######## dispatch_ctrl ########
Fig. 1: dispatch_ctrl, PDN straps and rails
The bar under the picture is 50 um long. Pins as bars on the die edge. Tap cells in grey.
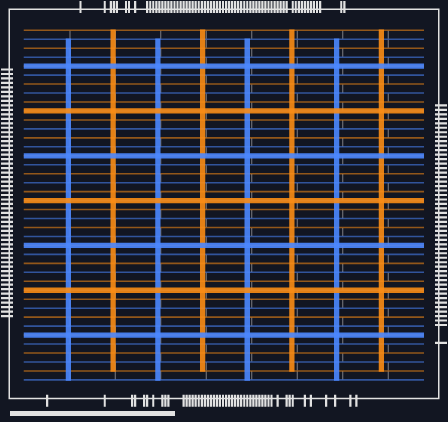
Fig. 2: dispatch_ctrl, placement by cell class
The bar under the picture is 50 um long.
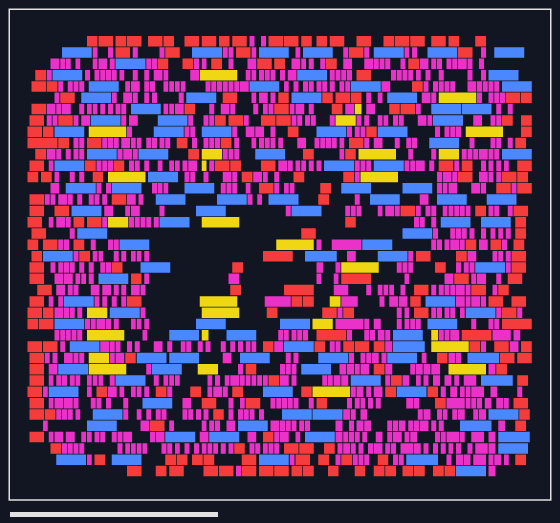
Fig. 3: dispatch_ctrl, clock wires, drivers and flops
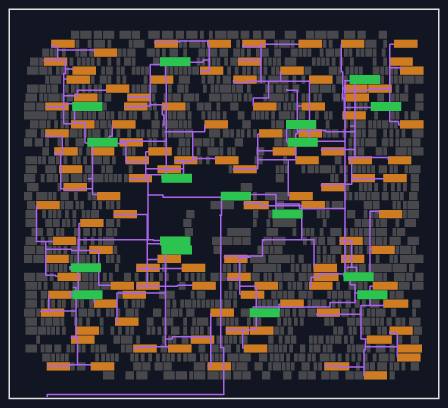
==> src/rtl/dispatch_ctrl_pkg.sv <==
// dispatch_ctrl_pkg: shared slot states and decoded instruction type codes
package dispatch_ctrl_pkg;
  typedef enum logic {EMPTY, HOLD} slot_state_t;
  localparam logic [2:0] TYPE_ALU = 3'd0;
  localparam logic [2:0] TYPE_BR  = 3'd1;
  localparam logic [2:0] TYPE_LS  = 3'd2;
  localparam logic [2:0] TYPE_JMP = 3'd3;
endpackage

==> src/rtl/dispatch_ctrl.sv <==
// dispatch_ctrl: one-entry holding slot feeding the dispatcher, issuing to ROB plus RS or LSB
module dispatch_ctrl
  import dispatch_ctrl_pkg::*;
#(
  parameter int STALL_CW = 16
) (
  input  logic                clk,
  input  logic                rst_n,
  input  logic                rdy,
  input  logic                rollback,
  input  logic                if_valid,
  input  logic [31:0]         if_inst,
  input  logic [31:0]         if_pc,
  input  logic [31:0]         if_jpc,
  output logic                if_ready,
  output logic                disp_flag,
  output logic [31:0]         disp_inst,
  output logic [31:0]         disp_pc,
  output logic [31:0]         disp_jpc,
  input  logic [2:0]          dec_type,
  input  logic                rob_full,
  input  logic                rs_full,
  input  logic                lsb_full,
  output logic                rob_issue,
  output logic                rs_issue,
  output logic                lsb_issue,
  output logic [STALL_CW-1:0] stall_cnt
);
  slot_state_t state, state_nx;
  logic is_ls, tgt_full, fire, accept, live, stall;
  // issue decision, intake handshake and next slot state
  always_comb begin
    live      = rst_n & rdy & ~rollback;
    is_ls     = dec_type == TYPE_LS;
    tgt_full  = is_ls ? lsb_full : rs_full;
    fire      = live & (state == HOLD) & ~rob_full & ~tgt_full;
    if_ready  = live & ((state == EMPTY) | fire);
    accept    = if_valid & if_ready;
    stall     = live & (state == HOLD) & ~fire;
    rob_issue = fire;
    rs_issue  = fire & ~is_ls;
    lsb_issue = fire & is_ls;
    disp_flag = state == HOLD;
    state_nx  = ~rdy ? state : rollback ? EMPTY : accept ? HOLD : fire ? EMPTY : state;
  end
  // slot state, held instruction and saturating stall counter
  always_ff @(posedge clk) begin
    if (!rst_n) begin
      state     <= EMPTY;
      disp_inst <= '0;
      disp_pc   <= '0;
      disp_jpc  <= '0;
      stall_cnt <= '0;
    end else begin
      state <= state_nx;
      if (accept) begin
        disp_inst <= if_inst;
        disp_pc   <= if_pc;
        disp_jpc  <= if_jpc;
      end
      if (stall && !(&stall_cnt)) stall_cnt <= stall_cnt + 1'b1;
    end
  end
endmodule
==> config.mk <==
export PLATFORM = sky130hd
export DESIGN_NAME = dispatch_ctrl
export DESIGN_NICKNAME = d
export VERILOG_FILES = /design/src/rtl/dispatch_ctrl_pkg.sv /design/src/rtl/dispatch_ctrl.sv
export SDC_FILE = /design/constraint.sdc
export NUM_CORES = 1
export LEC_CHECK = 0
export ABC_AREA = 1
export CAP_MARGIN = 5
export CORE_ASPECT_RATIO = 0.9
export CORE_MARGIN = 4
export CORE_UTILIZATION = 45
export DETAILED_ROUTE_END_ITERATION = 7
export PLACE_DENSITY = 0.81
export SLEW_MARGIN = 0
export SYNTH_ARGS = -nofsm -noshare
export SYNTH_HDL_FRONTEND = slang
export SYNTH_SLANG_ARGS = --single-unit
==> constraint.sdc <==
create_clock -name clk -period 2.4 [get_ports clk]
set_clock_uncertainty 0.05 [all_clocks]
set_input_delay 0.24 -clock clk [delete_from_list [all_inputs] [get_ports clk]]
set_output_delay 0.24 -clock clk [all_outputs]
set_load 0.1 [all_outputs]
==> results_tabular.tex <==
% Table of physical implementation metrics
\begin{tabular}{lr}
\hline
Metric & Value \\
\hline
\multicolumn{2}{l}{\textbf{Status}} \\
Result of the run & finished, final reports clean \\
\multicolumn{2}{l}{\textbf{Logic synthesis}} \\
Adder-cell area share of the yosys netlist & 0.2080\% \\
Yosys Warn Count & 0 \\
Top flip-flop cell by instance count after synthesis & dfxtp\_1 \\
Simple Share, Synth & 36.30\% \\
\multicolumn{2}{l}{\textbf{Clock network}} \\
Post-cts sizing count & 0 \\
\multicolumn{2}{l}{\textbf{Cells and area}} \\
Repair and plain buffers & 241 \\
Number of antenna diodes & 0 \\
\multicolumn{2}{l}{\textbf{Worst hold path}} \\
Hold Path Stages & 4 \\
\multicolumn{2}{l}{\textbf{GRT}} \\
Aggregate global-route resource usage & 22.43\% \\
Pin count of the biggest net entering global routing & 100 \\
GRT met1 Usage & 28.53\% \\
\multicolumn{2}{l}{\textbf{Detailed routing}} \\
Residual antenna-violating net count after detailed routing & 0 \\
Max Used Layer & met4 \\
\multicolumn{2}{l}{\textbf{Die}} \\
Overall die area & about 0.015 mm2 \\
\multicolumn{2}{l}{\textbf{Critical path}} \\
Worst EP required & between 2000 and 2500 ps \\
Worst reg2reg setup slack & 650 ps \\
\multicolumn{2}{l}{\textbf{Job}} \\
Total of max-cap violations & 0 \\
\hline
\end{tabular}
Notes on Fig. 1 above:
Key: blue = VSS; orange = VDD
The core has 39 rows. 7 straps on met5. 224 signal pins sit on the boundary. 164 tap cells. 40 met1 rails follow the rows.
vertical die dimension: 117.7 um
largest voltage drop on the vdd net: 474.6 uV
overall die width: 129.9 um
core region area: 0.01288 mm2

Notes on Fig. 2 above:
Key: red = remaining buffers and delay cells [cells 241, share of their area 25%]; yellow = clock drivers and dummy loads [cells 30, share of their area 6.6%]; magenta = remaining logic cells [cells 828, share of their area 42%]; blue = sequential cells [cells 113, share of their area 27%]
sequential portion of the cell area: 25.99%
number of cell rows: 39
area of all placed cells without fillers: 0.008737 mm2

Notes on Fig. 3 above:
Key: green = clock-net drivers [count 17]; purple = clock wires [length 1730 um]; orange = flip-flops [count 113]
There are 18 routed clock nets. Position of the flops: widely spread.
clk pwr: 0.00239 W
clock latency of the later-clocked register in the worst-skew pair: 420 ps
relative contribution of the clock network to total power: 43.7%

## power breakdown
group,internal [W],leakage (nW),switching (W)
combinational,0.000347,3.38,0.000755
clock,0.00152,0.280,0.000869
sequential,0.00194,0.920,0.0000334
## metrics by stage
step	power (W)	hold slack, ps
floorplan	0.002755	402.3
global placement	0.003105	429.7
detailed placement	0.003112	436.1
CTS	0.005505	318.6
global route	0.005665	352.0
finish	0.005466	320.9
## worst max-delay path: stages
cell             delay [ps]
clkdlybuf4s50_1         510
nand2_2                 100
nor2_8                  110
buf_12                  370
and2_2                  290
buf_12                  190

######## wb_port_arbiter_flat ########
### config.mk
export PLATFORM = sky130hd
export DESIGN_NAME = wb_port_arbiter_flat
export DESIGN_NICKNAME = d
export VERILOG_FILES = /design/src/rtl/wb_port_arbiter_pkg.sv /design/src/rtl/wb_port_arbiter_if.sv /design/src/rtl/wb_port_arbiter_rr_priority_encoder.sv /design/src/rtl/wb_port_arbiter.sv /design/src/flat_wrapper.sv
export SDC_FILE = /design/constraint.sdc
export NUM_CORES = 1
export LEC_CHECK = 0
export CAP_MARGIN = 10
export CORE_MARGIN = 2
export CORE_UTILIZATION = 44
export DETAILED_ROUTE_END_ITERATION = 7
export PLACE_DENSITY = 0.89
export SLEW_MARGIN = 25
export SYNTH_ARGS = -nofsm -noshare
export SYNTH_HDL_FRONTEND = slang
export SYNTH_SLANG_ARGS = --single-unit
### constraint.sdc
create_clock -name clk -period 4.01 [get_ports clk]
set_clock_uncertainty 0.2 [all_clocks]
set_input_delay 0.802 -clock clk [delete_from_list [all_inputs] [get_ports clk]]
set_output_delay 0.802 -clock clk [all_outputs]
set_load 0.02 [all_outputs]
### src/rtl/wb_port_arbiter_pkg.sv
// Shared types for the writeback port arbiter.
//   id_t        : instruction id carried with every writeback
//   wb_packet_t : {id, valid, data} as driven onto the register-file port
//   wb_src_t    : index of the source that owns the current writeback
//   multi_hot() : true when two or more bits of a request vector are set
package wb_port_arbiter_pkg;

  localparam int XLEN                = 32;
  localparam int ID_WIDTH            = 4;
  localparam int DEFAULT_NUM_SOURCES = 4;

  typedef logic [ID_WIDTH-1:0] id_t;

  typedef struct packed {
    id_t             id;
    logic            valid;
    logic [XLEN-1:0] data;
  } wb_packet_t;

  typedef logic [$clog2(DEFAULT_NUM_SOURCES)-1:0] wb_src_t;

  // v & (v-1) clears the lowest set bit; anything left means >= 2 bits set.
  // Request vectors up to 32 sources are supported.
  function automatic logic multi_hot(input logic [31:0] v);
    return (v & (v - 32'd1)) != 32'd0;
  endfunction

endpackage

### src/rtl/wb_port_arbiter_if.sv
// Bundle between the writeback units and the arbiter.
//   master : writeback units side (drives requests, sees acks and the port)
//   slave  : arbiter side
// Handshake: a source raises src_valid[i] with src_id[i]/src_data[i] and holds
// all three stable until it sees src_ack[i]=1 in the same cycle. The request
// is consumed on that clock edge; in the next cycle the source either drops
// src_valid[i] or presents its next result. At most one ack bit is ever set.
interface wb_port_arbiter_if
  import wb_port_arbiter_pkg::*;
#(
  parameter int NUM_SOURCES = DEFAULT_NUM_SOURCES,
  parameter int DATA_WIDTH  = XLEN
);
  logic                           writeback_suppress;
  logic [NUM_SOURCES-1:0]         src_valid;
  id_t                            src_id   [NUM_SOURCES];
  logic [DATA_WIDTH-1:0]          src_data [NUM_SOURCES];
  logic [NUM_SOURCES-1:0]         src_ack;
  wb_packet_t                     wb;
  logic [$clog2(NUM_SOURCES)-1:0] wb_src;
  logic                           conflict_stall;

  modport master (
    output writeback_suppress, src_valid, src_id, src_data,
    input  src_ack, wb, wb_src, conflict_stall
  );

  modport slave (
    input  writeback_suppress, src_valid, src_id, src_data,
    output src_ack, wb, wb_src, conflict_stall
  );
endinterface

### src/rtl/wb_port_arbiter_rr_priority_encoder.sv
// Rotated-priority encoder, purely combinational.
//   req_i : request vector
//   ptr_i : index with highest priority; priority falls off ptr, ptr+1, ... mod N
//   gnt_o : one-hot winner (zero when no request)
//   idx_o : binary index of the winner (zero when no request)
//   any_o : at least one request present
module rr_priority_encoder #(
  parameter  int N = 4,
  localparam int W = $clog2(N)
) (
  input  logic [N-1:0] req_i,
  input  logic [W-1:0] ptr_i,
  output logic [N-1:0] gnt_o,
  output logic [W-1:0] idx_o,
  output logic         any_o
);

  always_comb begin
    logic [W-1:0] j;
    gnt_o = '0;
    idx_o = '0;
    any_o = 1'b0;
    j     = '0;
    for (int k = 0; k < N; k++) begin
      j = W'((int'(ptr_i) + k) % N);
      if (!any_o && req_i[j]) begin
        any_o    = 1'b1;
        gnt_o[j] = 1'b1;
        idx_o    = j;
      end
    end
  end

endmodule

### src/rtl/wb_port_arbiter.sv
// Shares one register-file writeback port among NUM_SOURCES writeback units.
// One request per cycle is picked round-robin, acked combinationally and
// registered onto the port, so it appears on wb exactly one cycle later.
//   clk, rst  : core clock, asynchronous active-high reset
//   bus       : slave side of wb_port_arbiter_if (requests, acks, wb port,
//               wb_src, conflict_stall, writeback_suppress)
//   rr_ptr_o  : current round-robin pointer (debug visibility)
module wb_port_arbiter
  import wb_port_arbiter_pkg::*;
#(
  parameter int NUM_SOURCES = DEFAULT_NUM_SOURCES,
  parameter int DATA_WIDTH  = XLEN
) (
  input  logic                           clk,
  input  logic                           rst,
  wb_port_arbiter_if.slave               bus,
  output logic [$clog2(NUM_SOURCES)-1:0] rr_ptr_o
);

  localparam int SRC_W = $clog2(NUM_SOURCES);

  logic [SRC_W-1:0]       rr_ptr_q, rr_ptr_d;
  wb_packet_t             wb_q, wb_d;
  logic [SRC_W-1:0]       wb_src_q, wb_src_d;
  logic [NUM_SOURCES-1:0] pe_gnt;
  logic [SRC_W-1:0]       pe_idx;
  logic                   pe_any;
  logic                   grant;

  rr_priority_encoder #(.N(NUM_SOURCES)) u_pe (
    .req_i (bus.src_valid),
    .ptr_i (rr_ptr_q),
    .gnt_o (pe_gnt),
    .idx_o (pe_idx),
    .any_o (pe_any)
  );

  // rst gates the ack so no source believes it was consumed while the
  // output register is being cleared.
  assign grant          = pe_any & ~bus.writeback_suppress & ~rst;
  assign bus.src_ack    = grant ? pe_gnt : '0;
  assign bus.conflict_stall = multi_hot(32'(bus.src_valid)) & ~bus.writeback_suppress;

  // On idle cycles only valid drops; id/data/src keep their last value.
  always_comb begin
    rr_ptr_d    = rr_ptr_q;
    wb_d        = wb_q;
    wb_d.valid  = 1'b0;
    wb_src_d    = wb_src_q;
    if (grant) begin
      rr_ptr_d   = (pe_idx == SRC_W'(NUM_SOURCES - 1)) ? '0 : pe_idx + 1'b1;
      wb_d.id    = bus.src_id[pe_idx];
      wb_d.valid = 1'b1;
      wb_d.data  = bus.src_data[pe_idx];
      wb_src_d   = pe_idx;
    end
  end

  always_ff @(posedge clk or posedge rst) begin
    if (rst) begin
      rr_ptr_q <= '0;
      wb_q     <= '0;
      wb_src_q <= '0;
    end else begin
      rr_ptr_q <= rr_ptr_d;
      wb_q     <= wb_d;
      wb_src_q <= wb_src_d;
    end
  end

  assign bus.wb     = wb_q;
  assign bus.wb_src = wb_src_q;
  assign rr_ptr_o   = rr_ptr_q;

endmodule

### src/flat_wrapper.sv
// flat-port wrapper written by rule: the top's interface ports become plain ports
module wb_port_arbiter_flat import wb_port_arbiter_pkg::*;
#(
  parameter int NUM_SOURCES = DEFAULT_NUM_SOURCES,
  parameter int DATA_WIDTH  = XLEN
)
  (clk, rst, rr_ptr_o, bus_writeback_suppress, bus_src_valid, bus_src_id, bus_src_data, bus_src_ack, bus_wb, bus_wb_src, bus_conflict_stall);
  wb_port_arbiter_if #(.NUM_SOURCES(NUM_SOURCES), .DATA_WIDTH(DATA_WIDTH)) bus_i ();
  input  logic clk;
  input  logic rst;
  output logic [$clog2(NUM_SOURCES)-1:0] rr_ptr_o;
  input wire logic [$bits(bus_i.writeback_suppress)-1:0] bus_writeback_suppress;
  input wire logic [$bits(bus_i.src_valid)-1:0] bus_src_valid;
  input wire logic [$bits(bus_i.src_id)-1:0] bus_src_id;
  input wire logic [$bits(bus_i.src_data)-1:0] bus_src_data;
  output wire logic [$bits(bus_i.src_ack)-1:0] bus_src_ack;
  output wire logic [$bits(bus_i.wb)-1:0] bus_wb;
  output wire logic [$bits(bus_i.wb_src)-1:0] bus_wb_src;
  output wire logic [$bits(bus_i.conflict_stall)-1:0] bus_conflict_stall;
  assign bus_i.writeback_suppress = bus_writeback_suppress;
  assign bus_i.src_valid = bus_src_valid;
  assign bus_i.src_id = {>>{bus_src_id}};
  assign bus_i.src_data = {>>{bus_src_data}};
  assign bus_src_ack = bus_i.src_ack;
  assign bus_wb = bus_i.wb;
  assign bus_wb_src = bus_i.wb_src;
  assign bus_conflict_stall = bus_i.conflict_stall;
  wb_port_arbiter #(.NUM_SOURCES(NUM_SOURCES), .DATA_WIDTH(DATA_WIDTH)) u_core (.clk(clk), .rst(rst), .bus(bus_i), .rr_ptr_o(rr_ptr_o));
endmodule
Fig. 4: wb_port_arbiter_flat, PDN straps and rails
The bar under the picture is 20 um long. Pins as bars on the die edge. Tap cells in grey.
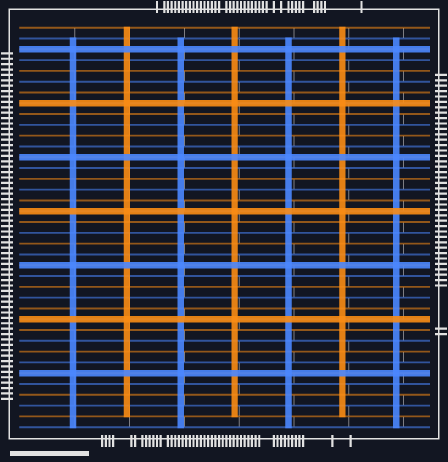
Key: orange = VDD; blue = VSS
7 straps on met5. The core has 37 rows.
largest voltage drop on the vdd net: 443.5 uV
vertical die dimension: 107.8 um
core region area: 0.01042 mm2
overall die width: 107.8 um

Fig. 5: wb_port_arbiter_flat, placement by cell class
The bar under the picture is 20 um long.
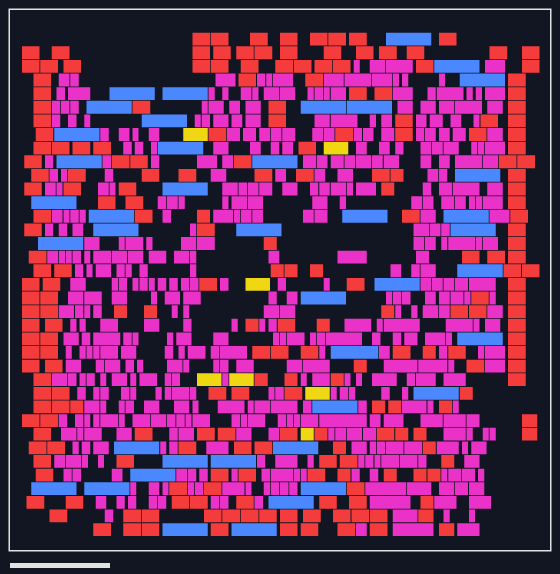
Key: yellow = clock drivers and dummy loads [cells 7, share of their area 1.3%]; blue = sequential cells [cells 41, share of their area 15%]; magenta = remaining logic cells [cells 494, share of their area 50%]; red = remaining buffers and delay cells [cells 229, share of their area 33%]
utilization after layout: 66.05%
area of all placed cells without fillers: 0.006880 mm2
number of cell rows: 37

==> results_tabular.tex <==
% Table of physical implementation metrics
\begin{tabular}{lr}
\hline
Metric & Value \\
\hline
\multicolumn{2}{l}{\textbf{GRT}} \\
GR Layer Usage met2 & 51.39\% \\
Wire length of the first global-routing pass & 28210 um \\
Via count of the first global-routing pass & 5692 \\
Antenna violations before repair & 0 \\
\multicolumn{2}{l}{\textbf{Power and ir drop}} \\
Power dissipated by switching net loads & $\sim$0.0025 W \\
Switching part of the total power & $\sim$53\% \\
\multicolumn{2}{l}{\textbf{Clock network}} \\
Count of hold-fix buffers inserted at cts & 0 \\
\multicolumn{2}{l}{\textbf{Timing}} \\
Headroom to the max-slew limit & 33.85\% \\
\multicolumn{2}{l}{\textbf{Status}} \\
Result of the run & finished, final reports clean \\
\multicolumn{2}{l}{\textbf{Die}} \\
Floorplan utilization & a little under half \\
\multicolumn{2}{l}{\textbf{Logic synthesis}} \\
Top comb family, area & simple AND/OR/NAND/NOR gates \\
Most used standard cell by instance count after synthesis & nand2\_1 \\
Top flip-flop cell by instance count after synthesis & dfrtp\_1 \\
Post-synth design cell area & 0.004742 mm2 \\
\multicolumn{2}{l}{\textbf{Placement}} \\
Placed wire-length estimate after detailed placement & 12670 um \\
\multicolumn{2}{l}{\textbf{Critical path}} \\
Type of the worst setup path & in -> out \\
CP max FO & 7 \\
\multicolumn{2}{l}{\textbf{Worst hold path}} \\
Hold Path Stages & 2 \\
\hline
\end{tabular}
Fig. 6: wb_port_arbiter_flat, clock wires, drivers and flops
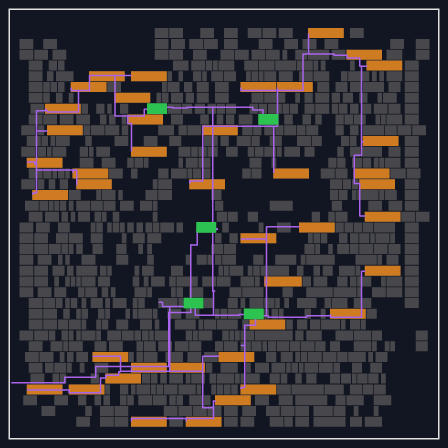
Key: green = clock-net drivers [count 5]; orange = flip-flops [count 41]; purple = clock wires [length 693 um]
There are 6 routed clock nets. Position of the flops: widely spread.
clk pwr: 0.000305 W
clock latency of the later-clocked register in the worst-skew pair: 300 ps
relative contribution of the clock network to total power: 6.3%

==> stage by stage <==
stage,instances,hold WS (ps)
after floorplan,600,381.2
after global placement,900,279.3
after detailed placement,900,320.2
after CTS,907,338.7
after global routing,907,368.7
final,907,321.6
==> area by class of cell <==
type / count / area, um2
repair buffers: 229 / 2205
clock buffers: 6 / 82.58
fillers: 867 / 3536
multi-input cells: 469 / 3293
clock inverters: 1 / 7.507
well taps: 136 / 170.2
inverters: 25 / 95.09
flip-flops and latches: 41 / 1027
==> state kept, by name, summed over array words and instances, names as in the netlist <==
register and count:
u_core.rr_ptr_o 2, u_core.bus.wb_src 2, u_core.bus.wb 37

######## rr_mux_arbiter ########
Fig. 7: rr_mux_arbiter, PDN straps and rails
The bar under the picture is 20 um long. Pins as bars on the die edge. Tap cells in grey.
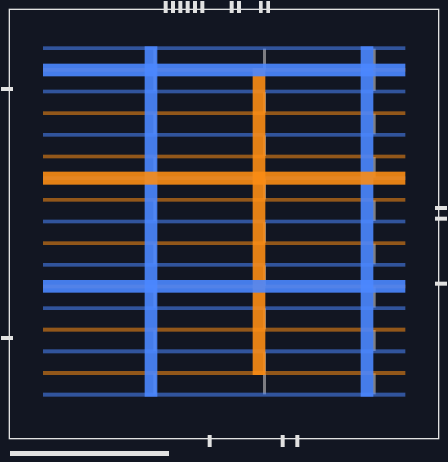
Fig. 8: rr_mux_arbiter, placement by cell class
The bar under the picture is 20 um long.
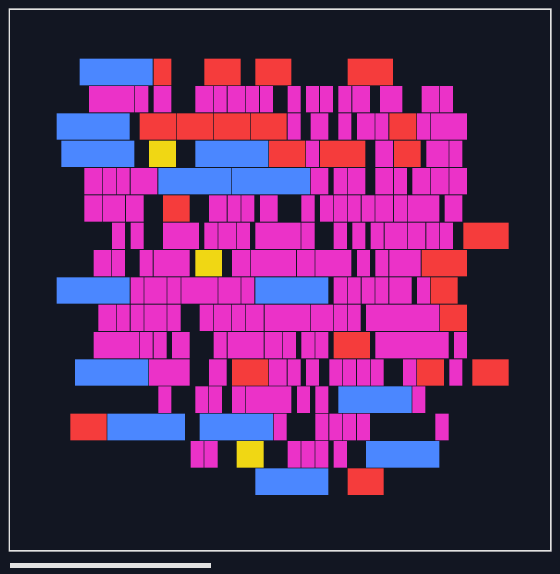
<file path="config.mk">
export PLATFORM = sky130hd
export DESIGN_NAME = rr_mux_arbiter
export DESIGN_NICKNAME = d
export VERILOG_FILES = /design/src/rtl/rr_arb_pkg.sv /design/src/rtl/rr_priority_pick.sv /design/src/rtl/rr_mux_arbiter.sv
export SDC_FILE = /design/constraint.sdc
export NUM_CORES = 1
export LEC_CHECK = 0
export ABC_AREA = 1
export CAP_MARGIN = 20
export CORE_MARGIN = 4
export CORE_UTILIZATION = 50
export CTS_CLUSTER_DIAMETER = 30
export DETAILED_ROUTE_END_ITERATION = 8
export PLACE_DENSITY = 0.86
export SETUP_SLACK_MARGIN = 0.3
export SLEW_MARGIN = 0
export SYNTH_ARGS = -nofsm -noshare
export SYNTH_HDL_FRONTEND = slang
export SYNTH_SLANG_ARGS = --single-unit
</file>
<file path="constraint.sdc">
create_clock -name clk -period 2.4 [get_ports clk]
set_input_delay 0.48 -clock clk [delete_from_list [all_inputs] [get_ports clk]]
set_output_delay 0.48 -clock clk [all_outputs]
set_load 0.02 [all_outputs]
</file>
<file path="src/rtl/rr_arb_pkg.sv">
// Shared definitions for the round-robin mux arbiter: requester count,
// FSM state encoding, the control-state struct and small index helpers.
package rr_arb_pkg;

    localparam int N_REQ = 4;

    typedef enum logic {
        IDLE = 1'b0,
        OWN  = 1'b1
    } arb_state_t;

    // Control state of the arbiter FSM, kept together so that a checker can
    // observe the whole control state through one signal.
    typedef struct packed {
        arb_state_t state;
        logic [1:0] ptr;
    } arb_ctl_t;

    // One-hot vector with only bit idx set.
    function automatic logic [N_REQ-1:0] idx_to_onehot(input logic [1:0] idx);
        return N_REQ'(1) << idx;
    endfunction

    // Next index in the rotating search order (3 wraps to 0).
    function automatic logic [1:0] idx_next(input logic [1:0] idx);
        return idx + 2'd1;
    endfunction

endpackage

</file>
<file path="src/rtl/rr_priority_pick.sv">
// Rotating-priority picker: returns the first requester at or after ptr
// (wrapping modulo 4) whose request bit is set and not masked by exclude.
// Used both for a fresh pick from IDLE and for handover from an owner.
module rr_priority_pick
    import rr_arb_pkg::*;
(
    input  logic [N_REQ-1:0] req,
    input  logic [1:0]       ptr,
    input  logic [N_REQ-1:0] exclude,
    output logic             found,
    output logic [1:0]       idx
);

    logic [N_REQ-1:0] cand;
    logic [1:0]       pos;

    assign cand = req & ~exclude;

    // Scan from farthest to nearest so the nearest hit in search order wins.
    always_comb begin
        found = 1'b0;
        idx   = ptr;
        pos   = ptr;
        for (int k = N_REQ - 1; k >= 0; k--) begin
            pos = ptr + 2'(k);
            if (cand[pos]) begin
                found = 1'b1;
                idx   = pos;
            end
        end
    end

endmodule

</file>
<file path="src/rtl/rr_mux_arbiter.sv">
// Round-robin arbiter sharing one 4:1 bit mux among four requesters.
//
// Request/grant protocol: a requester holds req[i] high for as long as it
// wants the mux. grant[i] rises one cycle after it is picked and stays high
// while req[i] stays high, for at most MAX_HOLD consecutive cycles when
// another requester is waiting. Dropping req[i] releases the mux at the next
// edge. valid mirrors (grant != 0); S is the binary index of the owner and
// keeps its last value while idle. Y is IN[S] gated by valid, with no
// register between IN and Y.
module rr_mux_arbiter
    import rr_arb_pkg::*;
#(
    parameter int MAX_HOLD = 8,
    parameter int HOLD_W   = 4
) (
    input  logic             clk,
    input  logic             rst_n,
    input  logic [N_REQ-1:0] req,
    input  logic [N_REQ-1:0] IN,
    output logic [N_REQ-1:0] grant,
    output logic [1:0]       S,
    output logic             valid,
    output logic             Y
);

    // Last hold_cnt value an owner may reach before its tenure expires.
    localparam logic [HOLD_W-1:0] HOLD_LAST = HOLD_W'(MAX_HOLD - 1);

    arb_ctl_t          ctl;
    logic [HOLD_W-1:0] hold_cnt;

    logic [N_REQ-1:0]  exclude;
    logic              pick_found;
    logic [1:0]        pick_idx;

    // While owning, the current owner is masked so that a pick always finds
    // a different requester (handover); from IDLE everyone competes.
    assign exclude = (ctl.state == OWN) ? grant : '0;

    rr_priority_pick u_pick (
        .req     (req),
        .ptr     (ctl.ptr),
        .exclude (exclude),
        .found   (pick_found),
        .idx     (pick_idx)
    );

    // Arbiter FSM: owner selection, tenure counting and registered outputs.
    always_ff @(posedge clk) begin
        if (!rst_n) begin
            ctl.state <= IDLE;
            ctl.ptr   <= 2'd0;
            hold_cnt  <= '0;
            grant     <= '0;
            S         <= 2'd0;
            valid     <= 1'b0;
        end else begin
            case (ctl.state)
                IDLE: begin
                    if (pick_found) begin
                        ctl.state <= OWN;
                        ctl.ptr   <= idx_next(pick_idx);
                        hold_cnt  <= '0;
                        grant     <= idx_to_onehot(pick_idx);
                        S         <= pick_idx;
                        valid     <= 1'b1;
                    end
                end
                OWN: begin
                    if (req[S] && (hold_cnt < HOLD_LAST)) begin
                        // Owner keeps the mux; tenure not yet used up.
                        hold_cnt <= hold_cnt + 1'b1;
                    end else if (pick_found) begin
                        // Release or expiry with someone else waiting.
                        ctl.ptr  <= idx_next(pick_idx);
                        hold_cnt <= '0;
                        grant    <= idx_to_onehot(pick_idx);
                        S        <= pick_idx;
                    end else if (req[S]) begin
                        // Expiry with no competitor: restart tenure, no bubble.
                        hold_cnt <= '0;
                    end else begin
                        // Release with nobody waiting.
                        ctl.state <= IDLE;
                        hold_cnt  <= '0;
                        grant     <= '0;
                        valid     <= 1'b0;
                    end
                end
                default: begin
                    ctl.state <= IDLE;
                    hold_cnt  <= '0;
                    grant     <= '0;
                    valid     <= 1'b0;
                end
            endcase
        end
    end

    // Data path: selected input bit, forced low while nobody owns the mux.
    assign Y = valid & IN[S];

endmodule
</file>
==> results_tabular.tex <==
% Table of physical implementation metrics
\begin{tabular}{lr}
\hline
Metric & Value \\
\hline
\multicolumn{2}{l}{\textbf{Cells and area}} \\
Number of multi-input logic gates & 124 \\
Proportion of layout cells with a drive suffix above 1 & 17.89\% \\
Non-filler instance count after layout & around 220 \\
Area Growth Syn to Fin & 27.00\% \\
\multicolumn{2}{l}{\textbf{Clock network}} \\
Clock transition at the registers of the reported paths & 80 ps \\
Sinks on the clock net & 14 \\
Number of CTS-inserted buffers & 3 \\
\multicolumn{2}{l}{\textbf{Critical path}} \\
Type of the worst setup path & reg -> reg \\
Arrival time reported for the critical path endpoint & roughly 2100 ps \\
Setup crit end kind & flop \\
\multicolumn{2}{l}{\textbf{Logic synthesis}} \\
Most instantiated cells after synthesis & nand2\_1, inv\_1, nand3\_1, dfxtp\_1, nor2\_1 \\
Cells after synthesis & 166 \\
Seq/Total Area, Yosys & 26.76\% \\
\multicolumn{2}{l}{\textbf{Status}} \\
Result of the run & finished, final reports clean \\
\multicolumn{2}{l}{\textbf{Timing}} \\
Setup TNS after final layout & 0 ps \\
Max-slew violations & 0 \\
\multicolumn{2}{l}{\textbf{Die}} \\
Overall die width & 53.77 um \\
Number of top-level pins & 18 \\
Number of well-tap cells placed & 27 \\
\multicolumn{2}{l}{\textbf{Power and ir drop}} \\
Combinational share of power & between 70\% and 80\% \\
Internal & around 0.00089 W \\
Relative contribution of the clock network to total power & 7.0\% \\
\multicolumn{2}{l}{\textbf{Detailed routing}} \\
Met3 wirelength from detailed routing & 150 um \\
Number of DRC markers after the initial detailed-route iteration & 33 \\
\multicolumn{2}{l}{\textbf{Worst hold path}} \\
Hold Path Class & reg -> reg \\
\hline
\end{tabular}
About Fig. 7:
Key: orange = VDD; blue = VSS
27 tap cells. The core has 16 rows. 18 signal pins sit on the boundary. 3 straps on met4. 3 straps on met5.
largest voltage drop on the vdd net: 922.1 uV
vertical die dimension: 53.77 um

About Fig. 8:
Key: red = remaining buffers and delay cells [cells 23, share of their area 17%]; blue = sequential cells [cells 14, share of their area 22%]; yellow = clock-net drivers [cells 3, share of their area 1.7%]; magenta = remaining logic cells [cells 150, share of their area 59%]
number of cell rows: 16
core region area: 0.001982 mm2
sequential portion of the cell area: 21.26%
area of all placed cells without fillers: 0.001330 mm2
utilization after layout: 67.11%

-- stage by stage --
stage	setup WS [ps]	hold slack, ps
finish	469.3	469.7
global route	283.5	494.7
CTS	295.4	474.9
detailed placement	-111.4	463.1
global placement	18.74	455.5
floorplan	505.8	438.7
-- state kept, by name, summed over array words and instances (netlist names) --
name,count
S,2
ctl,3
grant,4
hold_cnt,4
valid,1
-- worst paths after layout --
path,depth (start not counted),end,start
worst max-delay path,14,grant[1],ctl[0]
worst min-delay path,2,hold_cnt[3],hold_cnt[3]
worst max register to register,14,grant[1],ctl[0]
worst min register to register,2,hold_cnt[3],hold_cnt[3]

######## mode_switch_conditioner ########
Fig. 9: mode_switch_conditioner, PDN straps and rails
The bar under the picture is 50 um long. Pins as bars on the die edge. Tap cells in grey.
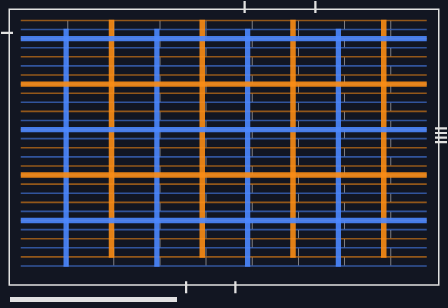
Fig. 10: mode_switch_conditioner, placement view
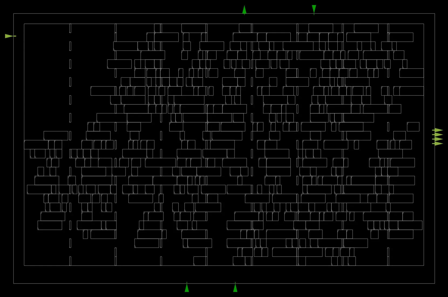
**config.mk**
```make
export PLATFORM = sky130hd
export DESIGN_NAME = mode_switch_conditioner
export DESIGN_NICKNAME = d
export VERILOG_FILES = /design/src/rtl/mode_switch_conditioner_pkg.sv /design/src/rtl/mode_switch_conditioner_debounce.sv /design/src/rtl/mode_switch_conditioner.sv
export SDC_FILE = /design/constraint.sdc
export NUM_CORES = 1
export LEC_CHECK = 0
export ABC_AREA = 0
export CORE_AREA = 3 3 125 79
export CTS_CLUSTER_DIAMETER = 40
export DETAILED_ROUTE_END_ITERATION = 10
export DIE_AREA = 0 0 128 82
export PLACE_DENSITY_LB_ADDON = 0.2
export SLEW_MARGIN = 20
export SYNTH_ARGS = -nofsm -noshare
export SYNTH_HDL_FRONTEND = slang
export SYNTH_HIERARCHICAL = 1
export SYNTH_SLANG_ARGS = --single-unit
```
**constraint.sdc**
```tcl
create_clock -name clk -period 4 [get_ports clk]
set_input_delay 1 -clock clk [delete_from_list [all_inputs] [get_ports clk]]
set_output_delay 1 -clock clk [all_outputs]
set_load 0.01 [all_outputs]
```
**src/rtl/mode_switch_conditioner_pkg.sv**
```systemverilog
`default_nettype none
// ============================================================================
//  Module      : breath_pkg
//  Description : Shared constants, conditioner state type and cycle-count
//                helpers for the breathing/flowing LED mode path.
//  Contents    : DEFAULT_CLK_FREQ  - default system clock in Hz
//                cond_state_t      - mode conditioner states
//                ms_to_cycles()    - milliseconds to clock cycles
//                count_width()     - counter width for a terminal count
//  Revision    : 1.0 - initial release
// ============================================================================
package breath_pkg;

    localparam int unsigned DEFAULT_CLK_FREQ = 100_000_000;

    typedef enum logic [1:0] {
        S_RUN    = 2'd0,
        S_BLANK  = 2'd1,
        S_COMMIT = 2'd2
    } cond_state_t;

    function automatic int unsigned ms_to_cycles(input int unsigned clk_freq,
                                                 input int unsigned ms);
        return (clk_freq / 1000) * ms;
    endfunction

    // Width able to hold 0..terminal without wrapping; never less than 1 bit.
    function automatic int unsigned count_width(input int unsigned terminal);
        return (terminal < 1) ? 1 : $clog2(terminal + 1);
    endfunction

endpackage
`default_nettype wire

```
**src/rtl/mode_switch_conditioner_debounce.sv**
```systemverilog
`default_nettype none
// ============================================================================
//  Module      : switch_debounce
//  Description : 2-flop synchroniser followed by a stability counter. The
//                output level changes only after the synchronised input has
//                disagreed with it for DB_CYCLES consecutive cycles.
//  Ports       : clk    - system clock
//                rst_n  - synchronous active-low reset
//                din    - asynchronous raw input
//                stable - debounced level
//                rise   - one-cycle pulse on a 0->1 change of stable
//  Revision    : 1.0 - initial release
// ============================================================================
module switch_debounce
    import breath_pkg::*;
#(
    parameter int unsigned DB_CYCLES = 4
) (
    input  logic clk,
    input  logic rst_n,
    input  logic din,
    output logic stable,
    output logic rise
);

    localparam int unsigned       CNT_W    = count_width(DB_CYCLES - 1);
    localparam logic [CNT_W-1:0]  CNT_LAST = CNT_W'(DB_CYCLES - 1);

    logic             r_sync1;
    logic             r_sync2;
    logic [CNT_W-1:0] r_cnt;
    logic             r_stable;
    logic             r_rise;

    always_ff @(posedge clk) begin
        if (!rst_n) begin
            r_sync1  <= 1'b0;
            r_sync2  <= 1'b0;
            r_cnt    <= '0;
            r_stable <= 1'b0;
            r_rise   <= 1'b0;
        end else begin
            r_sync1 <= din;
            r_sync2 <= r_sync1;
            r_rise  <= 1'b0;
            if (r_sync2 == r_stable) begin
                r_cnt <= '0;
            end else if (r_cnt == CNT_LAST) begin
                // This is the DB_CYCLES-th consecutive disagreeing cycle.
                r_stable <= r_sync2;
                r_rise   <= r_sync2;
                r_cnt    <= '0;
            end else begin
                r_cnt <= r_cnt + 1'b1;
            end
        end
    end

    assign stable = r_stable;
    assign rise   = r_rise;

endmodule
`default_nettype wire

```
**src/rtl/mode_switch_conditioner.sv**
```systemverilog
`default_nettype none
// ============================================================================
//  Module      : mode_switch_conditioner
//  Description : Debounces the mode DIP switch and pause button, and applies
//                mode changes only after an LED blanking window.
//  Ports       : clk       - system clock
//                rst_n     - synchronous active-low reset
//                sw_raw    - raw mode switch (0 breathing, 1 flowing)
//                btn_raw   - raw pause button, active-high
//                mode      - committed mode
//                blank     - force LED bus off
//                mode_chg  - one-cycle pulse when mode changes
//                pause     - pause flag, toggled by button presses
//                sw_stable - debounced switch level
//  Revision    : 1.0 - initial release
// ============================================================================
module mode_switch_conditioner
    import breath_pkg::*;
#(
    parameter int unsigned CLK_FREQ    = DEFAULT_CLK_FREQ,
    parameter int unsigned DEBOUNCE_MS = 20,
    parameter int unsigned BLANK_MS    = 200
) (
    input  logic clk,
    input  logic rst_n,
    input  logic sw_raw,
    input  logic btn_raw,
    output logic mode,
    output logic blank,
    output logic mode_chg,
    output logic pause,
    output logic sw_stable
);

    localparam int unsigned MS_CYCLES    = ms_to_cycles(CLK_FREQ, 1);
    localparam int unsigned DB_CYCLES    = MS_CYCLES * DEBOUNCE_MS;
    localparam int unsigned BLANK_CYCLES = MS_CYCLES * BLANK_MS;

    localparam int unsigned        TIMER_W    = count_width(BLANK_CYCLES - 1);
    localparam logic [TIMER_W-1:0] TIMER_LAST = TIMER_W'(BLANK_CYCLES - 1);

    logic w_sw_db;
    logic w_sw_rise;
    logic w_btn_db;
    logic w_btn_rise;
    logic w_commit;
    logic w_unused;

    cond_state_t        r_state;
    logic [TIMER_W-1:0] r_timer;
    logic               r_sw_stable;
    logic               r_btn_rise;
    logic               r_mode;
    logic               r_blank;
    logic               r_mode_chg;
    logic               r_pause;

    switch_debounce #(.DB_CYCLES(DB_CYCLES)) u_sw_db (
        .clk    (clk),
        .rst_n  (rst_n),
        .din    (sw_raw),
        .stable (w_sw_db),
        .rise   (w_sw_rise)
    );

    switch_debounce #(.DB_CYCLES(DB_CYCLES)) u_btn_db (
        .clk    (clk),
        .rst_n  (rst_n),
        .din    (btn_raw),
        .stable (w_btn_db),
        .rise   (w_btn_rise)
    );

    // Switch edge pulse and button level are not needed here.
    assign w_unused = w_sw_rise ^ w_btn_db;

    // A real commit: last blanking cycle and the debounced switch still
    // disagrees with the committed mode.
    assign w_commit = (r_state == S_BLANK) && (r_timer == TIMER_LAST)
                   && (r_sw_stable != r_mode);

    always_ff @(posedge clk) begin
        if (!rst_n) begin
            r_state     <= S_RUN;
            r_timer     <= '0;
            r_sw_stable <= 1'b0;
            r_btn_rise  <= 1'b0;
            r_mode      <= 1'b0;
            r_blank     <= 1'b0;
            r_mode_chg  <= 1'b0;
            r_pause     <= 1'b0;
        end else begin
            // Debouncer outputs are re-registered so both input paths see the
            // same one-cycle delay before the FSM and pause logic act on them.
            r_sw_stable <= w_sw_db;
            r_btn_rise  <= w_btn_rise;
            r_mode_chg  <= 1'b0;

            case (r_state)
                S_RUN: begin
                    r_blank <= 1'b0;
                    if (r_sw_stable != r_mode) begin
                        r_state <= S_BLANK;
                        r_timer <= '0;
                        r_blank <= 1'b1;
                    end
                end
                S_BLANK: begin
                    r_blank <= 1'b1;
                    if (r_timer == TIMER_LAST) begin
                        // A switch that bounced back commits the same value,
                        // so mode_chg stays low.
                        r_state    <= S_COMMIT;
                        r_mode     <= r_sw_stable;
                        r_mode_chg <= (r_sw_stable != r_mode);
                    end else begin
                        r_timer <= r_timer + 1'b1;
                    end
                end
                S_COMMIT: begin
                    r_blank <= 1'b0;
                    r_timer <= '0;
                    r_state <= S_RUN;
                end
                default: begin
                    r_blank <= 1'b0;
                    r_state <= S_RUN;
                end
            endcase

            // A commit overrides a simultaneous button press.
            if (w_commit) begin
                r_pause <= 1'b0;
            end else if (r_btn_rise) begin
                r_pause <= ~r_pause;
            end
        end
    end

    assign mode      = r_mode;
    assign blank     = r_blank;
    assign mode_chg  = r_mode_chg;
    assign pause     = r_pause;
    assign sw_stable = r_sw_stable;

endmodule
`default_nettype wire
```
==> results_tabular.tex <==
% Table of physical implementation metrics
\begin{tabular}{lr}
\hline
Metric & Value \\
\hline
\multicolumn{2}{l}{\textbf{Critical path}} \\
Setup crit end kind & flop \\
Worst setup SP type & primary input \\
\multicolumn{2}{l}{\textbf{GRT}} \\
Antenna violations before repair & 0 \\
GRT busiest layer & met1 \\
Wire length of the first global-routing pass & 13480 um \\
\multicolumn{2}{l}{\textbf{Placement}} \\
Placed wire-length estimate after detailed placement & $\sim$5700 um \\
\multicolumn{2}{l}{\textbf{Cells and area}} \\
Sequential cell area in the final layout & approximately 0.0016 mm2 \\
Proportion of layout cells with a drive suffix above 1 & 10.99\% \\
Commonest cells after routing, fill and taps aside & dfxtp\_1, nor2\_1, nand2\_1, a21oi\_1, nand3\_1 \\
Inverters & 17 \\
Number of multi-input logic gates & roughly 330 \\
Registers with the most flip-flops & r\_timer x25, u\_btn\_db/r\_cnt x21, u\_sw\_db/r\_cnt x21 \\
\multicolumn{2}{l}{\textbf{Clock network}} \\
Clock tree from TritonCTS & done \\
Deepest clock path buffer count & 2 \\
Number of CTS-inserted buffers & 9 \\
\multicolumn{2}{l}{\textbf{Detailed routing}} \\
Vias per std cell & 5.555 \\
\multicolumn{2}{l}{\textbf{Power and ir drop}} \\
Power drawn by the sequential cells & $\sim$0.00082 W \\
LEAKAGE & 1.348 nW \\
\multicolumn{2}{l}{\textbf{Status}} \\
Result of the run & finished, final reports clean \\
\multicolumn{2}{l}{\textbf{Die}} \\
Number of well-tap cells placed & 116 \\
Overall die area & $\sim$0.010 mm2 \\
\multicolumn{2}{l}{\textbf{Logic synthesis}} \\
Yosys Warn Count & 6 \\
Cells after synthesis & between 400 and 500 \\
\multicolumn{2}{l}{\textbf{Timing}} \\
Final hold vios & 0 \\
Worst hold slack across all endpoints & 434.7 ps \\
Worst-margin pin slew & 931.8 ps \\
\hline
\end{tabular}
## Picture notes: Fig. 9
Key: blue = VSS; orange = VDD
28 met1 rails follow the rows. The core has 27 rows. 116 tap cells. 9 signal pins sit on the boundary.
overall die width: 128 um
largest voltage drop on the vdd net: 211.0 uV
core region area: 0.008919 mm2
vertical die dimension: 82 um

## Picture notes: Fig. 10
utilization after layout: 48.43%
non-filler instance count after layout: 571

[critical path, stage by stage]
cell and delay [ps]:
clkdlybuf4s50_1 450, buf_4 260, o21ai_1 270, or4_2 690, nand2_1 80
[stage by stage]
stage	util, %	instances	cell area (um2)	total power [W]	setup WS [ps]
final	48.43	571	4319	0.001621	1527
after global routing	48.43	571	4319	0.001678	1369
after CTS	48.43	571	4319	0.001644	1489
after detailed placement	45.27	555	4038	0.0008603	1169
after global placement	45.27	555	4038	0.0008594	1199
after floorplan	-	444	3892	0.0008514	2059

######## bin_matvec_seq ########
**config.mk**
```make
export PLATFORM = sky130hd
export DESIGN_NAME = bin_matvec_seq
export DESIGN_NICKNAME = d
export VERILOG_FILES = /design/src/rtl/bin_matrix_pkg.sv /design/src/rtl/bin_dot.sv /design/src/rtl/bin_matvec_seq.sv
export SDC_FILE = /design/constraint.sdc
export NUM_CORES = 1
export LEC_CHECK = 0
export CORE_MARGIN = 3
export CORE_UTILIZATION = 46
export DETAILED_ROUTE_END_ITERATION = 12
export MAX_ROUTING_LAYER = met4
export PLACE_DENSITY = 0.74
export REMOVE_ABC_BUFFERS = 1
export SYNTH_ARGS = -nofsm -noshare
export SYNTH_HDL_FRONTEND = slang
export SYNTH_SLANG_ARGS = --single-unit
export TNS_END_PERCENT = 50
```
**constraint.sdc**
```tcl
create_clock -name clk -period 2.4 [get_ports clk]
set_clock_uncertainty 0.15 [all_clocks]
set_input_delay 0.48 -clock clk [delete_from_list [all_inputs] [get_ports clk]]
set_output_delay 0.48 -clock clk [all_outputs]
set_load 0.1 [all_outputs]
```
**src/rtl/bin_matrix_pkg.sv**
```systemverilog
// Shared definitions for the binary matrix-vector block: FSM state encoding
// and the reduction-mode constants used on the mode input.
package bin_matrix_pkg;

    typedef enum logic [1:0] {
        ST_IDLE = 2'd0,
        ST_BUSY = 2'd1,
        ST_DONE = 2'd2
    } state_t;

    localparam logic MODE_XOR = 1'b0;
    localparam logic MODE_OR  = 1'b1;

endpackage

```
**src/rtl/bin_dot.sv**
```systemverilog
// Single-row binary dot product: AND each matrix bit with the matching vector
// bit, then reduce with XOR (GF(2)) or OR (boolean) depending on mode.
module bin_dot
    import bin_matrix_pkg::*;
#(
    parameter int N = 3
) (
    input  logic [N-1:0] row,
    input  logic [N-1:0] vec,
    input  logic         mode,
    output logic         bit_out
);

    logic [N-1:0] prod;

    assign prod    = row & vec;
    assign bit_out = (mode == MODE_OR) ? (|prod) : (^prod);

endmodule

```
**src/rtl/bin_matvec_seq.sv**
```systemverilog
// Sequential binary matrix-vector multiply. One operand set is accepted in
// IDLE, rows are computed one per cycle through a single shared bin_dot, and
// the result is held in DONE until the consumer takes it.
//
// state   | meaning
// --------+------------------------------------------------------------
// ST_IDLE | waiting for an operand set, in_ready high
// ST_BUSY | computing row row_cnt, busy high; finishes on row N-1
// ST_DONE | result stable on u, out_valid high until out_ready
module bin_matvec_seq
    import bin_matrix_pkg::*;
#(
    parameter int N          = 3,
    parameter bit RESET_MODE = 1'b0
) (
    input  logic           clk,
    input  logic           rst_n,
    input  logic           in_valid,
    output logic           in_ready,
    input  logic [N*N-1:0] a_flat,
    input  logic [N-1:0]   v,
    input  logic           mode,
    output logic           out_valid,
    input  logic           out_ready,
    output logic [N-1:0]   u,
    output logic           busy
);

    localparam int CW = $clog2(N) + 1;

    state_t           state;
    state_t           state_next;
    logic [N*N-1:0]   a_reg;
    logic [N-1:0]     v_reg;
    logic             mode_reg;
    logic [N-1:0]     u_reg;
    logic [CW-1:0]    row_cnt;
    logic [N-1:0]     a_row;
    logic             dot_bit;
    logic             accept;
    logic             last_row;

    assign accept   = (state == ST_IDLE) && in_valid;
    assign last_row = (row_cnt == CW'(N - 1));
    assign u        = u_reg;

    // Select the registered matrix row addressed by the row counter.
    always_comb begin
        a_row = '0;
        for (int r = 0; r < N; r++) begin
            if (row_cnt == CW'(r)) a_row = a_reg[r*N +: N];
        end
    end

    bin_dot #(.N(N)) u_dot (
        .row     (a_row),
        .vec     (v_reg),
        .mode    (mode_reg),
        .bit_out (dot_bit)
    );

    // State register.
    always_ff @(posedge clk or negedge rst_n) begin
        if (!rst_n) state <= ST_IDLE;
        else        state <= state_next;
    end

    // Next-state and handshake outputs; outputs are pure functions of state.
    always_comb begin
        state_next = state;
        in_ready   = 1'b0;
        busy       = 1'b0;
        out_valid  = 1'b0;
        case (state)
            ST_IDLE: begin
                in_ready = 1'b1;
                if (in_valid) state_next = ST_BUSY;
            end
            ST_BUSY: begin
                busy = 1'b1;
                if (last_row) state_next = ST_DONE;
            end
            ST_DONE: begin
                out_valid = 1'b1;
                if (out_ready) state_next = ST_IDLE;
            end
            default: state_next = ST_IDLE;
        endcase
    end

    // Operand capture on accept, then one result bit written per BUSY cycle.
    // Uncomputed rows stay 0 because u is cleared on accept.
    always_ff @(posedge clk or negedge rst_n) begin
        if (!rst_n) begin
            a_reg    <= '0;
            v_reg    <= '0;
            mode_reg <= RESET_MODE;
            u_reg    <= '0;
            row_cnt  <= '0;
        end else if (accept) begin
            a_reg    <= a_flat;
            v_reg    <= v;
            mode_reg <= mode;
            u_reg    <= '0;
            row_cnt  <= '0;
        end else if (state == ST_BUSY) begin
            for (int r = 0; r < N; r++) begin
                if (row_cnt == CW'(r)) u_reg[r] <= dot_bit;
            end
            row_cnt <= row_cnt + CW'(1);
        end
    end

endmodule

```
Fig. 11: bin_matvec_seq, wiring by layer
The bar under the picture is 20 um long. Only two layers are drawn.
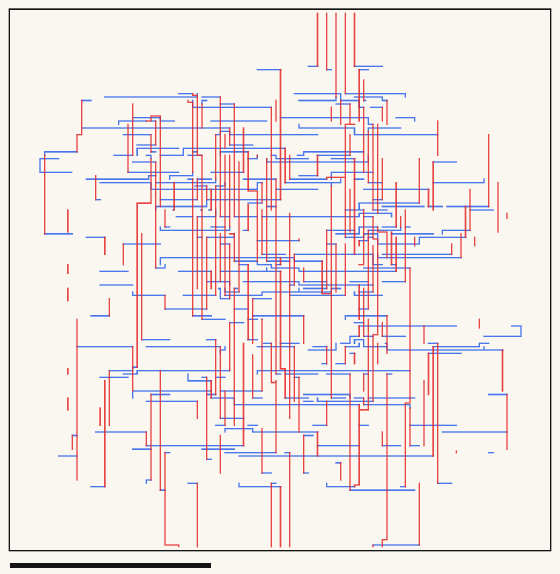
Key: blue = M1 [wire length 887 um]; red = M2 [wire length 1010 um]
final wirelength: 2027 um
average routed wire per standard cell: 13.70 um
aggregate global-route resource usage: 16.09%

Fig. 12: bin_matvec_seq, clock wires, drivers and flops
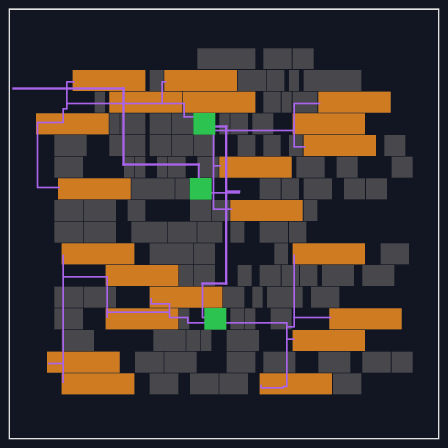
Key: purple = clock wires [length 234 um]; orange = flip-flops [count 21]; green = clock-net drivers [count 3]
There are 4 routed clock nets.
clock latency of the later-clocked register in the worst-skew pair: 300 ps
relative contribution of the clock network to total power: 8.4%
clk pwr: 0.000167 W

## final cells by class
cell class	count	share of cell area [%]
flip-flops and latches	21	38.11
clock buffers	4	1.906
inverters	5	1.452
well taps	27	2.450
repair buffers	29	20.51
multi-input cells	62	35.57
## routing by layer
layer  vias up  part of all wire, %
li1        378                    -
met1       383                   44
met2        19                   50
met3         5                  4.8
met4         0                  1.4
met5         -                    0
## power by group
part / switching, W / internal [W] / leakage (nW)
Combinational: 0.000679 / 0.000477 / 0.354
Sequential: 0.000131 / 0.000524 / 0.257
Clock: 0.000102 / 0.0000648 / 0.0150
==> results_tabular.tex <==
% Table of physical implementation metrics
\begin{tabular}{lr}
\hline
Metric & Value \\
\hline
\multicolumn{2}{l}{\textbf{Timing}} \\
Max-slew violations & 0 \\
Final hold vios & 0 \\
Final setup violating endpoints & 0 \\
\multicolumn{2}{l}{\textbf{Clock network}} \\
Count of buffers added by post-CTS timing repair for setup & 0 \\
Deepest clock path buffer count & 2 \\
Clock transition at the registers of the reported paths & $\sim$110 ps \\
\multicolumn{2}{l}{\textbf{Logic synthesis}} \\
Post-synth regs & 21 \\
Fraction of synthesis flops using an asynchronous set or reset pin & 100.0\% \\
Cells after synthesis & around 90 \\
Syn avg cell area & 11.64 um2 \\
\multicolumn{2}{l}{\textbf{Status}} \\
Result of the run & finished, final reports clean \\
\multicolumn{2}{l}{\textbf{Cells and area}} \\
Sequential cell area in the final layout & 525.5 um2 \\
Area Growth Syn to Fin & 31.66\% \\
Area of all placed cells without fillers & 0.001379 mm2 \\
Filler cells & 168 \\
\multicolumn{2}{l}{\textbf{Placement}} \\
Number of instances in the placed design & 142 \\
\multicolumn{2}{l}{\textbf{Critical path}} \\
Number of cells traversed by the worst register-to-register path & 10 \\
Reg2reg end & u[2] \\
Destination of the critical timing path & u[2] \\
Worst setup SP type & flop \\
\multicolumn{2}{l}{\textbf{GRT}} \\
Antenna violations before repair & 0 \\
\multicolumn{2}{l}{\textbf{Worst hold path}} \\
Hold Path Class & in -> async \\
\multicolumn{2}{l}{\textbf{Detailed routing}} \\
Residual antenna-violating net count after detailed routing & 0 \\
\hline
\end{tabular}

######## frame_deserializer_flat ########
Fig. 13: frame_deserializer_flat, PDN straps and rails
The bar under the picture is 20 um long. Pins as bars on the die edge. Tap cells in grey.
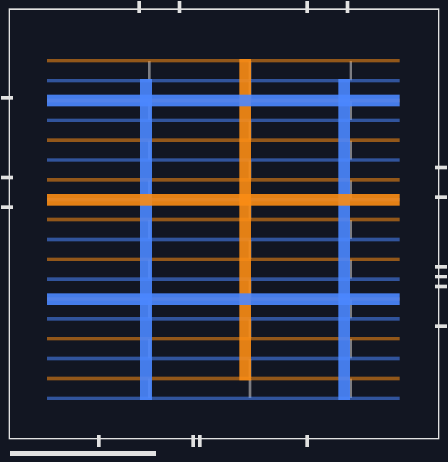
Fig. 14: frame_deserializer_flat, placement by cell class
The bar under the picture is 20 um long.
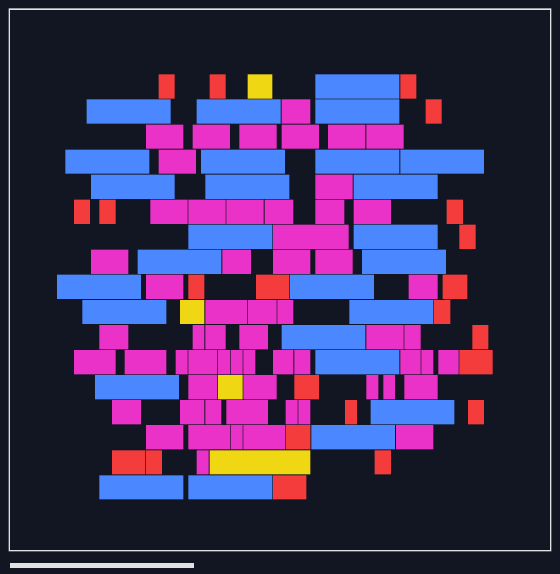
Fig. 15: frame_deserializer_flat, clock wires, drivers and flops
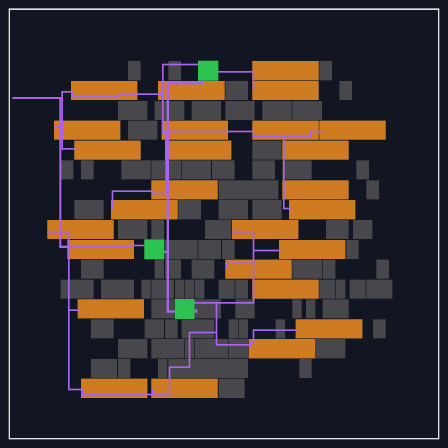
<file path="src/rtl/frame_deserializer_if.sv">
// -----------------------------------------------------------------------------
// frame_deserializer_if
// Purpose : groups the serial-side strobe/data and the parallel-side
//           valid/ready handshake of the frame deserializer into one bundle.
// Signals : SAMPLE_ENABLE        bit strobe from the oversampler
//           DEBOUNCED_DATA       synchronised, debounced serial line
//           DATA_READY           consumer accepts the presented word
//           PARALLEL_DATA_OUTPUT received word, LSB received first
//           DATA_VALID           word presented and not yet accepted
//           PARITY_ERROR         parity flag for the presented word
//           FRAME_ERROR          one-cycle pulse, frame dropped (stop/timeout)
//           OVERRUN              one-cycle pulse, good frame dropped (full)
// Modports: master drives the strobe/data/ready side, slave is the deserializer.
// -----------------------------------------------------------------------------
interface frame_deserializer_if #(
   parameter int DATA_WIDTH = 8
);
   logic                  SAMPLE_ENABLE;
   logic                  DEBOUNCED_DATA;
   logic                  DATA_READY;
   logic [DATA_WIDTH-1:0] PARALLEL_DATA_OUTPUT;
   logic                  DATA_VALID;
   logic                  PARITY_ERROR;
   logic                  FRAME_ERROR;
   logic                  OVERRUN;

   modport master (
      output SAMPLE_ENABLE, DEBOUNCED_DATA, DATA_READY,
      input  PARALLEL_DATA_OUTPUT, DATA_VALID, PARITY_ERROR, FRAME_ERROR, OVERRUN
   );

   modport slave (
      input  SAMPLE_ENABLE, DEBOUNCED_DATA, DATA_READY,
      output PARALLEL_DATA_OUTPUT, DATA_VALID, PARITY_ERROR, FRAME_ERROR, OVERRUN
   );
endinterface

</file>
<file path="src/rtl/frame_deserializer.sv">
// -----------------------------------------------------------------------------
// frame_deserializer
// Purpose : receives frames of start(0), DATA_WIDTH data bits LSB first, one
//           parity bit and one stop(1) bit, sampled on SAMPLE_ENABLE strobes,
//           and presents each completed word on a valid/ready output register.
// Ports   : CONTROL_CLOCK  sole clock, rising edge
//           RESET_N        asynchronous active-low reset
//           bus            frame_deserializer_if.slave (see interface header)
// Config  : define FRAME_TIMEOUT_EN to abandon a partial frame after
//           TIMEOUT_CYCLES clocks without a SAMPLE_ENABLE strobe; without it a
//           partial frame waits indefinitely and no timeout counter exists.
// -----------------------------------------------------------------------------
module frame_deserializer #(
   parameter int DATA_WIDTH     = 8,
   parameter int PARITY_ODD     = 1,
   parameter int TIMEOUT_CYCLES = 1024
) (
   input logic                 CONTROL_CLOCK,
   input logic                 RESET_N,
   frame_deserializer_if.slave bus
);

   localparam int             CW       = $clog2(DATA_WIDTH);
   localparam logic [CW-1:0]  LAST_BIT = CW'(DATA_WIDTH - 1);
   localparam logic           PAR_ODD  = (PARITY_ODD != 0) ? 1'b1 : 1'b0;

   // Reject illegal configurations at elaboration time
   if ((DATA_WIDTH < 5) || (DATA_WIDTH > 16) || (TIMEOUT_CYCLES < 2)) begin : g_param_check
      $error("frame_deserializer: illegal parameter value");
   end

   typedef enum logic [1:0] {
      ST_IDLE   = 2'd0,
      ST_DATA   = 2'd1,
      ST_PARITY = 2'd2,
      ST_STOP   = 2'd3
   } state_t;

   state_t                state_q,  state_d;
   logic [CW-1:0]         cnt_q,    cnt_d;
   logic [DATA_WIDTH-1:0] shift_q,  shift_d;
   logic                  fperr_q,  fperr_d;   // parity error of frame in flight
   logic [DATA_WIDTH-1:0] data_q,   data_d;
   logic                  valid_q,  valid_d;
   logic                  perr_q,   perr_d;
   logic                  ferr_q,   ferr_d;
   logic                  ovr_q,    ovr_d;
   logic                  complete_s;

`ifdef FRAME_TIMEOUT_EN
   localparam int         TW = $clog2(TIMEOUT_CYCLES + 1);
   logic [TW-1:0]         tmo_q,    tmo_d;
`endif

   // Even-count XOR of data plus parity bit, compared against the selected sense
   function automatic logic parity_err(input logic [DATA_WIDTH-1:0] d, input logic p);
      return (((^d) ^ p) != PAR_ODD) ? 1'b1 : 1'b0;
   endfunction

   // Next-state logic: frame FSM, output register, optional timeout
   always_comb begin
      state_d    = state_q;
      cnt_d      = cnt_q;
      shift_d    = shift_q;
      fperr_d    = fperr_q;
      data_d     = data_q;
      valid_d    = valid_q;
      perr_d     = perr_q;
      ferr_d     = 1'b0;
      ovr_d      = 1'b0;
      complete_s = 1'b0;
`ifdef FRAME_TIMEOUT_EN
      tmo_d      = tmo_q;
`endif

      if (bus.SAMPLE_ENABLE) begin
         case (state_q)
            ST_IDLE: begin
               if (!bus.DEBOUNCED_DATA) begin
                  state_d = ST_DATA;
                  cnt_d   = '0;
               end else begin
                  state_d = ST_IDLE;
               end
            end
            ST_DATA: begin
               // LSB arrives first, so shift in from the top
               shift_d = {bus.DEBOUNCED_DATA, shift_q[DATA_WIDTH-1:1]};
               if (cnt_q == LAST_BIT) begin
                  state_d = ST_PARITY;
               end else begin
                  cnt_d = cnt_q + CW'(1);
               end
            end
            ST_PARITY: begin
               fperr_d = parity_err(shift_q, bus.DEBOUNCED_DATA);
               state_d = ST_STOP;
            end
            ST_STOP: begin
               state_d = ST_IDLE;
               if (bus.DEBOUNCED_DATA) begin
                  complete_s = 1'b1;
               end else begin
                  ferr_d = 1'b1;
               end
            end
            default: begin
               state_d = ST_IDLE;
            end
         endcase
      end else begin
         state_d = state_q;
      end

`ifdef FRAME_TIMEOUT_EN
      // Clocks since last strobe; only meaningful while a frame is open
      if ((state_q == ST_IDLE) || bus.SAMPLE_ENABLE) begin
         tmo_d = '0;
      end else if (tmo_q == TW'(TIMEOUT_CYCLES - 1)) begin
         tmo_d   = '0;
         state_d = ST_IDLE;
         ferr_d  = 1'b1;
      end else begin
         tmo_d = tmo_q + TW'(1);
      end
`endif

      // Output register: a completion may reuse the slot freed on this edge
      if (complete_s) begin
         if (!valid_q || bus.DATA_READY) begin
            data_d  = shift_q;
            perr_d  = fperr_q;
            valid_d = 1'b1;
         end else begin
            ovr_d = 1'b1;
         end
      end else if (valid_q && bus.DATA_READY) begin
         valid_d = 1'b0;
         perr_d  = 1'b0;
      end else begin
         valid_d = valid_q;
      end
   end

   // State and output registers
   always_ff @(posedge CONTROL_CLOCK or negedge RESET_N) begin
      if (!RESET_N) begin
         state_q <= ST_IDLE;
         cnt_q   <= '0;
         shift_q <= '0;
         fperr_q <= 1'b0;
         data_q  <= '0;
         valid_q <= 1'b0;
         perr_q  <= 1'b0;
         ferr_q  <= 1'b0;
         ovr_q   <= 1'b0;
`ifdef FRAME_TIMEOUT_EN
         tmo_q   <= '0;
`endif
      end else begin
         state_q <= state_d;
         cnt_q   <= cnt_d;
         shift_q <= shift_d;
         fperr_q <= fperr_d;
         data_q  <= data_d;
         valid_q <= valid_d;
         perr_q  <= perr_d;
         ferr_q  <= ferr_d;
         ovr_q   <= ovr_d;
`ifdef FRAME_TIMEOUT_EN
         tmo_q   <= tmo_d;
`endif
      end
   end

   assign bus.PARALLEL_DATA_OUTPUT = data_q;
   assign bus.DATA_VALID           = valid_q;
   assign bus.PARITY_ERROR         = perr_q;
   assign bus.FRAME_ERROR          = ferr_q;
   assign bus.OVERRUN              = ovr_q;

endmodule

</file>
<file path="src/flat_wrapper.sv">
// flat-port wrapper written by rule: the top's interface ports become plain ports
module frame_deserializer_flat 
#(
   parameter int DATA_WIDTH     = 8,
   parameter int PARITY_ODD     = 1,
   parameter int TIMEOUT_CYCLES = 1024
)
  (CONTROL_CLOCK, RESET_N, bus_SAMPLE_ENABLE, bus_DEBOUNCED_DATA, bus_DATA_READY, bus_PARALLEL_DATA_OUTPUT, bus_DATA_VALID, bus_PARITY_ERROR, bus_FRAME_ERROR, bus_OVERRUN);
  frame_deserializer_if #(.DATA_WIDTH(DATA_WIDTH)) bus_i ();
  input logic CONTROL_CLOCK;
  input logic RESET_N;
  input wire logic [$bits(bus_i.SAMPLE_ENABLE)-1:0] bus_SAMPLE_ENABLE;
  input wire logic [$bits(bus_i.DEBOUNCED_DATA)-1:0] bus_DEBOUNCED_DATA;
  input wire logic [$bits(bus_i.DATA_READY)-1:0] bus_DATA_READY;
  output wire logic [$bits(bus_i.PARALLEL_DATA_OUTPUT)-1:0] bus_PARALLEL_DATA_OUTPUT;
  output wire logic [$bits(bus_i.DATA_VALID)-1:0] bus_DATA_VALID;
  output wire logic [$bits(bus_i.PARITY_ERROR)-1:0] bus_PARITY_ERROR;
  output wire logic [$bits(bus_i.FRAME_ERROR)-1:0] bus_FRAME_ERROR;
  output wire logic [$bits(bus_i.OVERRUN)-1:0] bus_OVERRUN;
  assign bus_i.SAMPLE_ENABLE = bus_SAMPLE_ENABLE;
  assign bus_i.DEBOUNCED_DATA = bus_DEBOUNCED_DATA;
  assign bus_i.DATA_READY = bus_DATA_READY;
  assign bus_PARALLEL_DATA_OUTPUT = bus_i.PARALLEL_DATA_OUTPUT;
  assign bus_DATA_VALID = bus_i.DATA_VALID;
  assign bus_PARITY_ERROR = bus_i.PARITY_ERROR;
  assign bus_FRAME_ERROR = bus_i.FRAME_ERROR;
  assign bus_OVERRUN = bus_i.OVERRUN;
  frame_deserializer #(.DATA_WIDTH(DATA_WIDTH), .PARITY_ODD(PARITY_ODD), .TIMEOUT_CYCLES(TIMEOUT_CYCLES)) u_core (.CONTROL_CLOCK(CONTROL_CLOCK), .RESET_N(RESET_N), .bus(bus_i));
endmodule
</file>
<file path="config.mk">
export PLATFORM = sky130hd
export DESIGN_NAME = frame_deserializer_flat
export DESIGN_NICKNAME = d
export VERILOG_FILES = /design/src/rtl/frame_deserializer_if.sv /design/src/rtl/frame_deserializer.sv /design/src/flat_wrapper.sv
export SDC_FILE = /design/constraint.sdc
export NUM_CORES = 1
export LEC_CHECK = 0
export CORE_MARGIN = 5
export CORE_UTILIZATION = 50
export DETAILED_ROUTE_END_ITERATION = 10
export PLACE_DENSITY = 0.85
export RECOVER_POWER = 100
export SLEW_MARGIN = 20
export SYNTH_ARGS = -nofsm -noshare
export SYNTH_HDL_FRONTEND = slang
export SYNTH_SLANG_ARGS = --single-unit
</file>
<file path="constraint.sdc">
create_clock -name CONTROL_CLOCK -period 1.61 [get_ports CONTROL_CLOCK]
set_input_delay 0.322 -clock CONTROL_CLOCK [delete_from_list [all_inputs] [get_ports CONTROL_CLOCK]]
set_output_delay 0.322 -clock CONTROL_CLOCK [all_outputs]
set_load 0.05 [all_outputs]
</file>
==> results_tabular.tex <==
% Table of physical implementation metrics
\begin{tabular}{lr}
\hline
Metric & Value \\
\hline
\multicolumn{2}{l}{\textbf{Critical path}} \\
CP max FO & 8 \\
Reg2reg end & u\_core.bus.PARALLEL\_DATA\_OUTPUT[1] \\
Worst path depth & 4 \\
Worst reg2reg setup slack & 90 ps \\
\multicolumn{2}{l}{\textbf{Logic synthesis}} \\
Adder-cell area share of the yosys netlist & 6.349\% \\
Yosys Warn Count & 0 \\
MUX share of area & approximately a fifth \\
AO/OA Area Share & around 5.2\% \\
\multicolumn{2}{l}{\textbf{Placement}} \\
Placed inst area & 0.001413 mm2 \\
Number of instances in the placed design & 136 \\
\multicolumn{2}{l}{\textbf{Detailed routing}} \\
Vias per std cell & 5.207 \\
Residual antenna-violating net count after detailed routing & 0 \\
\multicolumn{2}{l}{\textbf{Status}} \\
Result of the run & finished, final reports clean \\
\multicolumn{2}{l}{\textbf{Cells and area}} \\
Inverters & 5 \\
Number of multi-input logic gates & approximately 55 \\
\multicolumn{2}{l}{\textbf{Timing}} \\
Final critical-path required period & about 1500 ps \\
Worst hold slack across all endpoints & 504.7 ps \\
Final worst-path setup slack & 94.42 ps \\
\multicolumn{2}{l}{\textbf{GRT}} \\
GRT busiest layer & met2 \\
Via count of the first global-routing pass & approximately 770 \\
Overflow left after global routing & 0 \\
\multicolumn{2}{l}{\textbf{Power and ir drop}} \\
Relative contribution of sequential cells to total power & 36.9\% \\
Switching part of the total power & 40.09\% \\
Power dissipated by switching net loads & roughly 0.0013 W \\
Power drawn by the sequential cells & 0.00116 W \\
\multicolumn{2}{l}{\textbf{Die}} \\
Floorplan utilization & between 50\% and 60\% \\
\hline
\end{tabular}
Notes on Fig. 13 above:
Key: orange = VDD; blue = VSS
17 signal pins sit on the boundary. 18 met1 rails follow the rows.
core region area: 0.002233 mm2
largest voltage drop on the vdd net: 1166 uV
vertical die dimension: 58.63 um

Notes on Fig. 14 above:
Key: magenta = remaining logic cells [cells 60, share of their area 38%]; yellow = clock drivers and dummy loads [cells 4, share of their area 3.8%]; blue = sequential cells [cells 26, share of their area 48%]; red = remaining buffers and delay cells [cells 22, share of their area 10%]
area of all placed cells without fillers: 0.001400 mm2
utilization after layout: 62.69%
number of cell rows: 17
sequential portion of the cell area: 46.47%

Notes on Fig. 15 above:
Key: purple = clock wires [length 293 um]; orange = flip-flops [count 26]; green = clock-net drivers [count 3]
There are 4 routed clock nets.
Clock Skew: 3.758 ps
clock latency of the later-clocked register in the worst-skew pair: 330 ps

-- cells in the mapped netlist, drive strengths merged --
library cell / n
a21oi: 2
mux2: 18
o21ai: 2
nand3: 1
inv: 5
nand2: 5
xor2: 1
nor2b: 1
nand2b: 1
dfrtp: 26
xnor2: 5
a22o: 2
o2111ai: 1
clkbuf: 1
xnor3: 1
nor2: 4
nor3b: 1
a32oi: 1
mux2i: 2
a31oi: 1
ha: 6
-- what timing repair did --
item	4_1_cts	5_1_grt
pin swaps	0	0
gates resized	1	1
endpoints found under the setup margin	1	1

######## serial_addsub_flat ########
==> config.mk <==
export PLATFORM = sky130hd
export DESIGN_NAME = serial_addsub_flat
export DESIGN_NICKNAME = d
export VERILOG_FILES = /design/src/rtl/serial_addsub_pkg.sv /design/src/rtl/serial_addsub_if.sv /design/src/rtl/serial_addsub_fulladder.sv /design/src/rtl/serial_addsub.sv /design/src/flat_wrapper.sv
export SDC_FILE = /design/constraint.sdc
export NUM_CORES = 1
export LEC_CHECK = 0
export CORE_UTILIZATION = 47
export CTS_CLUSTER_SIZE = 10
export DETAILED_ROUTE_END_ITERATION = 6
export GPL_TIMING_DRIVEN = 0
export MAX_ROUTING_LAYER = met4
export PLACE_DENSITY = 0.8
export SETUP_SLACK_MARGIN = 0.5
export SYNTH_ARGS = -nofsm -noshare
export SYNTH_HDL_FRONTEND = slang
export SYNTH_SLANG_ARGS = --single-unit
==> constraint.sdc <==
create_clock -name clk -period 1.2 [get_ports clk]
set_input_delay 0.3 -clock clk [delete_from_list [all_inputs] [get_ports clk]]
set_output_delay 0.3 -clock clk [all_outputs]
set_load 0.01 [all_outputs]
==> src/rtl/serial_addsub_pkg.sv <==
// Shared types and constants for the bit-serial add/subtract unit.
package serial_addsub_pkg;

    localparam int unsigned ADDSUB_WIDTH = 16;

    typedef enum logic [1:0] {
        IDLE = 2'd0,
        RUN  = 2'd1,
        DONE = 2'd2
    } state_t;

endpackage

==> src/rtl/serial_addsub_if.sv <==
// Operand/result handshake bundle between a controller and serial_addsub.
interface serial_addsub_if #(
    parameter int unsigned WIDTH = 16
);
    logic             start;
    logic             sub;
    logic [WIDTH-1:0] a;
    logic [WIDTH-1:0] b;
    logic             busy;
    logic             done;
    logic [WIDTH-1:0] result;
    logic             cout;
    logic             overflow;

    modport master (
        output start, sub, a, b,
        input  busy, done, result, cout, overflow
    );

    modport slave (
        input  start, sub, a, b,
        output busy, done, result, cout, overflow
    );
endinterface

==> src/rtl/serial_addsub_fulladder.sv <==
// One-bit full-adder cell; the only combinational datapath element.
module serial_addsub_fulladder (
    input  logic x,
    input  logic y,
    input  logic cin,
    output logic A,
    output logic cout
);
    assign A    = x ^ y ^ cin;
    assign cout = (x & y) | (cin & (x ^ y));
endmodule

==> src/rtl/serial_addsub.sv <==
// Bit-serial WIDTH-bit adder/subtractor: one bit per clock through a single
// full-adder cell, with start/busy/done handshake and registered result.
module serial_addsub
    import serial_addsub_pkg::*;
#(
    parameter int unsigned WIDTH = ADDSUB_WIDTH
) (
    input  logic            clk,
    input  logic            rst,
    serial_addsub_if.slave  bus
);
    localparam int unsigned CW = (WIDTH > 1) ? $clog2(WIDTH) : 1;

    state_t             state;
    logic [WIDTH-1:0]   a_sr;
    logic [WIDTH-1:0]   b_sr;
    logic [WIDTH-2:0]   s_sr;
    logic               carry;
    logic [CW-1:0]      cnt;
    logic               busy_q;
    logic               done_q;
    logic [WIDTH-1:0]   result_q;
    logic               cout_q;
    logic               overflow_q;

    logic               fa_sum;
    logic               fa_cout;
    logic               last_bit;

    serial_addsub_fulladder u_fa (
        .x    (a_sr[0]),
        .y    (b_sr[0]),
        .cin  (carry),
        .A    (fa_sum),
        .cout (fa_cout)
    );

    assign last_bit = (cnt == CW'(WIDTH - 1));

    // S holds the low WIDTH-1 sum bits; the MSB joins them as the result is captured.
    always_ff @(posedge clk) begin
        if (rst) begin
            state      <= IDLE;
            a_sr       <= '0;
            b_sr       <= '0;
            s_sr       <= '0;
            carry      <= 1'b0;
            cnt        <= '0;
            busy_q     <= 1'b0;
            done_q     <= 1'b0;
            result_q   <= '0;
            cout_q     <= 1'b0;
            overflow_q <= 1'b0;
        end else begin
            case (state)
                IDLE: begin
                    if (bus.start) begin
                        a_sr   <= bus.a;
                        b_sr   <= bus.sub ? ~bus.b : bus.b;
                        carry  <= bus.sub;
                        cnt    <= '0;
                        busy_q <= 1'b1;
                        state  <= RUN;
                    end
                end
                RUN: begin
                    a_sr  <= a_sr >> 1;
                    b_sr  <= b_sr >> 1;
                    s_sr  <= (WIDTH-1)'({fa_sum, s_sr} >> 1);
                    carry <= fa_cout;
                    cnt   <= cnt + CW'(1);
                    if (last_bit) begin
                        // carry here is the carry into the MSB
                        result_q   <= {fa_sum, s_sr};
                        cout_q     <= fa_cout;
                        overflow_q <= carry ^ fa_cout;
                        busy_q     <= 1'b0;
                        done_q     <= 1'b1;
                        state      <= DONE;
                    end
                end
                DONE: begin
                    done_q <= 1'b0;
                    state  <= IDLE;
                end
                default: begin
                    busy_q <= 1'b0;
                    done_q <= 1'b0;
                    state  <= IDLE;
                end
            endcase
        end
    end

    assign bus.busy     = busy_q;
    assign bus.done     = done_q;
    assign bus.result   = result_q;
    assign bus.cout     = cout_q;
    assign bus.overflow = overflow_q;

endmodule

==> src/flat_wrapper.sv <==
// flat-port wrapper written by rule: the top's interface ports become plain ports
module serial_addsub_flat import serial_addsub_pkg::*;
#(
    parameter int unsigned WIDTH = ADDSUB_WIDTH
)
  (clk, rst, bus_start, bus_sub, bus_a, bus_b, bus_busy, bus_done, bus_result, bus_cout, bus_overflow);
  serial_addsub_if #(.WIDTH(WIDTH)) bus_i ();
  input  logic clk;
  input  logic rst;
  input wire logic [$bits(bus_i.start)-1:0] bus_start;
  input wire logic [$bits(bus_i.sub)-1:0] bus_sub;
  input wire logic [$bits(bus_i.a)-1:0] bus_a;
  input wire logic [$bits(bus_i.b)-1:0] bus_b;
  output wire logic [$bits(bus_i.busy)-1:0] bus_busy;
  output wire logic [$bits(bus_i.done)-1:0] bus_done;
  output wire logic [$bits(bus_i.result)-1:0] bus_result;
  output wire logic [$bits(bus_i.cout)-1:0] bus_cout;
  output wire logic [$bits(bus_i.overflow)-1:0] bus_overflow;
  assign bus_i.start = bus_start;
  assign bus_i.sub = bus_sub;
  assign bus_i.a = bus_a;
  assign bus_i.b = bus_b;
  assign bus_busy = bus_i.busy;
  assign bus_done = bus_i.done;
  assign bus_result = bus_i.result;
  assign bus_cout = bus_i.cout;
  assign bus_overflow = bus_i.overflow;
  serial_addsub #(.WIDTH(WIDTH)) u_core (.clk(clk), .rst(rst), .bus(bus_i));
endmodule
Fig. 16: serial_addsub_flat, PDN straps and rails
The bar under the picture is 20 um long. Pins as bars on the die edge. Tap cells in grey.
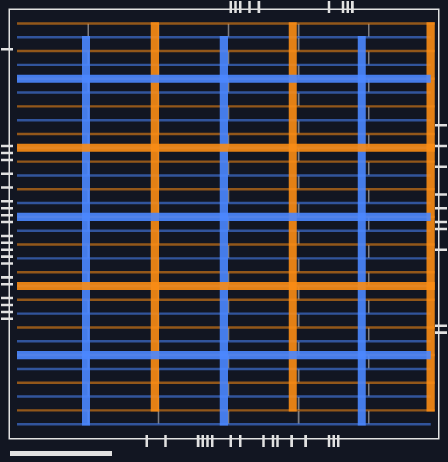
Key: orange = VDD; blue = VSS
56 signal pins sit on the boundary. 6 straps on met4. 30 met1 rails follow the rows. 5 straps on met5. 77 tap cells.
core region area: 0.006422 mm2
vertical die dimension: 84.25 um

==> results_tabular.tex <==
% Table of physical implementation metrics
\begin{tabular}{lr}
\hline
Metric & Value \\
\hline
\multicolumn{2}{l}{\textbf{Critical path}} \\
Worst path depth & 5 \\
Worst setup SP type & flop \\
\multicolumn{2}{l}{\textbf{Job}} \\
Tally of OpenROAD warnings & 29 \\
Total of max-cap violations & 0 \\
\multicolumn{2}{l}{\textbf{Detailed routing}} \\
Met2 wirelength from detailed routing & 4939 um \\
Average routed wire per standard cell & between 15 and 20 um \\
Final routed DRC violation total & 2 \\
Met3 wirelength from detailed routing & 548 um \\
\multicolumn{2}{l}{\textbf{Logic synthesis}} \\
Post-synth regs & 74 \\
MUX share of area & less than 1\% \\
Post-synth design cell area & 0.003179 mm2 \\
\multicolumn{2}{l}{\textbf{Timing}} \\
Worst hold slack across all endpoints & 330.1 ps \\
Final setup violating endpoints & about 73 \\
Final worst-path setup slack & -179.9 ps \\
\multicolumn{2}{l}{\textbf{Status}} \\
Failing checks & design-rule violations, negative setup slack \\
Result of the run & complete, but fails checks \\
\multicolumn{2}{l}{\textbf{Clock network}} \\
Clock tree from TritonCTS & done \\
\multicolumn{2}{l}{\textbf{GRT}} \\
Via count of the first global-routing pass & between 2000 and 3000 \\
\multicolumn{2}{l}{\textbf{Cells and area}} \\
Sequential cells & 74 \\
Inverters & 0 \\
Sequential portion of the cell area & approximately a third \\
\multicolumn{2}{l}{\textbf{Die}} \\
Floorplan utilization & 49.50\% \\
Overall die width & 84.25 um \\
\multicolumn{2}{l}{\textbf{Worst hold path}} \\
Hold Path Stages & 3 \\
Worst hold path endpoint & u\_core.b\_sr[0] \\
\hline
\end{tabular}
-- where the power goes --
part           leakage, nW  internal [W]  switching [W]
Clock                0.120       0.00137       0.000973
Sequential           0.616       0.00257      0.0000883
Combinational         1.04      0.000557       0.000477
-- how the worst max path moves through the flow --
stage	to	from
after floorplan	u_core.cnt[3]	u_core.state[0]
after global placement	u_core.a_sr[4]	rst
after detailed placement	u_core.cnt[1]	rst
after global routing	u_core.bus.busy	u_core.cnt[0]
after CTS	u_core.a_sr[12]	u_core.state[0]
final	u_core.bus.busy	u_core.cnt[0]

######## alu_issue_ctrl ########
`src/rtl/alu_issue_ctrl.sv`:
```
// Issue/writeback controller for a 4-bit combinational ALU: register file, operand staging, result writeback.
// Optional zero/negative result flags are enabled by defining ALU_ISSUE_FLAGS_EN.
module alu_issue_ctrl #(
  parameter int DATA_W = 4,
  parameter int ADDR_W = 2
) (
  input  logic              clk,
  input  logic              reset,
  input  logic              instr_valid,
  output logic              instr_ready,
  input  logic [2:0]        instr_op,
  input  logic [ADDR_W-1:0] instr_rd,
  input  logic [ADDR_W-1:0] instr_rs1,
  input  logic [ADDR_W-1:0] instr_rs2,
  input  logic              ld_en,
  input  logic [ADDR_W-1:0] ld_addr,
  input  logic [DATA_W-1:0] ld_data,
  output logic [DATA_W-1:0] alu_a,
  output logic [DATA_W-1:0] alu_b,
  output logic              alu_s2,
  output logic              alu_s1,
  output logic              alu_s0,
  input  logic [DATA_W-1:0] alu_out,
  output logic              result_valid,
  output logic [DATA_W-1:0] result_data,
  output logic [ADDR_W-1:0] result_rd,
  input  logic [ADDR_W-1:0] dbg_addr,
  output logic [DATA_W-1:0] dbg_data
`ifdef ALU_ISSUE_FLAGS_EN
  ,
  output logic              flag_z,
  output logic              flag_n
`endif
);

  localparam int NREG = 2 ** ADDR_W;

  typedef enum logic {
    S_IDLE,
    S_EXEC
  } state_t;

  state_t            r_state;
  state_t            w_state_nxt;
  logic [DATA_W-1:0] r_rf [NREG];
  logic [DATA_W-1:0] r_alu_a;
  logic [DATA_W-1:0] r_alu_b;
  logic [2:0]        r_op;
  logic [ADDR_W-1:0] r_rd;
  logic              r_result_valid;
  logic [DATA_W-1:0] r_result_data;
  logic [ADDR_W-1:0] r_result_rd;
  logic              w_ready;
  logic              w_accept;
  logic              w_wb;

  // NOTE: state updates use non-blocking assignments so every register samples pre-edge values.
  always_ff @(posedge clk or posedge reset) begin
    if (reset) r_state <= S_IDLE;
    else       r_state <= w_state_nxt;
  end

  // NOTE: combinational outputs get a default first so no path can infer a latch.
  always_comb begin
    w_state_nxt = r_state;
    case (r_state)
      S_IDLE:  if (instr_valid) w_state_nxt = S_EXEC;
      S_EXEC:  w_state_nxt = S_IDLE;
      default: w_state_nxt = S_IDLE;
    endcase
  end

  always_comb begin
    w_ready  = (r_state == S_IDLE);
    w_accept = w_ready && instr_valid;
    w_wb     = (r_state == S_EXEC);
  end

  // NOTE: the register file is small and must read 0 after reset, so it is reset explicitly.
  // Writeback is applied after the host load so it wins on an address collision.
  always_ff @(posedge clk or posedge reset) begin
    if (reset) begin
      for (int i = 0; i < NREG; i++) r_rf[i] <= '0;
    end else begin
      for (int i = 0; i < NREG; i++) begin
        if (w_wb && (r_rd == ADDR_W'(i)))         r_rf[i] <= alu_out;
        else if (ld_en && (ld_addr == ADDR_W'(i))) r_rf[i] <= ld_data;
      end
    end
  end

  // Operands are read from pre-edge register contents, so a same-edge load is not seen.
  always_ff @(posedge clk or posedge reset) begin
    if (reset) begin
      r_alu_a <= '0;
      r_alu_b <= '0;
      r_op    <= '0;
      r_rd    <= '0;
    end else if (w_accept) begin
      r_alu_a <= r_rf[instr_rs1];
      r_alu_b <= r_rf[instr_rs2];
      r_op    <= instr_op;
      r_rd    <= instr_rd;
    end
  end

  always_ff @(posedge clk or posedge reset) begin
    if (reset) begin
      r_result_valid <= 1'b0;
      r_result_data  <= '0;
      r_result_rd    <= '0;
    end else begin
      r_result_valid <= w_wb;
      if (w_wb) begin
        r_result_data <= alu_out;
        r_result_rd   <= r_rd;
      end
    end
  end

`ifdef ALU_ISSUE_FLAGS_EN
  logic r_flag_z;
  logic r_flag_n;

  always_ff @(posedge clk or posedge reset) begin
    if (reset) begin
      r_flag_z <= 1'b0;
      r_flag_n <= 1'b0;
    end else if (w_wb) begin
      r_flag_z <= (alu_out == '0);
      r_flag_n <= alu_out[DATA_W-1];
    end
  end

  assign flag_z = r_flag_z;
  assign flag_n = r_flag_n;
`endif

  assign instr_ready  = w_ready;
  assign alu_a        = r_alu_a;
  assign alu_b        = r_alu_b;
  assign alu_s2       = r_op[2];
  assign alu_s1       = r_op[1];
  assign alu_s0       = r_op[0];
  assign result_valid = r_result_valid;
  assign result_data  = r_result_data;
  assign result_rd    = r_result_rd;
  assign dbg_data     = r_rf[dbg_addr];

endmodule

```
`config.mk`:
```
export PLATFORM = sky130hd
export DESIGN_NAME = alu_issue_ctrl
export DESIGN_NICKNAME = d
export VERILOG_FILES = /design/src/rtl/alu_issue_ctrl.sv
export SDC_FILE = /design/constraint.sdc
export NUM_CORES = 1
export LEC_CHECK = 0
export CAP_MARGIN = 30
export CORE_MARGIN = 1.5
export CORE_UTILIZATION = 52
export DETAILED_ROUTE_END_ITERATION = 16
export MAX_ROUTING_LAYER = met4
export PLACE_DENSITY = 0.84
export SLEW_MARGIN = 20
export SYNTH_ARGS = -nofsm -noshare
export SYNTH_HDL_FRONTEND = slang
export SYNTH_SLANG_ARGS = --single-unit
```
`constraint.sdc`:
```
create_clock -name clk -period 2.5 [get_ports clk]
set_clock_uncertainty 0.05 [all_clocks]
set_input_delay 0.5 -clock clk [delete_from_list [all_inputs] [get_ports clk]]
set_output_delay 0.5 -clock clk [all_outputs]
set_load 0.05 [all_outputs]
```
Fig. 17: alu_issue_ctrl, PDN straps and rails
The bar under the picture is 20 um long. Pins as bars on the die edge. Tap cells in grey.
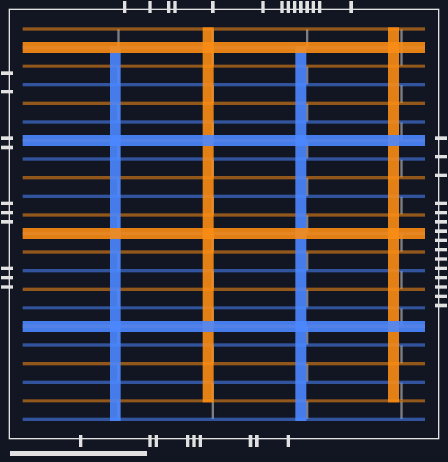
Key: orange = VDD; blue = VSS
4 straps on met5. 4 straps on met4. 46 tap cells.
core region area: 0.003363 mm2
vertical die dimension: 62.62 um
largest voltage drop on the vdd net: 487.1 uV
overall die width: 62.62 um

Fig. 18: alu_issue_ctrl, placement by cell class
The bar under the picture is 20 um long.
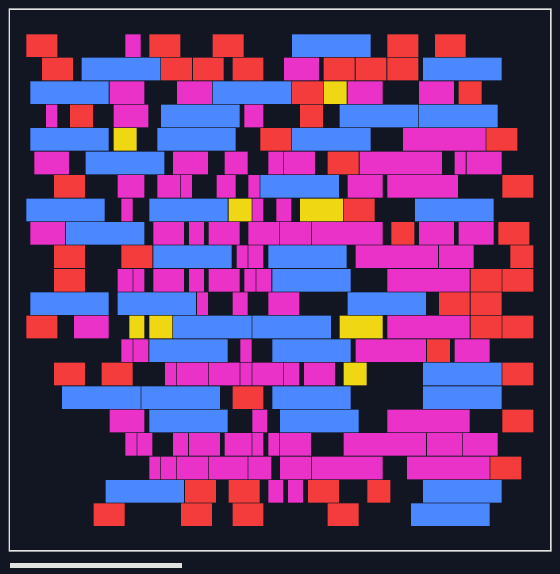
Key: blue = sequential cells [cells 37, share of their area 39%]; magenta = remaining logic cells [cells 90, share of their area 38%]; red = remaining buffers and delay cells [cells 50, share of their area 20%]; yellow = clock drivers and dummy loads [cells 8, share of their area 3.0%]
area of all placed cells without fillers: 0.002429 mm2
sequential portion of the cell area: 38.12%
number of cell rows: 21
utilization after layout: 72.21%

==> results_tabular.tex <==
% Table of physical implementation metrics
\begin{tabular}{lr}
\hline
Metric & Value \\
\hline
\multicolumn{2}{l}{\textbf{Cells and area}} \\
Area-dominant cell class after layout & sequential cells \\
Proportion of cell area occupied by multi-input gates & 36.42\% \\
\multicolumn{2}{l}{\textbf{Power and ir drop}} \\
Power drawn by the sequential cells & roughly 0.00090 W \\
Power per Cell Area & roughly 920 mW/mm2 \\
Power dissipated by switching net loads & 0.0008911 W \\
\multicolumn{2}{l}{\textbf{Timing}} \\
Headroom to the max-slew limit & 65.57\% \\
\multicolumn{2}{l}{\textbf{GRT}} \\
Via count of the first global-routing pass & 1355 \\
Pin count of the biggest net entering global routing & 38 \\
Antenna violations before repair & 0 \\
\multicolumn{2}{l}{\textbf{Die}} \\
Overall die area & 0.003921 mm2 \\
\multicolumn{2}{l}{\textbf{Critical path}} \\
CP max FO & 4 \\
\multicolumn{2}{l}{\textbf{Detailed routing}} \\
Met3 wirelength from detailed routing & 186 um \\
Final wirelength & about 4000 um \\
\multicolumn{2}{l}{\textbf{Placement}} \\
Setup Slack @ Placement & 41.52 ps \\
Placed inst area & 0.002359 mm2 \\
\multicolumn{2}{l}{\textbf{Clock network}} \\
Root cell of the clock tree & clkbuf\_4 \\
\multicolumn{2}{l}{\textbf{Status}} \\
Result of the run & finished, final reports clean \\
\multicolumn{2}{l}{\textbf{Logic synthesis}} \\
Cell count listed in synth\_stat.txt & between 100 and 150 \\
Post-synth EDFFs & 0 \\
\hline
\end{tabular}
Fig. 19: alu_issue_ctrl, clock wires, drivers and flops
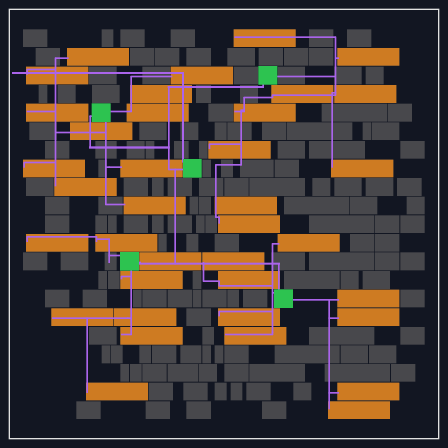
Key: orange = flip-flops [count 37]; green = clock-net drivers [count 5]; purple = clock wires [length 420 um]
There are 6 routed clock nets. Position of the flops: widely spread.
clock latency of the later-clocked register in the worst-skew pair: 340 ps
relative contribution of the clock network to total power: 15.8%
clk pwr: 0.000354 W

-- final timing paths --
path	from	endpoint	slack [ps]	cells after the start
setup / recovery	dbg_addr[0]	dbg_data[1]	70	3
hold / removal	result_data[0]	result_data[0]	470	1
setup reg to reg	r_state	alu_a[0]	850	4
hold reg to reg	result_data[0]	result_data[0]	470	1
max in group asynchronous	reset	r_rf[10]	1530	3
min in group asynchronous	reset	r_op[0]	530	3
-- cells by family after synthesis --
group	after synthesis	synth area share [%]
AOI/OAI and AO/OA	16	4.333
DFF	37	50.10
buffers and inverters	8	2.031
and+or+nand+nor	25	7.041
muxes	47	36.49

######## instruction_fetch ########
**config.mk**
```make
export PLATFORM = sky130hd
export DESIGN_NAME = instruction_fetch
export DESIGN_NICKNAME = d
export VERILOG_FILES = /design/src/rtl/instruction_fetch.sv
export SDC_FILE = /design/constraint.sdc
export NUM_CORES = 1
export LEC_CHECK = 0
export ABC_AREA = 1
export CAP_MARGIN = 15
export CORE_ASPECT_RATIO = 2
export CORE_MARGIN = 4
export CORE_UTILIZATION = 46
export CTS_CLUSTER_SIZE = 40
export DETAILED_ROUTE_END_ITERATION = 16
export MAX_ROUTING_LAYER = met4
export PLACE_DENSITY = 0.83
export SETUP_SLACK_MARGIN = 0.4
export SYNTH_ARGS = -nofsm -noshare
export SYNTH_HDL_FRONTEND = slang
export SYNTH_SLANG_ARGS = --single-unit
```
**constraint.sdc**
```tcl
create_clock -name CLK_SYS -period 1.7 [get_ports CLK_SYS]
set_input_delay 0.17 -clock CLK_SYS [delete_from_list [all_inputs] [get_ports CLK_SYS]]
set_output_delay 0.17 -clock CLK_SYS [all_outputs]
set_load 0.01 [all_outputs]
```
**src/rtl/instruction_fetch.sv**
```systemverilog
// -----------------------------------------------------------------------------
// instruction_fetch
//
// Fetch stage sitting directly in front of a synchronous-read instruction
// memory. The memory registers `pc` on every CLK_SYS edge and presents the
// addressed word on `instruction` during the following cycle. This block
// tracks that one-cycle latency (pc_q1/valid_q1) and registers the returned
// word, its address and a valid flag into the IF/ID register for decode.
//
// Features: downstream stall (the held address is replayed to the memory),
// redirect with a one-bubble flush, and halt after LAST_PC has been issued.
//
// Ports:
//   CLK_SYS      in   1         system clock, all state on rising edge
//   RST_SYS      in   1         synchronous reset, active-high
//   stall        in   1         freeze fetch and IF/ID state
//   redirect_en  in   1         load redirect_pc, flush the in-flight fetch
//   redirect_pc  in   PC_WIDTH  redirect target word address
//   instruction  in   32        memory word for the address issued last cycle
//   pc           out  PC_WIDTH  address presented to the memory (combinational)
//   instr_id     out  32        IF/ID instruction (NOP_INSTR when invalid)
//   pc_id        out  PC_WIDTH  address of instr_id
//   valid_id     out  1         instr_id is a real instruction
//   halted       out  1         fetch has stopped after LAST_PC
// -----------------------------------------------------------------------------
module instruction_fetch #(
    parameter int                  PC_WIDTH  = 10,
    parameter logic [PC_WIDTH-1:0] RESET_PC  = '0,
    parameter logic [PC_WIDTH-1:0] LAST_PC   = '1,
    parameter logic [31:0]         NOP_INSTR = 32'h08E7_0500
) (
    input  logic                CLK_SYS,
    input  logic                RST_SYS,
    input  logic                stall,
    input  logic                redirect_en,
    input  logic [PC_WIDTH-1:0] redirect_pc,
    input  logic [31:0]         instruction,
    output logic [PC_WIDTH-1:0] pc,
    output logic [31:0]         instr_id,
    output logic [PC_WIDTH-1:0] pc_id,
    output logic                valid_id,
    output logic                halted
);

    typedef enum logic [1:0] {
        BOOT = 2'd0,
        RUN  = 2'd1,
        HALT = 2'd2
    } state_t;

    // Fetch-side state
    state_t              state_q;
    state_t              state_d;
    logic [PC_WIDTH-1:0] pc_reg;      // next sequential address
    logic [PC_WIDTH-1:0] pc_reg_d;
    logic [PC_WIDTH-1:0] pc_q1;       // address of the word now on `instruction`
    logic [PC_WIDTH-1:0] pc_q1_d;
    logic                valid_q1;    // that word belongs to the correct path
    logic                valid_q1_d;

    // IF/ID next values
    logic [31:0]         instr_id_d;
    logic [PC_WIDTH-1:0] pc_id_d;
    logic                valid_id_d;

    // -------------------------------------------------------------------------
    // Address mux. During a stall the memory is handed back the address it
    // already holds, so the word on `instruction` is reloaded unchanged and
    // nothing is lost or duplicated when the stall releases.
    // -------------------------------------------------------------------------
    always_comb begin
        if (RST_SYS) begin
            pc = RESET_PC;
        end else if (redirect_en) begin
            pc = redirect_pc;
        end else if (stall) begin
            pc = pc_q1;
        end else begin
            pc = pc_reg;
        end
    end

    // -------------------------------------------------------------------------
    // Next-state and next-value logic.
    // NOTE: every signal gets its hold value first; without these defaults the
    // branches that leave a signal untouched would infer latches.
    // -------------------------------------------------------------------------
    always_comb begin
        state_d    = state_q;
        pc_reg_d   = pc_reg;
        pc_q1_d    = pc_q1;
        valid_q1_d = valid_q1;
        instr_id_d = instr_id;
        pc_id_d    = pc_id;
        valid_id_d = valid_id;

        if (redirect_en) begin
            // Redirect beats stall and HALT. The word on `instruction` is from
            // the abandoned path, so IF/ID takes a bubble instead.
            pc_q1_d    = redirect_pc;
            valid_q1_d = 1'b1;
            pc_reg_d   = redirect_pc + 1'b1;
            instr_id_d = NOP_INSTR;
            valid_id_d = 1'b0;
            // The target itself may be the final instruction: it is issued on
            // this edge, so fetch stops here just as on a sequential arrival.
            state_d    = (redirect_pc == LAST_PC) ? HALT : RUN;
        end else if (!stall) begin
            // IF/ID advances on every non-stalled edge, HALT included, which
            // lets the LAST_PC word drain out after fetch has stopped. An
            // invalid slot is replaced by the bubble word, never the raw data.
            instr_id_d = valid_q1 ? instruction : NOP_INSTR;
            pc_id_d    = pc_q1;
            valid_id_d = valid_q1;

            case (state_q)
                HALT: begin
                    // Nothing new is issued; the address registers stay frozen.
                    valid_q1_d = 1'b0;
                end
                default: begin
                    // BOOT and RUN both issue the sequential address; the
                    // first such edge after reset is what leaves BOOT.
                    pc_q1_d    = pc;
                    valid_q1_d = 1'b1;
                    pc_reg_d   = pc + 1'b1;   // wraps modulo 2**PC_WIDTH
                    state_d    = (pc == LAST_PC) ? HALT : RUN;
                end
            endcase
        end
    end

    // -------------------------------------------------------------------------
    // State registers.
    // NOTE: sequential state uses non-blocking assignments so every register
    // samples the pre-edge values, independent of statement order.
    // -------------------------------------------------------------------------
    always_ff @(posedge CLK_SYS) begin
        if (RST_SYS) begin
            state_q  <= BOOT;
            pc_reg   <= RESET_PC;
            pc_q1    <= RESET_PC;
            valid_q1 <= 1'b0;
            instr_id <= NOP_INSTR;
            pc_id    <= '0;
            valid_id <= 1'b0;
        end else begin
            state_q  <= state_d;
            pc_reg   <= pc_reg_d;
            pc_q1    <= pc_q1_d;
            valid_q1 <= valid_q1_d;
            instr_id <= instr_id_d;
            pc_id    <= pc_id_d;
            valid_id <= valid_id_d;
        end
    end

    assign halted = (state_q == HALT);

endmodule

```
Fig. 20: instruction_fetch, PDN straps and rails
The bar under the picture is 20 um long. Pins as bars on the die edge. Tap cells in grey.
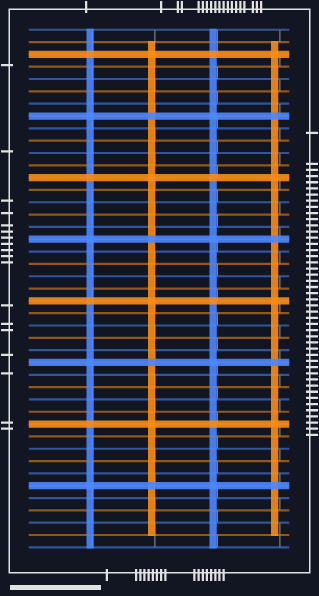
Key: orange = VDD; blue = VSS
The core has 42 rows. 88 tap cells. 4 straps on met4.
overall die width: 66.02 um
core region area: 0.006569 mm2
largest voltage drop on the vdd net: 908.5 uV
vertical die dimension: 124.0 um

==> results_tabular.tex <==
% Table of physical implementation metrics
\begin{tabular}{lr}
\hline
Metric & Value \\
\hline
\multicolumn{2}{l}{\textbf{Status}} \\
Result of the run & finished, final reports clean \\
\multicolumn{2}{l}{\textbf{Placement}} \\
Placed inst area & about 0.0046 mm2 \\
Setup Slack @ Placement & -421.0 ps \\
Placed wire-length estimate after detailed placement & 7766 um \\
\multicolumn{2}{l}{\textbf{Logic synthesis}} \\
Post-synth regs & 66 \\
Most instantiated cells after synthesis & nand2\_1, dfxtp\_1, a21oi\_1, inv\_1, nor2\_1 \\
Post-synth EDFFs & 0 \\
Yosys Warn Count & 0 \\
\multicolumn{2}{l}{\textbf{Detailed routing}} \\
Overall via count from detail\_route & 3700 \\
Number of DRC markers after the initial detailed-route iteration & 234 \\
Vias per std cell & 5.355 \\
DRT met1 WL & roughly 4200 um \\
\multicolumn{2}{l}{\textbf{Cells and area}} \\
Non-filler instance count after layout & just under 700 \\
Largest Register & instr\_id \\
\multicolumn{2}{l}{\textbf{Critical path}} \\
Worst setup path startpoint & pc\_q1[1] \\
Slowest CP cell & dfxtp\_2 \\
\multicolumn{2}{l}{\textbf{Timing}} \\
Clock Skew & between 6 and 7 ps \\
\multicolumn{2}{l}{\textbf{Power and ir drop}} \\
Overall power & about 0.0043 W \\
\multicolumn{2}{l}{\textbf{Clock network}} \\
Clock latency of the later-clocked register in the worst-skew pair & between 300 and 400 ps \\
Clock tree from TritonCTS & done \\
\multicolumn{2}{l}{\textbf{Worst hold path}} \\
Launch point of the worst hold path & instruction[6] \\
\hline
\end{tabular}
## layout make-up
| class | count | area [um2] | area share, % |
|---|---|---|---|
| tap | 88 | 110.1 | 2.103 |
| timing repair buffer | 182 | 1693 | 32.34 |
| inverter | 43 | 168.9 | 3.227 |
| multi-input combinational | 296 | 1625 | 31.05 |
| clock inverter | 7 | 70.07 | 1.338 |
| clock buffer | 9 | 225.2 | 4.302 |
| sequential | 66 | 1343 | 25.65 |

######## reg_state ########
Fig. 21: reg_state, PDN straps and rails
The bar under the picture is 100 um long. Pins as bars on the die edge. Tap cells in grey.
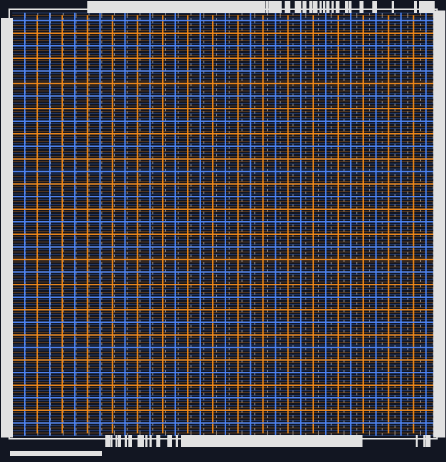
Fig. 22: reg_state, placement by cell class
The bar under the picture is 100 um long.
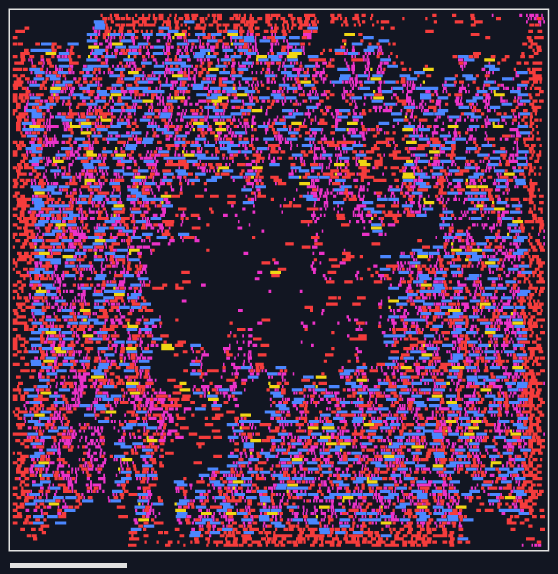
Fig. 23: reg_state, clock wires, drivers and flops
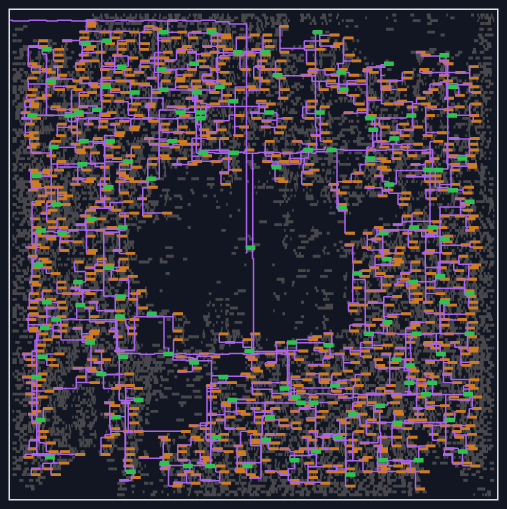
File: src/rtl/reg_state_pkg.sv
// Shared widths, index/word types and the zero-register id for the
// reg_state slice.
package reg_pkg;
  localparam int unsigned XLEN = 32;
  localparam int unsigned NREG = 32;

  typedef logic [4:0]      reg_id_t;
  typedef logic [XLEN-1:0] word_t;

  localparam reg_id_t REG_ZERO = 5'd0;
endpackage

File: src/rtl/reg_scoreboard.sv
// Pending-write busy vector with hazard lookup for decode.
// Priority on each edge is flush, then issue-set, then write-back clear.
module reg_scoreboard
  import reg_pkg::*;
#(
  parameter int unsigned NREG = reg_pkg::NREG
) (
  input  logic            clk,
  input  logic            rst_n,
  input  logic            sb_set_valid,
  input  reg_id_t         sb_set_id,
  input  logic            flush,
  input  reg_id_t         clr_id,
  input  reg_id_t         raddr1,
  input  reg_id_t         raddr2,
  output logic            hazard1,
  output logic            hazard2,
  output logic [NREG-1:0] busy
);

  logic [NREG-1:0] busy_q;
  logic [NREG-1:0] busy_d;

  // Set is applied after clear so a newer producer issued in the same
  // cycle as an older write-back keeps the register busy.
  always_comb begin
    busy_d = busy_q;
    if (flush) begin
      busy_d = '0;
    end else begin
      if (clr_id != REG_ZERO) busy_d[clr_id] = 1'b0;
      if (sb_set_valid && (sb_set_id != REG_ZERO)) busy_d[sb_set_id] = 1'b1;
    end
  end

  always_ff @(posedge clk or negedge rst_n) begin
    if (!rst_n) busy_q <= '0;
    else        busy_q <= busy_d;
  end

  // A same-cycle write-back resolves the hazard through the downstream bypass.
  assign hazard1 = busy_q[raddr1] && !((clr_id == raddr1) && (raddr1 != REG_ZERO));
  assign hazard2 = busy_q[raddr2] && !((clr_id == raddr2) && (raddr2 != REG_ZERO));
  assign busy    = busy_q;

endmodule

File: src/rtl/reg_state.sv
// Architectural register storage, busy scoreboard and handshaked debug read.
// Optional committed-write counter enabled by REG_STATE_WRITE_COUNT_EN.
module reg_state
  import reg_pkg::*;
#(
  parameter int unsigned XLEN = reg_pkg::XLEN,
  parameter int unsigned NREG = reg_pkg::NREG
) (
  input  logic            clk,
  input  logic            rst_n,
  input  reg_id_t         update_register_id,
  input  logic [XLEN-1:0] update_register_val,
  output logic [XLEN-1:0] registers [NREG-1:0],
  input  logic            sb_set_valid,
  input  reg_id_t         sb_set_id,
  input  logic            flush,
  input  reg_id_t         raddr1,
  input  reg_id_t         raddr2,
  output logic            hazard1,
  output logic            hazard2,
  output logic [NREG-1:0] busy,
  input  logic            dbg_req_valid,
  output logic            dbg_req_ready,
  input  reg_id_t         dbg_req_id,
  output logic            dbg_resp_valid,
  input  logic            dbg_resp_ready,
  output logic [XLEN-1:0] dbg_resp_data,
  output logic [31:0]     write_count
);

  logic            wr_en;
  logic            dbg_accept;
  logic [XLEN-1:0] dbg_rd_val;

  assign wr_en = (update_register_id != REG_ZERO);

  always_ff @(posedge clk or negedge rst_n) begin
    if (!rst_n) begin
      for (int unsigned i = 0; i < NREG; i++) registers[i] <= '0;
    end else if (wr_en) begin
      registers[update_register_id] <= update_register_val;
    end
  end

  reg_scoreboard #(.NREG(NREG)) u_scoreboard (
    .clk          (clk),
    .rst_n        (rst_n),
    .sb_set_valid (sb_set_valid),
    .sb_set_id    (sb_set_id),
    .flush        (flush),
    .clr_id       (update_register_id),
    .raddr1       (raddr1),
    .raddr2       (raddr2),
    .hazard1      (hazard1),
    .hazard2      (hazard2),
    .busy         (busy)
  );

  assign dbg_req_ready = !dbg_resp_valid || dbg_resp_ready;
  assign dbg_accept    = dbg_req_valid && dbg_req_ready;

  // Write-first: a same-cycle write to the requested id is forwarded.
  always_comb begin
    dbg_rd_val = '0;
    if (dbg_req_id == REG_ZERO)                dbg_rd_val = '0;
    else if (update_register_id == dbg_req_id) dbg_rd_val = update_register_val;
    else                                       dbg_rd_val = registers[dbg_req_id];
  end

  always_ff @(posedge clk or negedge rst_n) begin
    if (!rst_n) begin
      dbg_resp_valid <= 1'b0;
      dbg_resp_data  <= '0;
    end else if (dbg_accept) begin
      dbg_resp_valid <= 1'b1;
      dbg_resp_data  <= dbg_rd_val;
    end else if (dbg_resp_ready) begin
      dbg_resp_valid <= 1'b0;
    end
  end

`ifdef REG_STATE_WRITE_COUNT_EN
  logic [31:0] write_count_q;

  always_ff @(posedge clk or negedge rst_n) begin
    if (!rst_n)     write_count_q <= '0;
    else if (wr_en) write_count_q <= write_count_q + 32'd1;
  end

  assign write_count = write_count_q;
`else
  assign write_count = '0;
`endif

endmodule
File: config.mk
export PLATFORM = sky130hd
export DESIGN_NAME = reg_state
export DESIGN_NICKNAME = d
export VERILOG_FILES = /design/src/rtl/reg_state_pkg.sv /design/src/rtl/reg_scoreboard.sv /design/src/rtl/reg_state.sv
export SDC_FILE = /design/constraint.sdc
export NUM_CORES = 1
export LEC_CHECK = 0
export ABC_AREA = 1
export CAP_MARGIN = 10
export CORE_AREA = 2 2 459 461
export CTS_BUF_LIST = sky130_fd_sc_hd__clkbuf_16
export DETAILED_ROUTE_END_ITERATION = 16
export DIE_AREA = 0 0 461 463
export PLACE_DENSITY = 0.48
export SYNTH_ARGS = -nofsm -noshare
export SYNTH_HDL_FRONTEND = slang
export SYNTH_SLANG_ARGS = --single-unit
File: constraint.sdc
create_clock -name clk -period 1.5 [get_ports clk]
set_input_delay 0.3 -clock clk [delete_from_list [all_inputs] [get_ports clk]]
set_output_delay 0.3 -clock clk [all_outputs]
set_load 0.005 [all_outputs]
==> results_tabular.tex <==
% Table of physical implementation metrics
\begin{tabular}{lr}
\hline
Metric & Value \\
\hline
\multicolumn{2}{l}{\textbf{GRT}} \\
GR Layer Usage met2 & 52.60\% \\
Via count of the first global-routing pass & 58580 \\
Overflow left after global routing & 0 \\
\multicolumn{2}{l}{\textbf{Status}} \\
Result of the run & complete, but fails checks \\
Failing checks & negative setup slack \\
\multicolumn{2}{l}{\textbf{Worst hold path}} \\
Hold Path Class & in -> async \\
\multicolumn{2}{l}{\textbf{Critical path}} \\
Worst setup path startpoint & u\_scoreboard.busy[17] \\
CP max FO & 2 \\
Worst EP required & 1200 ps \\
\multicolumn{2}{l}{\textbf{Detailed routing}} \\
Final wirelength & 369200 um \\
\multicolumn{2}{l}{\textbf{Timing}} \\
Final worst-path setup slack & -879.2 ps \\
Max frequency & 420.3 MHz \\
Final setup violating endpoints & 1126 \\
\multicolumn{2}{l}{\textbf{Clock network}} \\
Root cell of the clock tree & clkbuf\_16 \\
\multicolumn{2}{l}{\textbf{Cells and area}} \\
Proportion of layout cells with a drive suffix above 1 & between 40 and 50\% \\
\hline
\end{tabular}
Notes on Fig. 21 above:
Key: blue = VSS; orange = VDD
1187 signal pins sit on the boundary. 33 straps on met5. 2805 tap cells. 169 met1 rails follow the rows.
core region area: 0.2085 mm2
overall die width: 461 um
vertical die dimension: 463 um

Notes on Fig. 22 above:
Key: yellow = clock drivers and dummy loads [cells 240, share of their area 4.6%]; red = remaining buffers and delay cells [cells 3391, share of their area 38%]; magenta = remaining logic cells [cells 5189, share of their area 27%]; blue = sequential cells [cells 1089, share of their area 30%]
area of all placed cells without fillers: 0.09336 mm2
number of cell rows: 168
sequential portion of the cell area: 29.30%
utilization after layout: 44.77%

Notes on Fig. 23 above:
Key: purple = clock wires [length 17600 um]; orange = flip-flops [count 1089]; green = clock-net drivers [count 137]
There are 138 routed clock nets.
clock latency of the later-clocked register in the worst-skew pair: 820 ps
clk pwr: 0.0316 W
relative contribution of the clock network to total power: 25.3%
Clock Skew: 37.04 ps

-- stage by stage --
step           TNS [ps]  cell area, um2  power, W  setup WS [ps]  cells
2_1_floorplan         0           51880   0.04954          11.64   6851
3_3_place_gp    -734410           78870   0.08290          -1535  11730
3_5_place_dp    -748030           78870   0.08310          -1390  11730
4_1_cts         -346690           89180    0.1217         -922.4  12390
5_1_grt         -283660           93340    0.1299         -979.9  12720
6_report        -230610           93360    0.1249         -879.2  12730
-- state kept, by name, summed over array words and instances, names as in the netlist --
name / count
dbg_resp_data: 32
registers: 1024
u_scoreboard.busy: 32
dbg_resp_valid: 1

######## buffer_mc ########
Fig. 24: buffer_mc, clock wires, drivers and flops
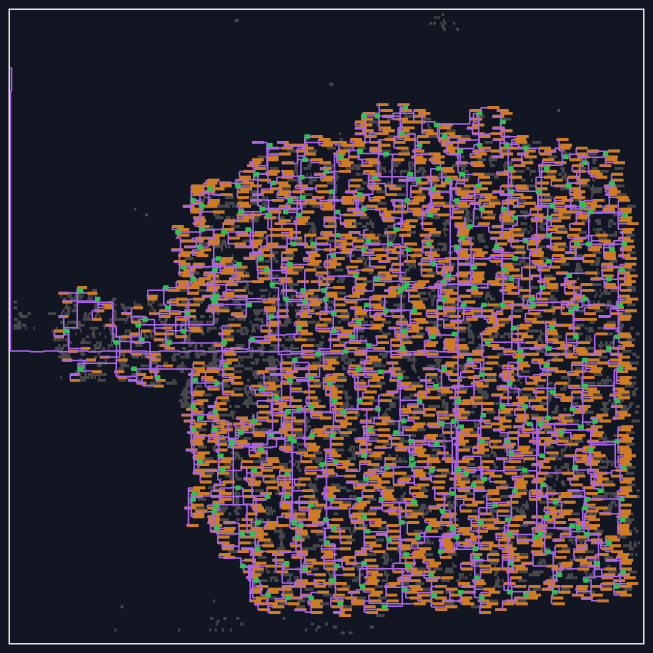
## src/rtl/flow_pkg.sv

```systemverilog
// Shared sizing helpers for the multi-channel buffer: clog2 plus channel-index,
// pointer and occupancy-count width derivations.
package flow_pkg;

    function automatic int clog2(input int value);
        int r;
        r = 0;
        for (int v = value - 1; v > 0; v = v >> 1) begin
            r++;
        end
        return r;
    endfunction

    function automatic int chan_width(input int nchan);
        return (nchan > 1) ? clog2(nchan) : 1;
    endfunction

    function automatic int ptr_width(input int depth);
        return (depth > 1) ? clog2(depth) : 1;
    endfunction

    // Occupancy runs 0..DEPTH inclusive, hence one bit more than a pointer.
    function automatic int count_width(input int depth);
        return clog2(depth) + 1;
    endfunction

endpackage

```

## src/rtl/buffer_mc_chan.sv

```systemverilog
// Bookkeeping for one channel of buffer_mc: read/write pointers, occupancy count,
// and the accept/error decisions for write, delete and flush requests.
module buffer_mc_chan
    import flow_pkg::*;
#(
    parameter int DEPTH = 16,
    parameter int PTR_W = ptr_width(DEPTH),
    parameter int CNT_W = count_width(DEPTH)
) (
    input  logic             clk,
    input  logic             rst,
    input  logic             wr_req_i,
    input  logic             del_req_i,
    input  logic             flush_i,
    output logic             wr_accept_o,
    output logic             wr_error_o,
    output logic             del_error_o,
    output logic [PTR_W-1:0] rd_ptr_o,
    output logic [PTR_W-1:0] wr_ptr_o,
    output logic [CNT_W-1:0] count_o
);

    logic [PTR_W-1:0] rd_ptr_q, rd_ptr_d;
    logic [PTR_W-1:0] wr_ptr_q, wr_ptr_d;
    logic [CNT_W-1:0] count_q, count_d;
    logic             full, empty, del_accept;

    // Full/empty are judged on the pre-edge count, so a write into a full
    // channel is refused even when a delete frees a slot in the same cycle.
    assign full  = (count_q == CNT_W'(DEPTH));
    assign empty = (count_q == '0);

    always_comb begin
        wr_accept_o = wr_req_i && !full && !flush_i;
        wr_error_o  = wr_req_i && full && !flush_i;
        del_accept  = del_req_i && !empty && !flush_i;
        del_error_o = del_req_i && empty && !flush_i;
        rd_ptr_d    = rd_ptr_q + PTR_W'(del_accept);
        wr_ptr_d    = wr_ptr_q + PTR_W'(wr_accept_o);
        count_d     = count_q + CNT_W'(wr_accept_o) - CNT_W'(del_accept);
        if (flush_i) begin
            rd_ptr_d = '0;
            wr_ptr_d = '0;
            count_d  = '0;
        end
    end

    always_ff @(posedge clk or posedge rst) begin
        if (rst) begin
            rd_ptr_q <= '0;
            wr_ptr_q <= '0;
            count_q  <= '0;
        end else begin
            rd_ptr_q <= rd_ptr_d;
            wr_ptr_q <= wr_ptr_d;
            count_q  <= count_d;
        end
    end

    assign rd_ptr_o = rd_ptr_q;
    assign wr_ptr_o = wr_ptr_q;
    assign count_o  = count_q;

endmodule

```

## src/rtl/buffer_mc.sv

```systemverilog
// Multi-channel first-word-fall-through buffer over one shared storage array with
// lookahead read outputs. Optional per-channel flush: define BUFFER_MC_FLUSH_EN.
module buffer_mc
    import flow_pkg::*;
#(
    parameter  int WIDTH  = 32,
    parameter  int DEPTH  = 16,
    parameter  int NCHAN  = 4,
    localparam int CHAN_W = chan_width(NCHAN),
    localparam int CNT_W  = count_width(DEPTH)
) (
    input  logic              clk,
    input  logic              rst,
    input  logic              write_strobe,
    input  logic [CHAN_W-1:0] write_channel,
    input  logic [WIDTH-1:0]  write_data,
    input  logic [CHAN_W-1:0] read_channel,
    input  logic              read_delete,
    output logic              read_full,
    output logic [WIDTH-1:0]  read_data,
    output logic [CNT_W-1:0]  read_count,
    output logic              error
`ifdef BUFFER_MC_FLUSH_EN
    ,
    input  logic              flush_strobe,
    input  logic [CHAN_W-1:0] flush_channel
`endif
);

    localparam int PTR_W     = ptr_width(DEPTH);
    localparam int MEM_WORDS = NCHAN * DEPTH;

    logic [WIDTH-1:0]  mem_q [MEM_WORDS];
    logic [PTR_W-1:0]  rd_ptr [NCHAN];
    logic [PTR_W-1:0]  wr_ptr [NCHAN];
    logic [CNT_W-1:0]  count  [NCHAN];
    logic [NCHAN-1:0]  wr_accept, wr_err, del_err;
    logic              wc_valid, rc_valid;
    logic              flush_req;
    logic [CHAN_W-1:0] flush_sel;
    logic [CNT_W-1:0]  rd_cnt;
    logic [PTR_W-1:0]  rd_ptr_sel;
    logic              write_err_q, write_err_d;
    logic              read_err_q, read_err_d;

`ifdef BUFFER_MC_FLUSH_EN
    assign flush_req = flush_strobe;
    assign flush_sel = flush_channel;
`else
    assign flush_req = 1'b0;
    assign flush_sel = '0;
`endif

    // Channel indices only need a range check when NCHAN is not a power of two.
    if (NCHAN == (1 << CHAN_W)) begin : g_full_range
        assign wc_valid = 1'b1;
        assign rc_valid = 1'b1;
    end else begin : g_part_range
        assign wc_valid = {1'b0, write_channel} < (CHAN_W + 1)'(NCHAN);
        assign rc_valid = {1'b0, read_channel} < (CHAN_W + 1)'(NCHAN);
    end

    for (genvar c = 0; c < NCHAN; c++) begin : g_chan
        buffer_mc_chan #(
            .DEPTH (DEPTH),
            .PTR_W (PTR_W),
            .CNT_W (CNT_W)
        ) u_chan (
            .clk         (clk),
            .rst         (rst),
            .wr_req_i    (write_strobe && wc_valid && (write_channel == CHAN_W'(c))),
            .del_req_i   (read_delete && rc_valid && (read_channel == CHAN_W'(c))),
            .flush_i     (flush_req && (flush_sel == CHAN_W'(c))),
            .wr_accept_o (wr_accept[c]),
            .wr_error_o  (wr_err[c]),
            .del_error_o (del_err[c]),
            .rd_ptr_o    (rd_ptr[c]),
            .wr_ptr_o    (wr_ptr[c]),
            .count_o     (count[c])
        );
    end

    // Physical address c*DEPTH + ptr is a plain concatenation since DEPTH is 2^PTR_W.
    always_ff @(posedge clk) begin
        if (|wr_accept) begin
            mem_q[{write_channel, wr_ptr[write_channel]}] <= write_data;
        end
    end

    // On delete the view advances one slot so the consumer sees the next word now.
    always_comb begin
        rd_cnt     = '0;
        rd_ptr_sel = '0;
        read_full  = 1'b0;
        if (rc_valid) begin
            rd_cnt     = count[read_channel];
            rd_ptr_sel = rd_ptr[read_channel] + PTR_W'(read_delete);
            read_full  = read_delete ? (rd_cnt >= CNT_W'(2)) : (rd_cnt != '0);
        end
        read_data  = mem_q[{read_channel, rd_ptr_sel}];
        read_count = rd_cnt;
    end

    always_comb begin
        write_err_d = write_err_q | (write_strobe && !wc_valid) | (|wr_err);
        read_err_d  = read_err_q | (read_delete && !rc_valid) | (|del_err);
    end

    always_ff @(posedge clk or posedge rst) begin
        if (rst) begin
            write_err_q <= 1'b0;
            read_err_q  <= 1'b0;
        end else begin
            write_err_q <= write_err_d;
            read_err_q  <= read_err_d;
        end
    end

    assign error = write_err_q | read_err_q;

endmodule

```

## config.mk

```make
export PLATFORM = sky130hd
export DESIGN_NAME = buffer_mc
export DESIGN_NICKNAME = d
export VERILOG_FILES = /design/src/rtl/flow_pkg.sv /design/src/rtl/buffer_mc_chan.sv /design/src/rtl/buffer_mc.sv
export SDC_FILE = /design/constraint.sdc
export NUM_CORES = 2
export LEC_CHECK = 0
export CAP_MARGIN = 20
export CELL_PAD_IN_SITES_DETAIL_PLACEMENT = 0
export CELL_PAD_IN_SITES_GLOBAL_PLACEMENT = 1
export CORE_MARGIN = 3
export CORE_UTILIZATION = 25
export CTS_BUF_LIST = sky130_fd_sc_hd__clkbuf_2 sky130_fd_sc_hd__clkbuf_4 sky130_fd_sc_hd__clkbuf_8
export DETAILED_ROUTE_END_ITERATION = 16
export GPL_ROUTABILITY_DRIVEN = 0
export PLACE_DENSITY = 0.53
export SLEW_MARGIN = 20
export SYNTH_ARGS = -nofsm -noshare
export SYNTH_HDL_FRONTEND = slang
export SYNTH_HIERARCHICAL = 1
export SYNTH_SLANG_ARGS = --single-unit
export TNS_END_PERCENT = 30
```

## constraint.sdc

```tcl
create_clock -name clk -period 11.4 [get_ports clk]
set_clock_uncertainty 0.1 [all_clocks]
set_input_delay 2.28 -clock clk [delete_from_list [all_inputs] [get_ports clk]]
set_output_delay 2.28 -clock clk [all_outputs]
set_load 0.005 [all_outputs]
```

==> results_tabular.tex <==
% Table of physical implementation metrics
\begin{tabular}{lr}
\hline
Metric & Value \\
\hline
\multicolumn{2}{l}{\textbf{Logic synthesis}} \\
Yosys Warn Count & 6 \\
Post-synth regs & 2102 \\
Syn avg cell area & 19.67 um2 \\
Cells after synthesis & 4383 \\
Most instantiated cells after synthesis & edfxtp\_1, mux4\_2, nor2\_1, a21oi\_1, nand3\_1 \\
\multicolumn{2}{l}{\textbf{Critical path}} \\
Arrival time reported for the critical path endpoint & 7760 ps \\
Worst setup path startpoint & read\_channel[1] \\
\multicolumn{2}{l}{\textbf{Cells and area}} \\
Area of all placed cells without fillers & about 0.10 mm2 \\
Non-Clock Buffer Area Fraction & 2.432\% \\
Top logic cell by instance count in the layout & edfxtp\_1 \\
Non-filler instance count after layout & 9520 \\
\multicolumn{2}{l}{\textbf{Detailed routing}} \\
Number of DRC markers after the initial detailed-route iteration & between 4000 and 5000 \\
Residual antenna-violating net count after detailed routing & 0 \\
\multicolumn{2}{l}{\textbf{Clock network}} \\
Number of CTS-inserted buffers & 358 \\
Sinks on the clock net & 2102 \\
Count of buffers added by post-CTS timing repair for setup & 0 \\
CTS HTree Levels & 5 \\
\multicolumn{2}{l}{\textbf{GRT}} \\
Antenna violations before repair & 13 \\
\multicolumn{2}{l}{\textbf{Power and ir drop}} \\
Switching part of the total power & 22.90\% \\
Relative contribution of sequential cells to total power & 52.7\% \\
\multicolumn{2}{l}{\textbf{Worst hold path}} \\
Hold Path Class & reg -> reg \\
\multicolumn{2}{l}{\textbf{Status}} \\
Result of the run & finished, final reports clean \\
\multicolumn{2}{l}{\textbf{Timing}} \\
Final setup violating endpoints & 0 \\
\hline
\end{tabular}
Notes on Fig. 24 above:
Key: purple = clock wires [length 28.6 mm]; green = clock-net drivers [count 358]; orange = flip-flops [count 2102]
There are 359 routed clock nets.
relative contribution of the clock network to total power: 39.8%
clk pwr: 0.00645 W
clock latency of the later-clocked register in the worst-skew pair: 910 ps

[final timing paths]
path | end | slack (ps) | cells past startpoint
max reg2reg | mem_q[50][2] | 7370 | 9
min in group asynchronous | write_err_q | 1670 | 2
max in group asynchronous | g_chan[2].u_chan/rd_ptr_o[2] | 8780 | 2
min | read_err_q | 360 | 2
min reg2reg | read_err_q | 360 | 2
max | read_data[27] | 1260 | 13
[registers in the layout, indices dropped and copies added (netlist names)]
signal / flops
mem_q: 2048
g_chan.u_chan/count_o: 20
g_chan.u_chan/rd_ptr_o: 16
g_chan.u_chan/wr_ptr_o: 16
read_err_q: 1
write_err_q: 1


## Gallery

Placement by cell class.
image #1
The bar under the picture is 20 um long.
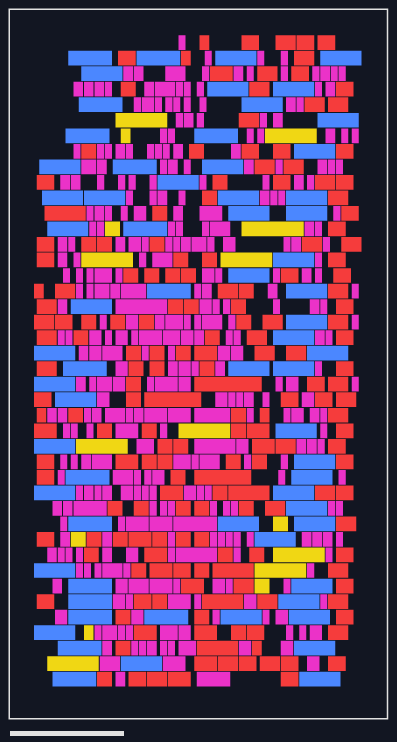
image #2
The bar under the picture is 20 um long.
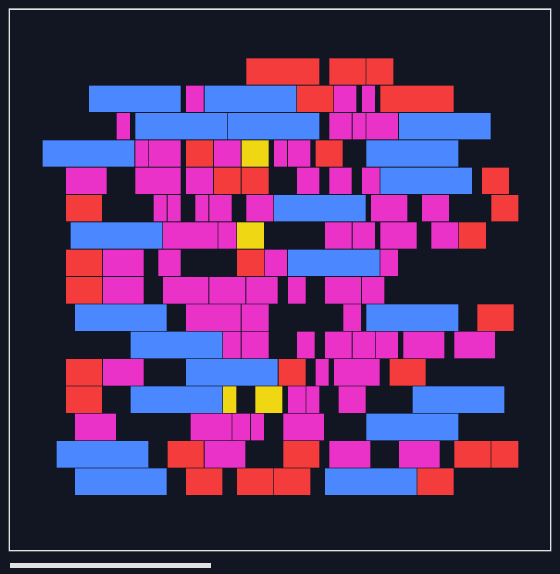
image #3
The bar under the picture is 20 um long.
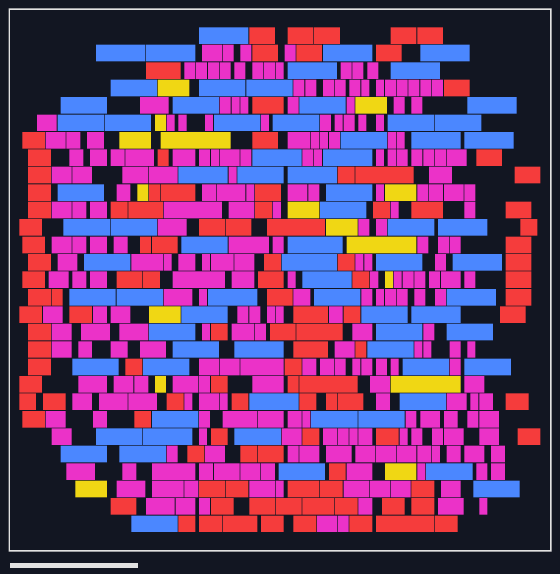
image #4
The bar under the picture is 50 um long.
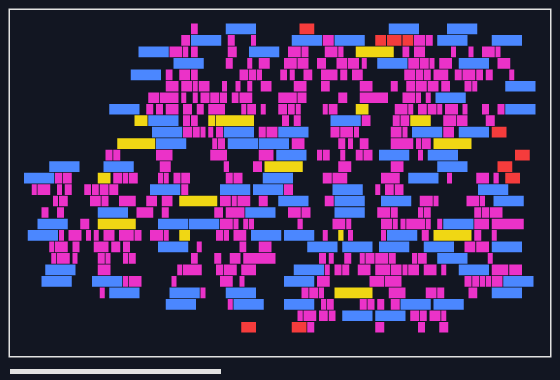
image #5
The bar under the picture is 200 um long.
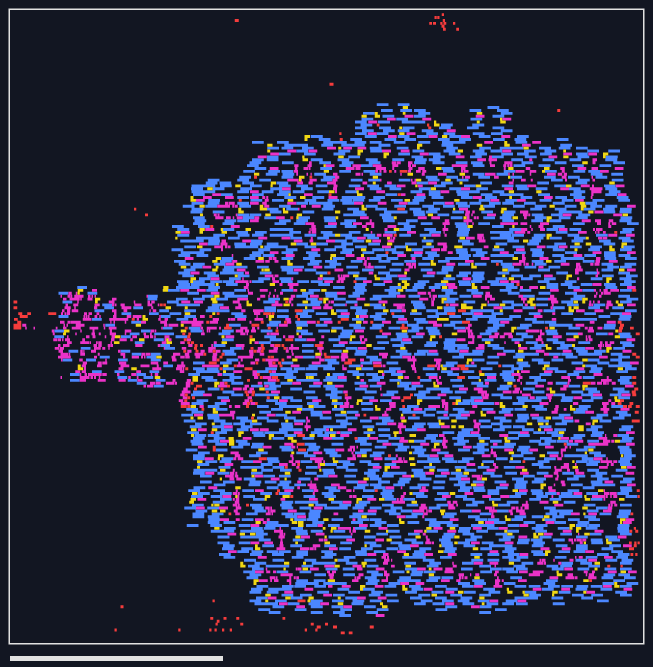
Image #2 comes from bin_matvec_seq.
Image #5 comes from buffer_mc.
Image #3 comes from serial_addsub_flat.
Image #1 comes from instruction_fetch.
Image #4 comes from mode_switch_conditioner.

Key to image #1:
Key: red = remaining buffers and delay cells [cells 182, share of their area 33%]; yellow = clock drivers and dummy loads [cells 16, share of their area 5.8%]; blue = sequential cells [cells 66, share of their area 26%]; magenta = remaining logic cells [cells 339, share of their area 35%]


==> screenshots <==
Wiring by layer.
(a)
The bar under the picture is 20 um long. Only two layers are drawn.
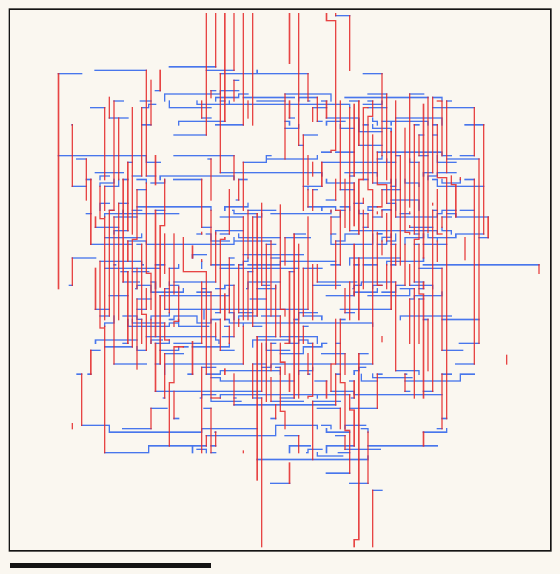
(b)
The bar under the picture is 20 um long. Only two layers are drawn.
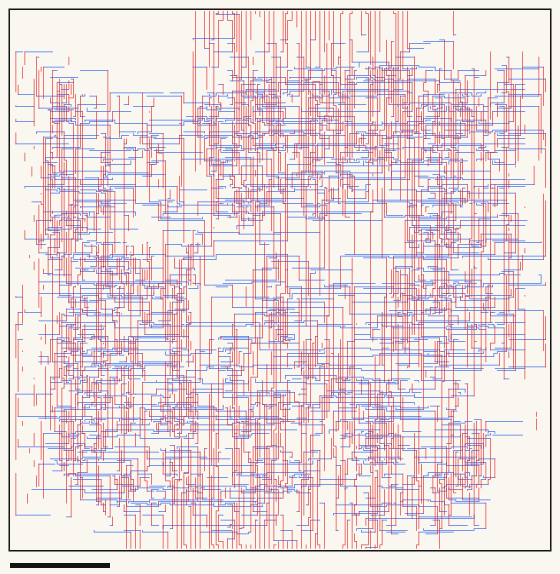
(c)
The bar under the picture is 20 um long. Only two layers are drawn.
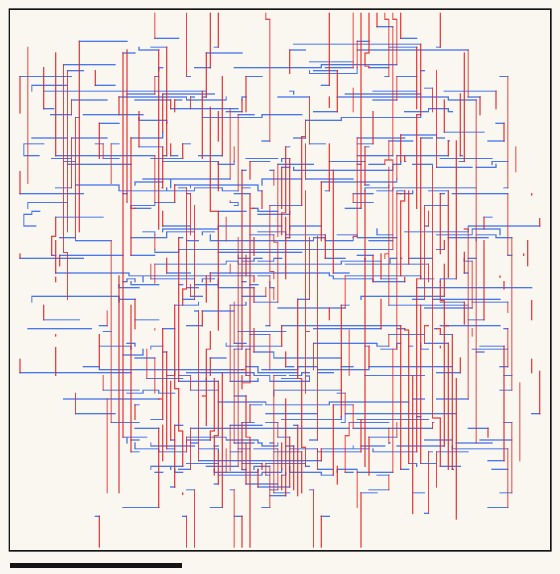
(d)
The bar under the picture is 50 um long. Only two layers are drawn.
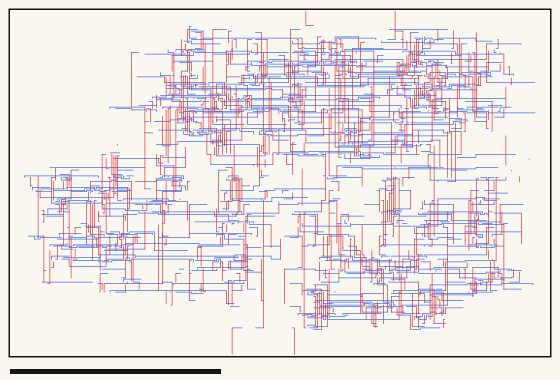
(e)
The bar under the picture is 20 um long. Only two layers are drawn.
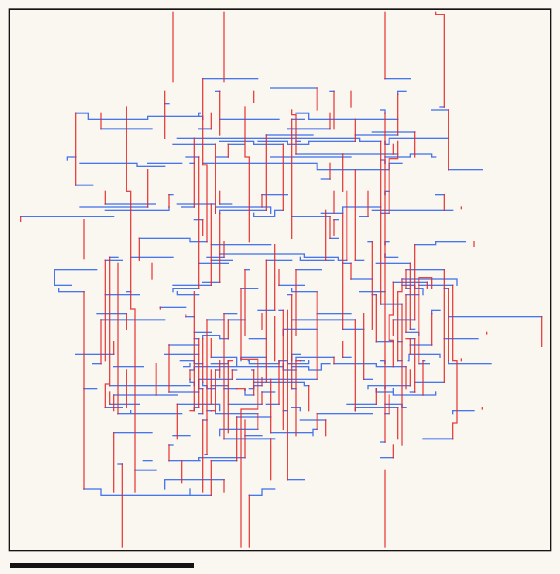
(f)
The bar under the picture is 20 um long. Only two layers are drawn.
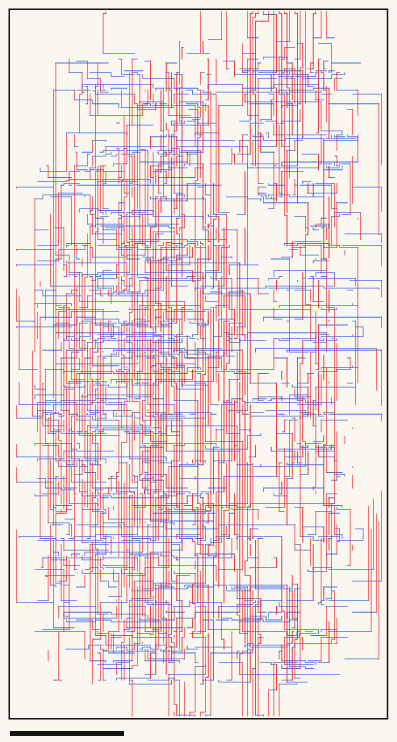
(b): wb_port_arbiter_flat
(c): alu_issue_ctrl
(a): rr_mux_arbiter
(d): mode_switch_conditioner
(e): frame_deserializer_flat
(f): instruction_fetch
The one with the smallest die is (a).
The one with the least wire is (e).

Key to (c):
Key: red = M2 [wire length 2040 um]; blue = M1 [wire length 1650 um]

Power and IR drop assume default switching activity.
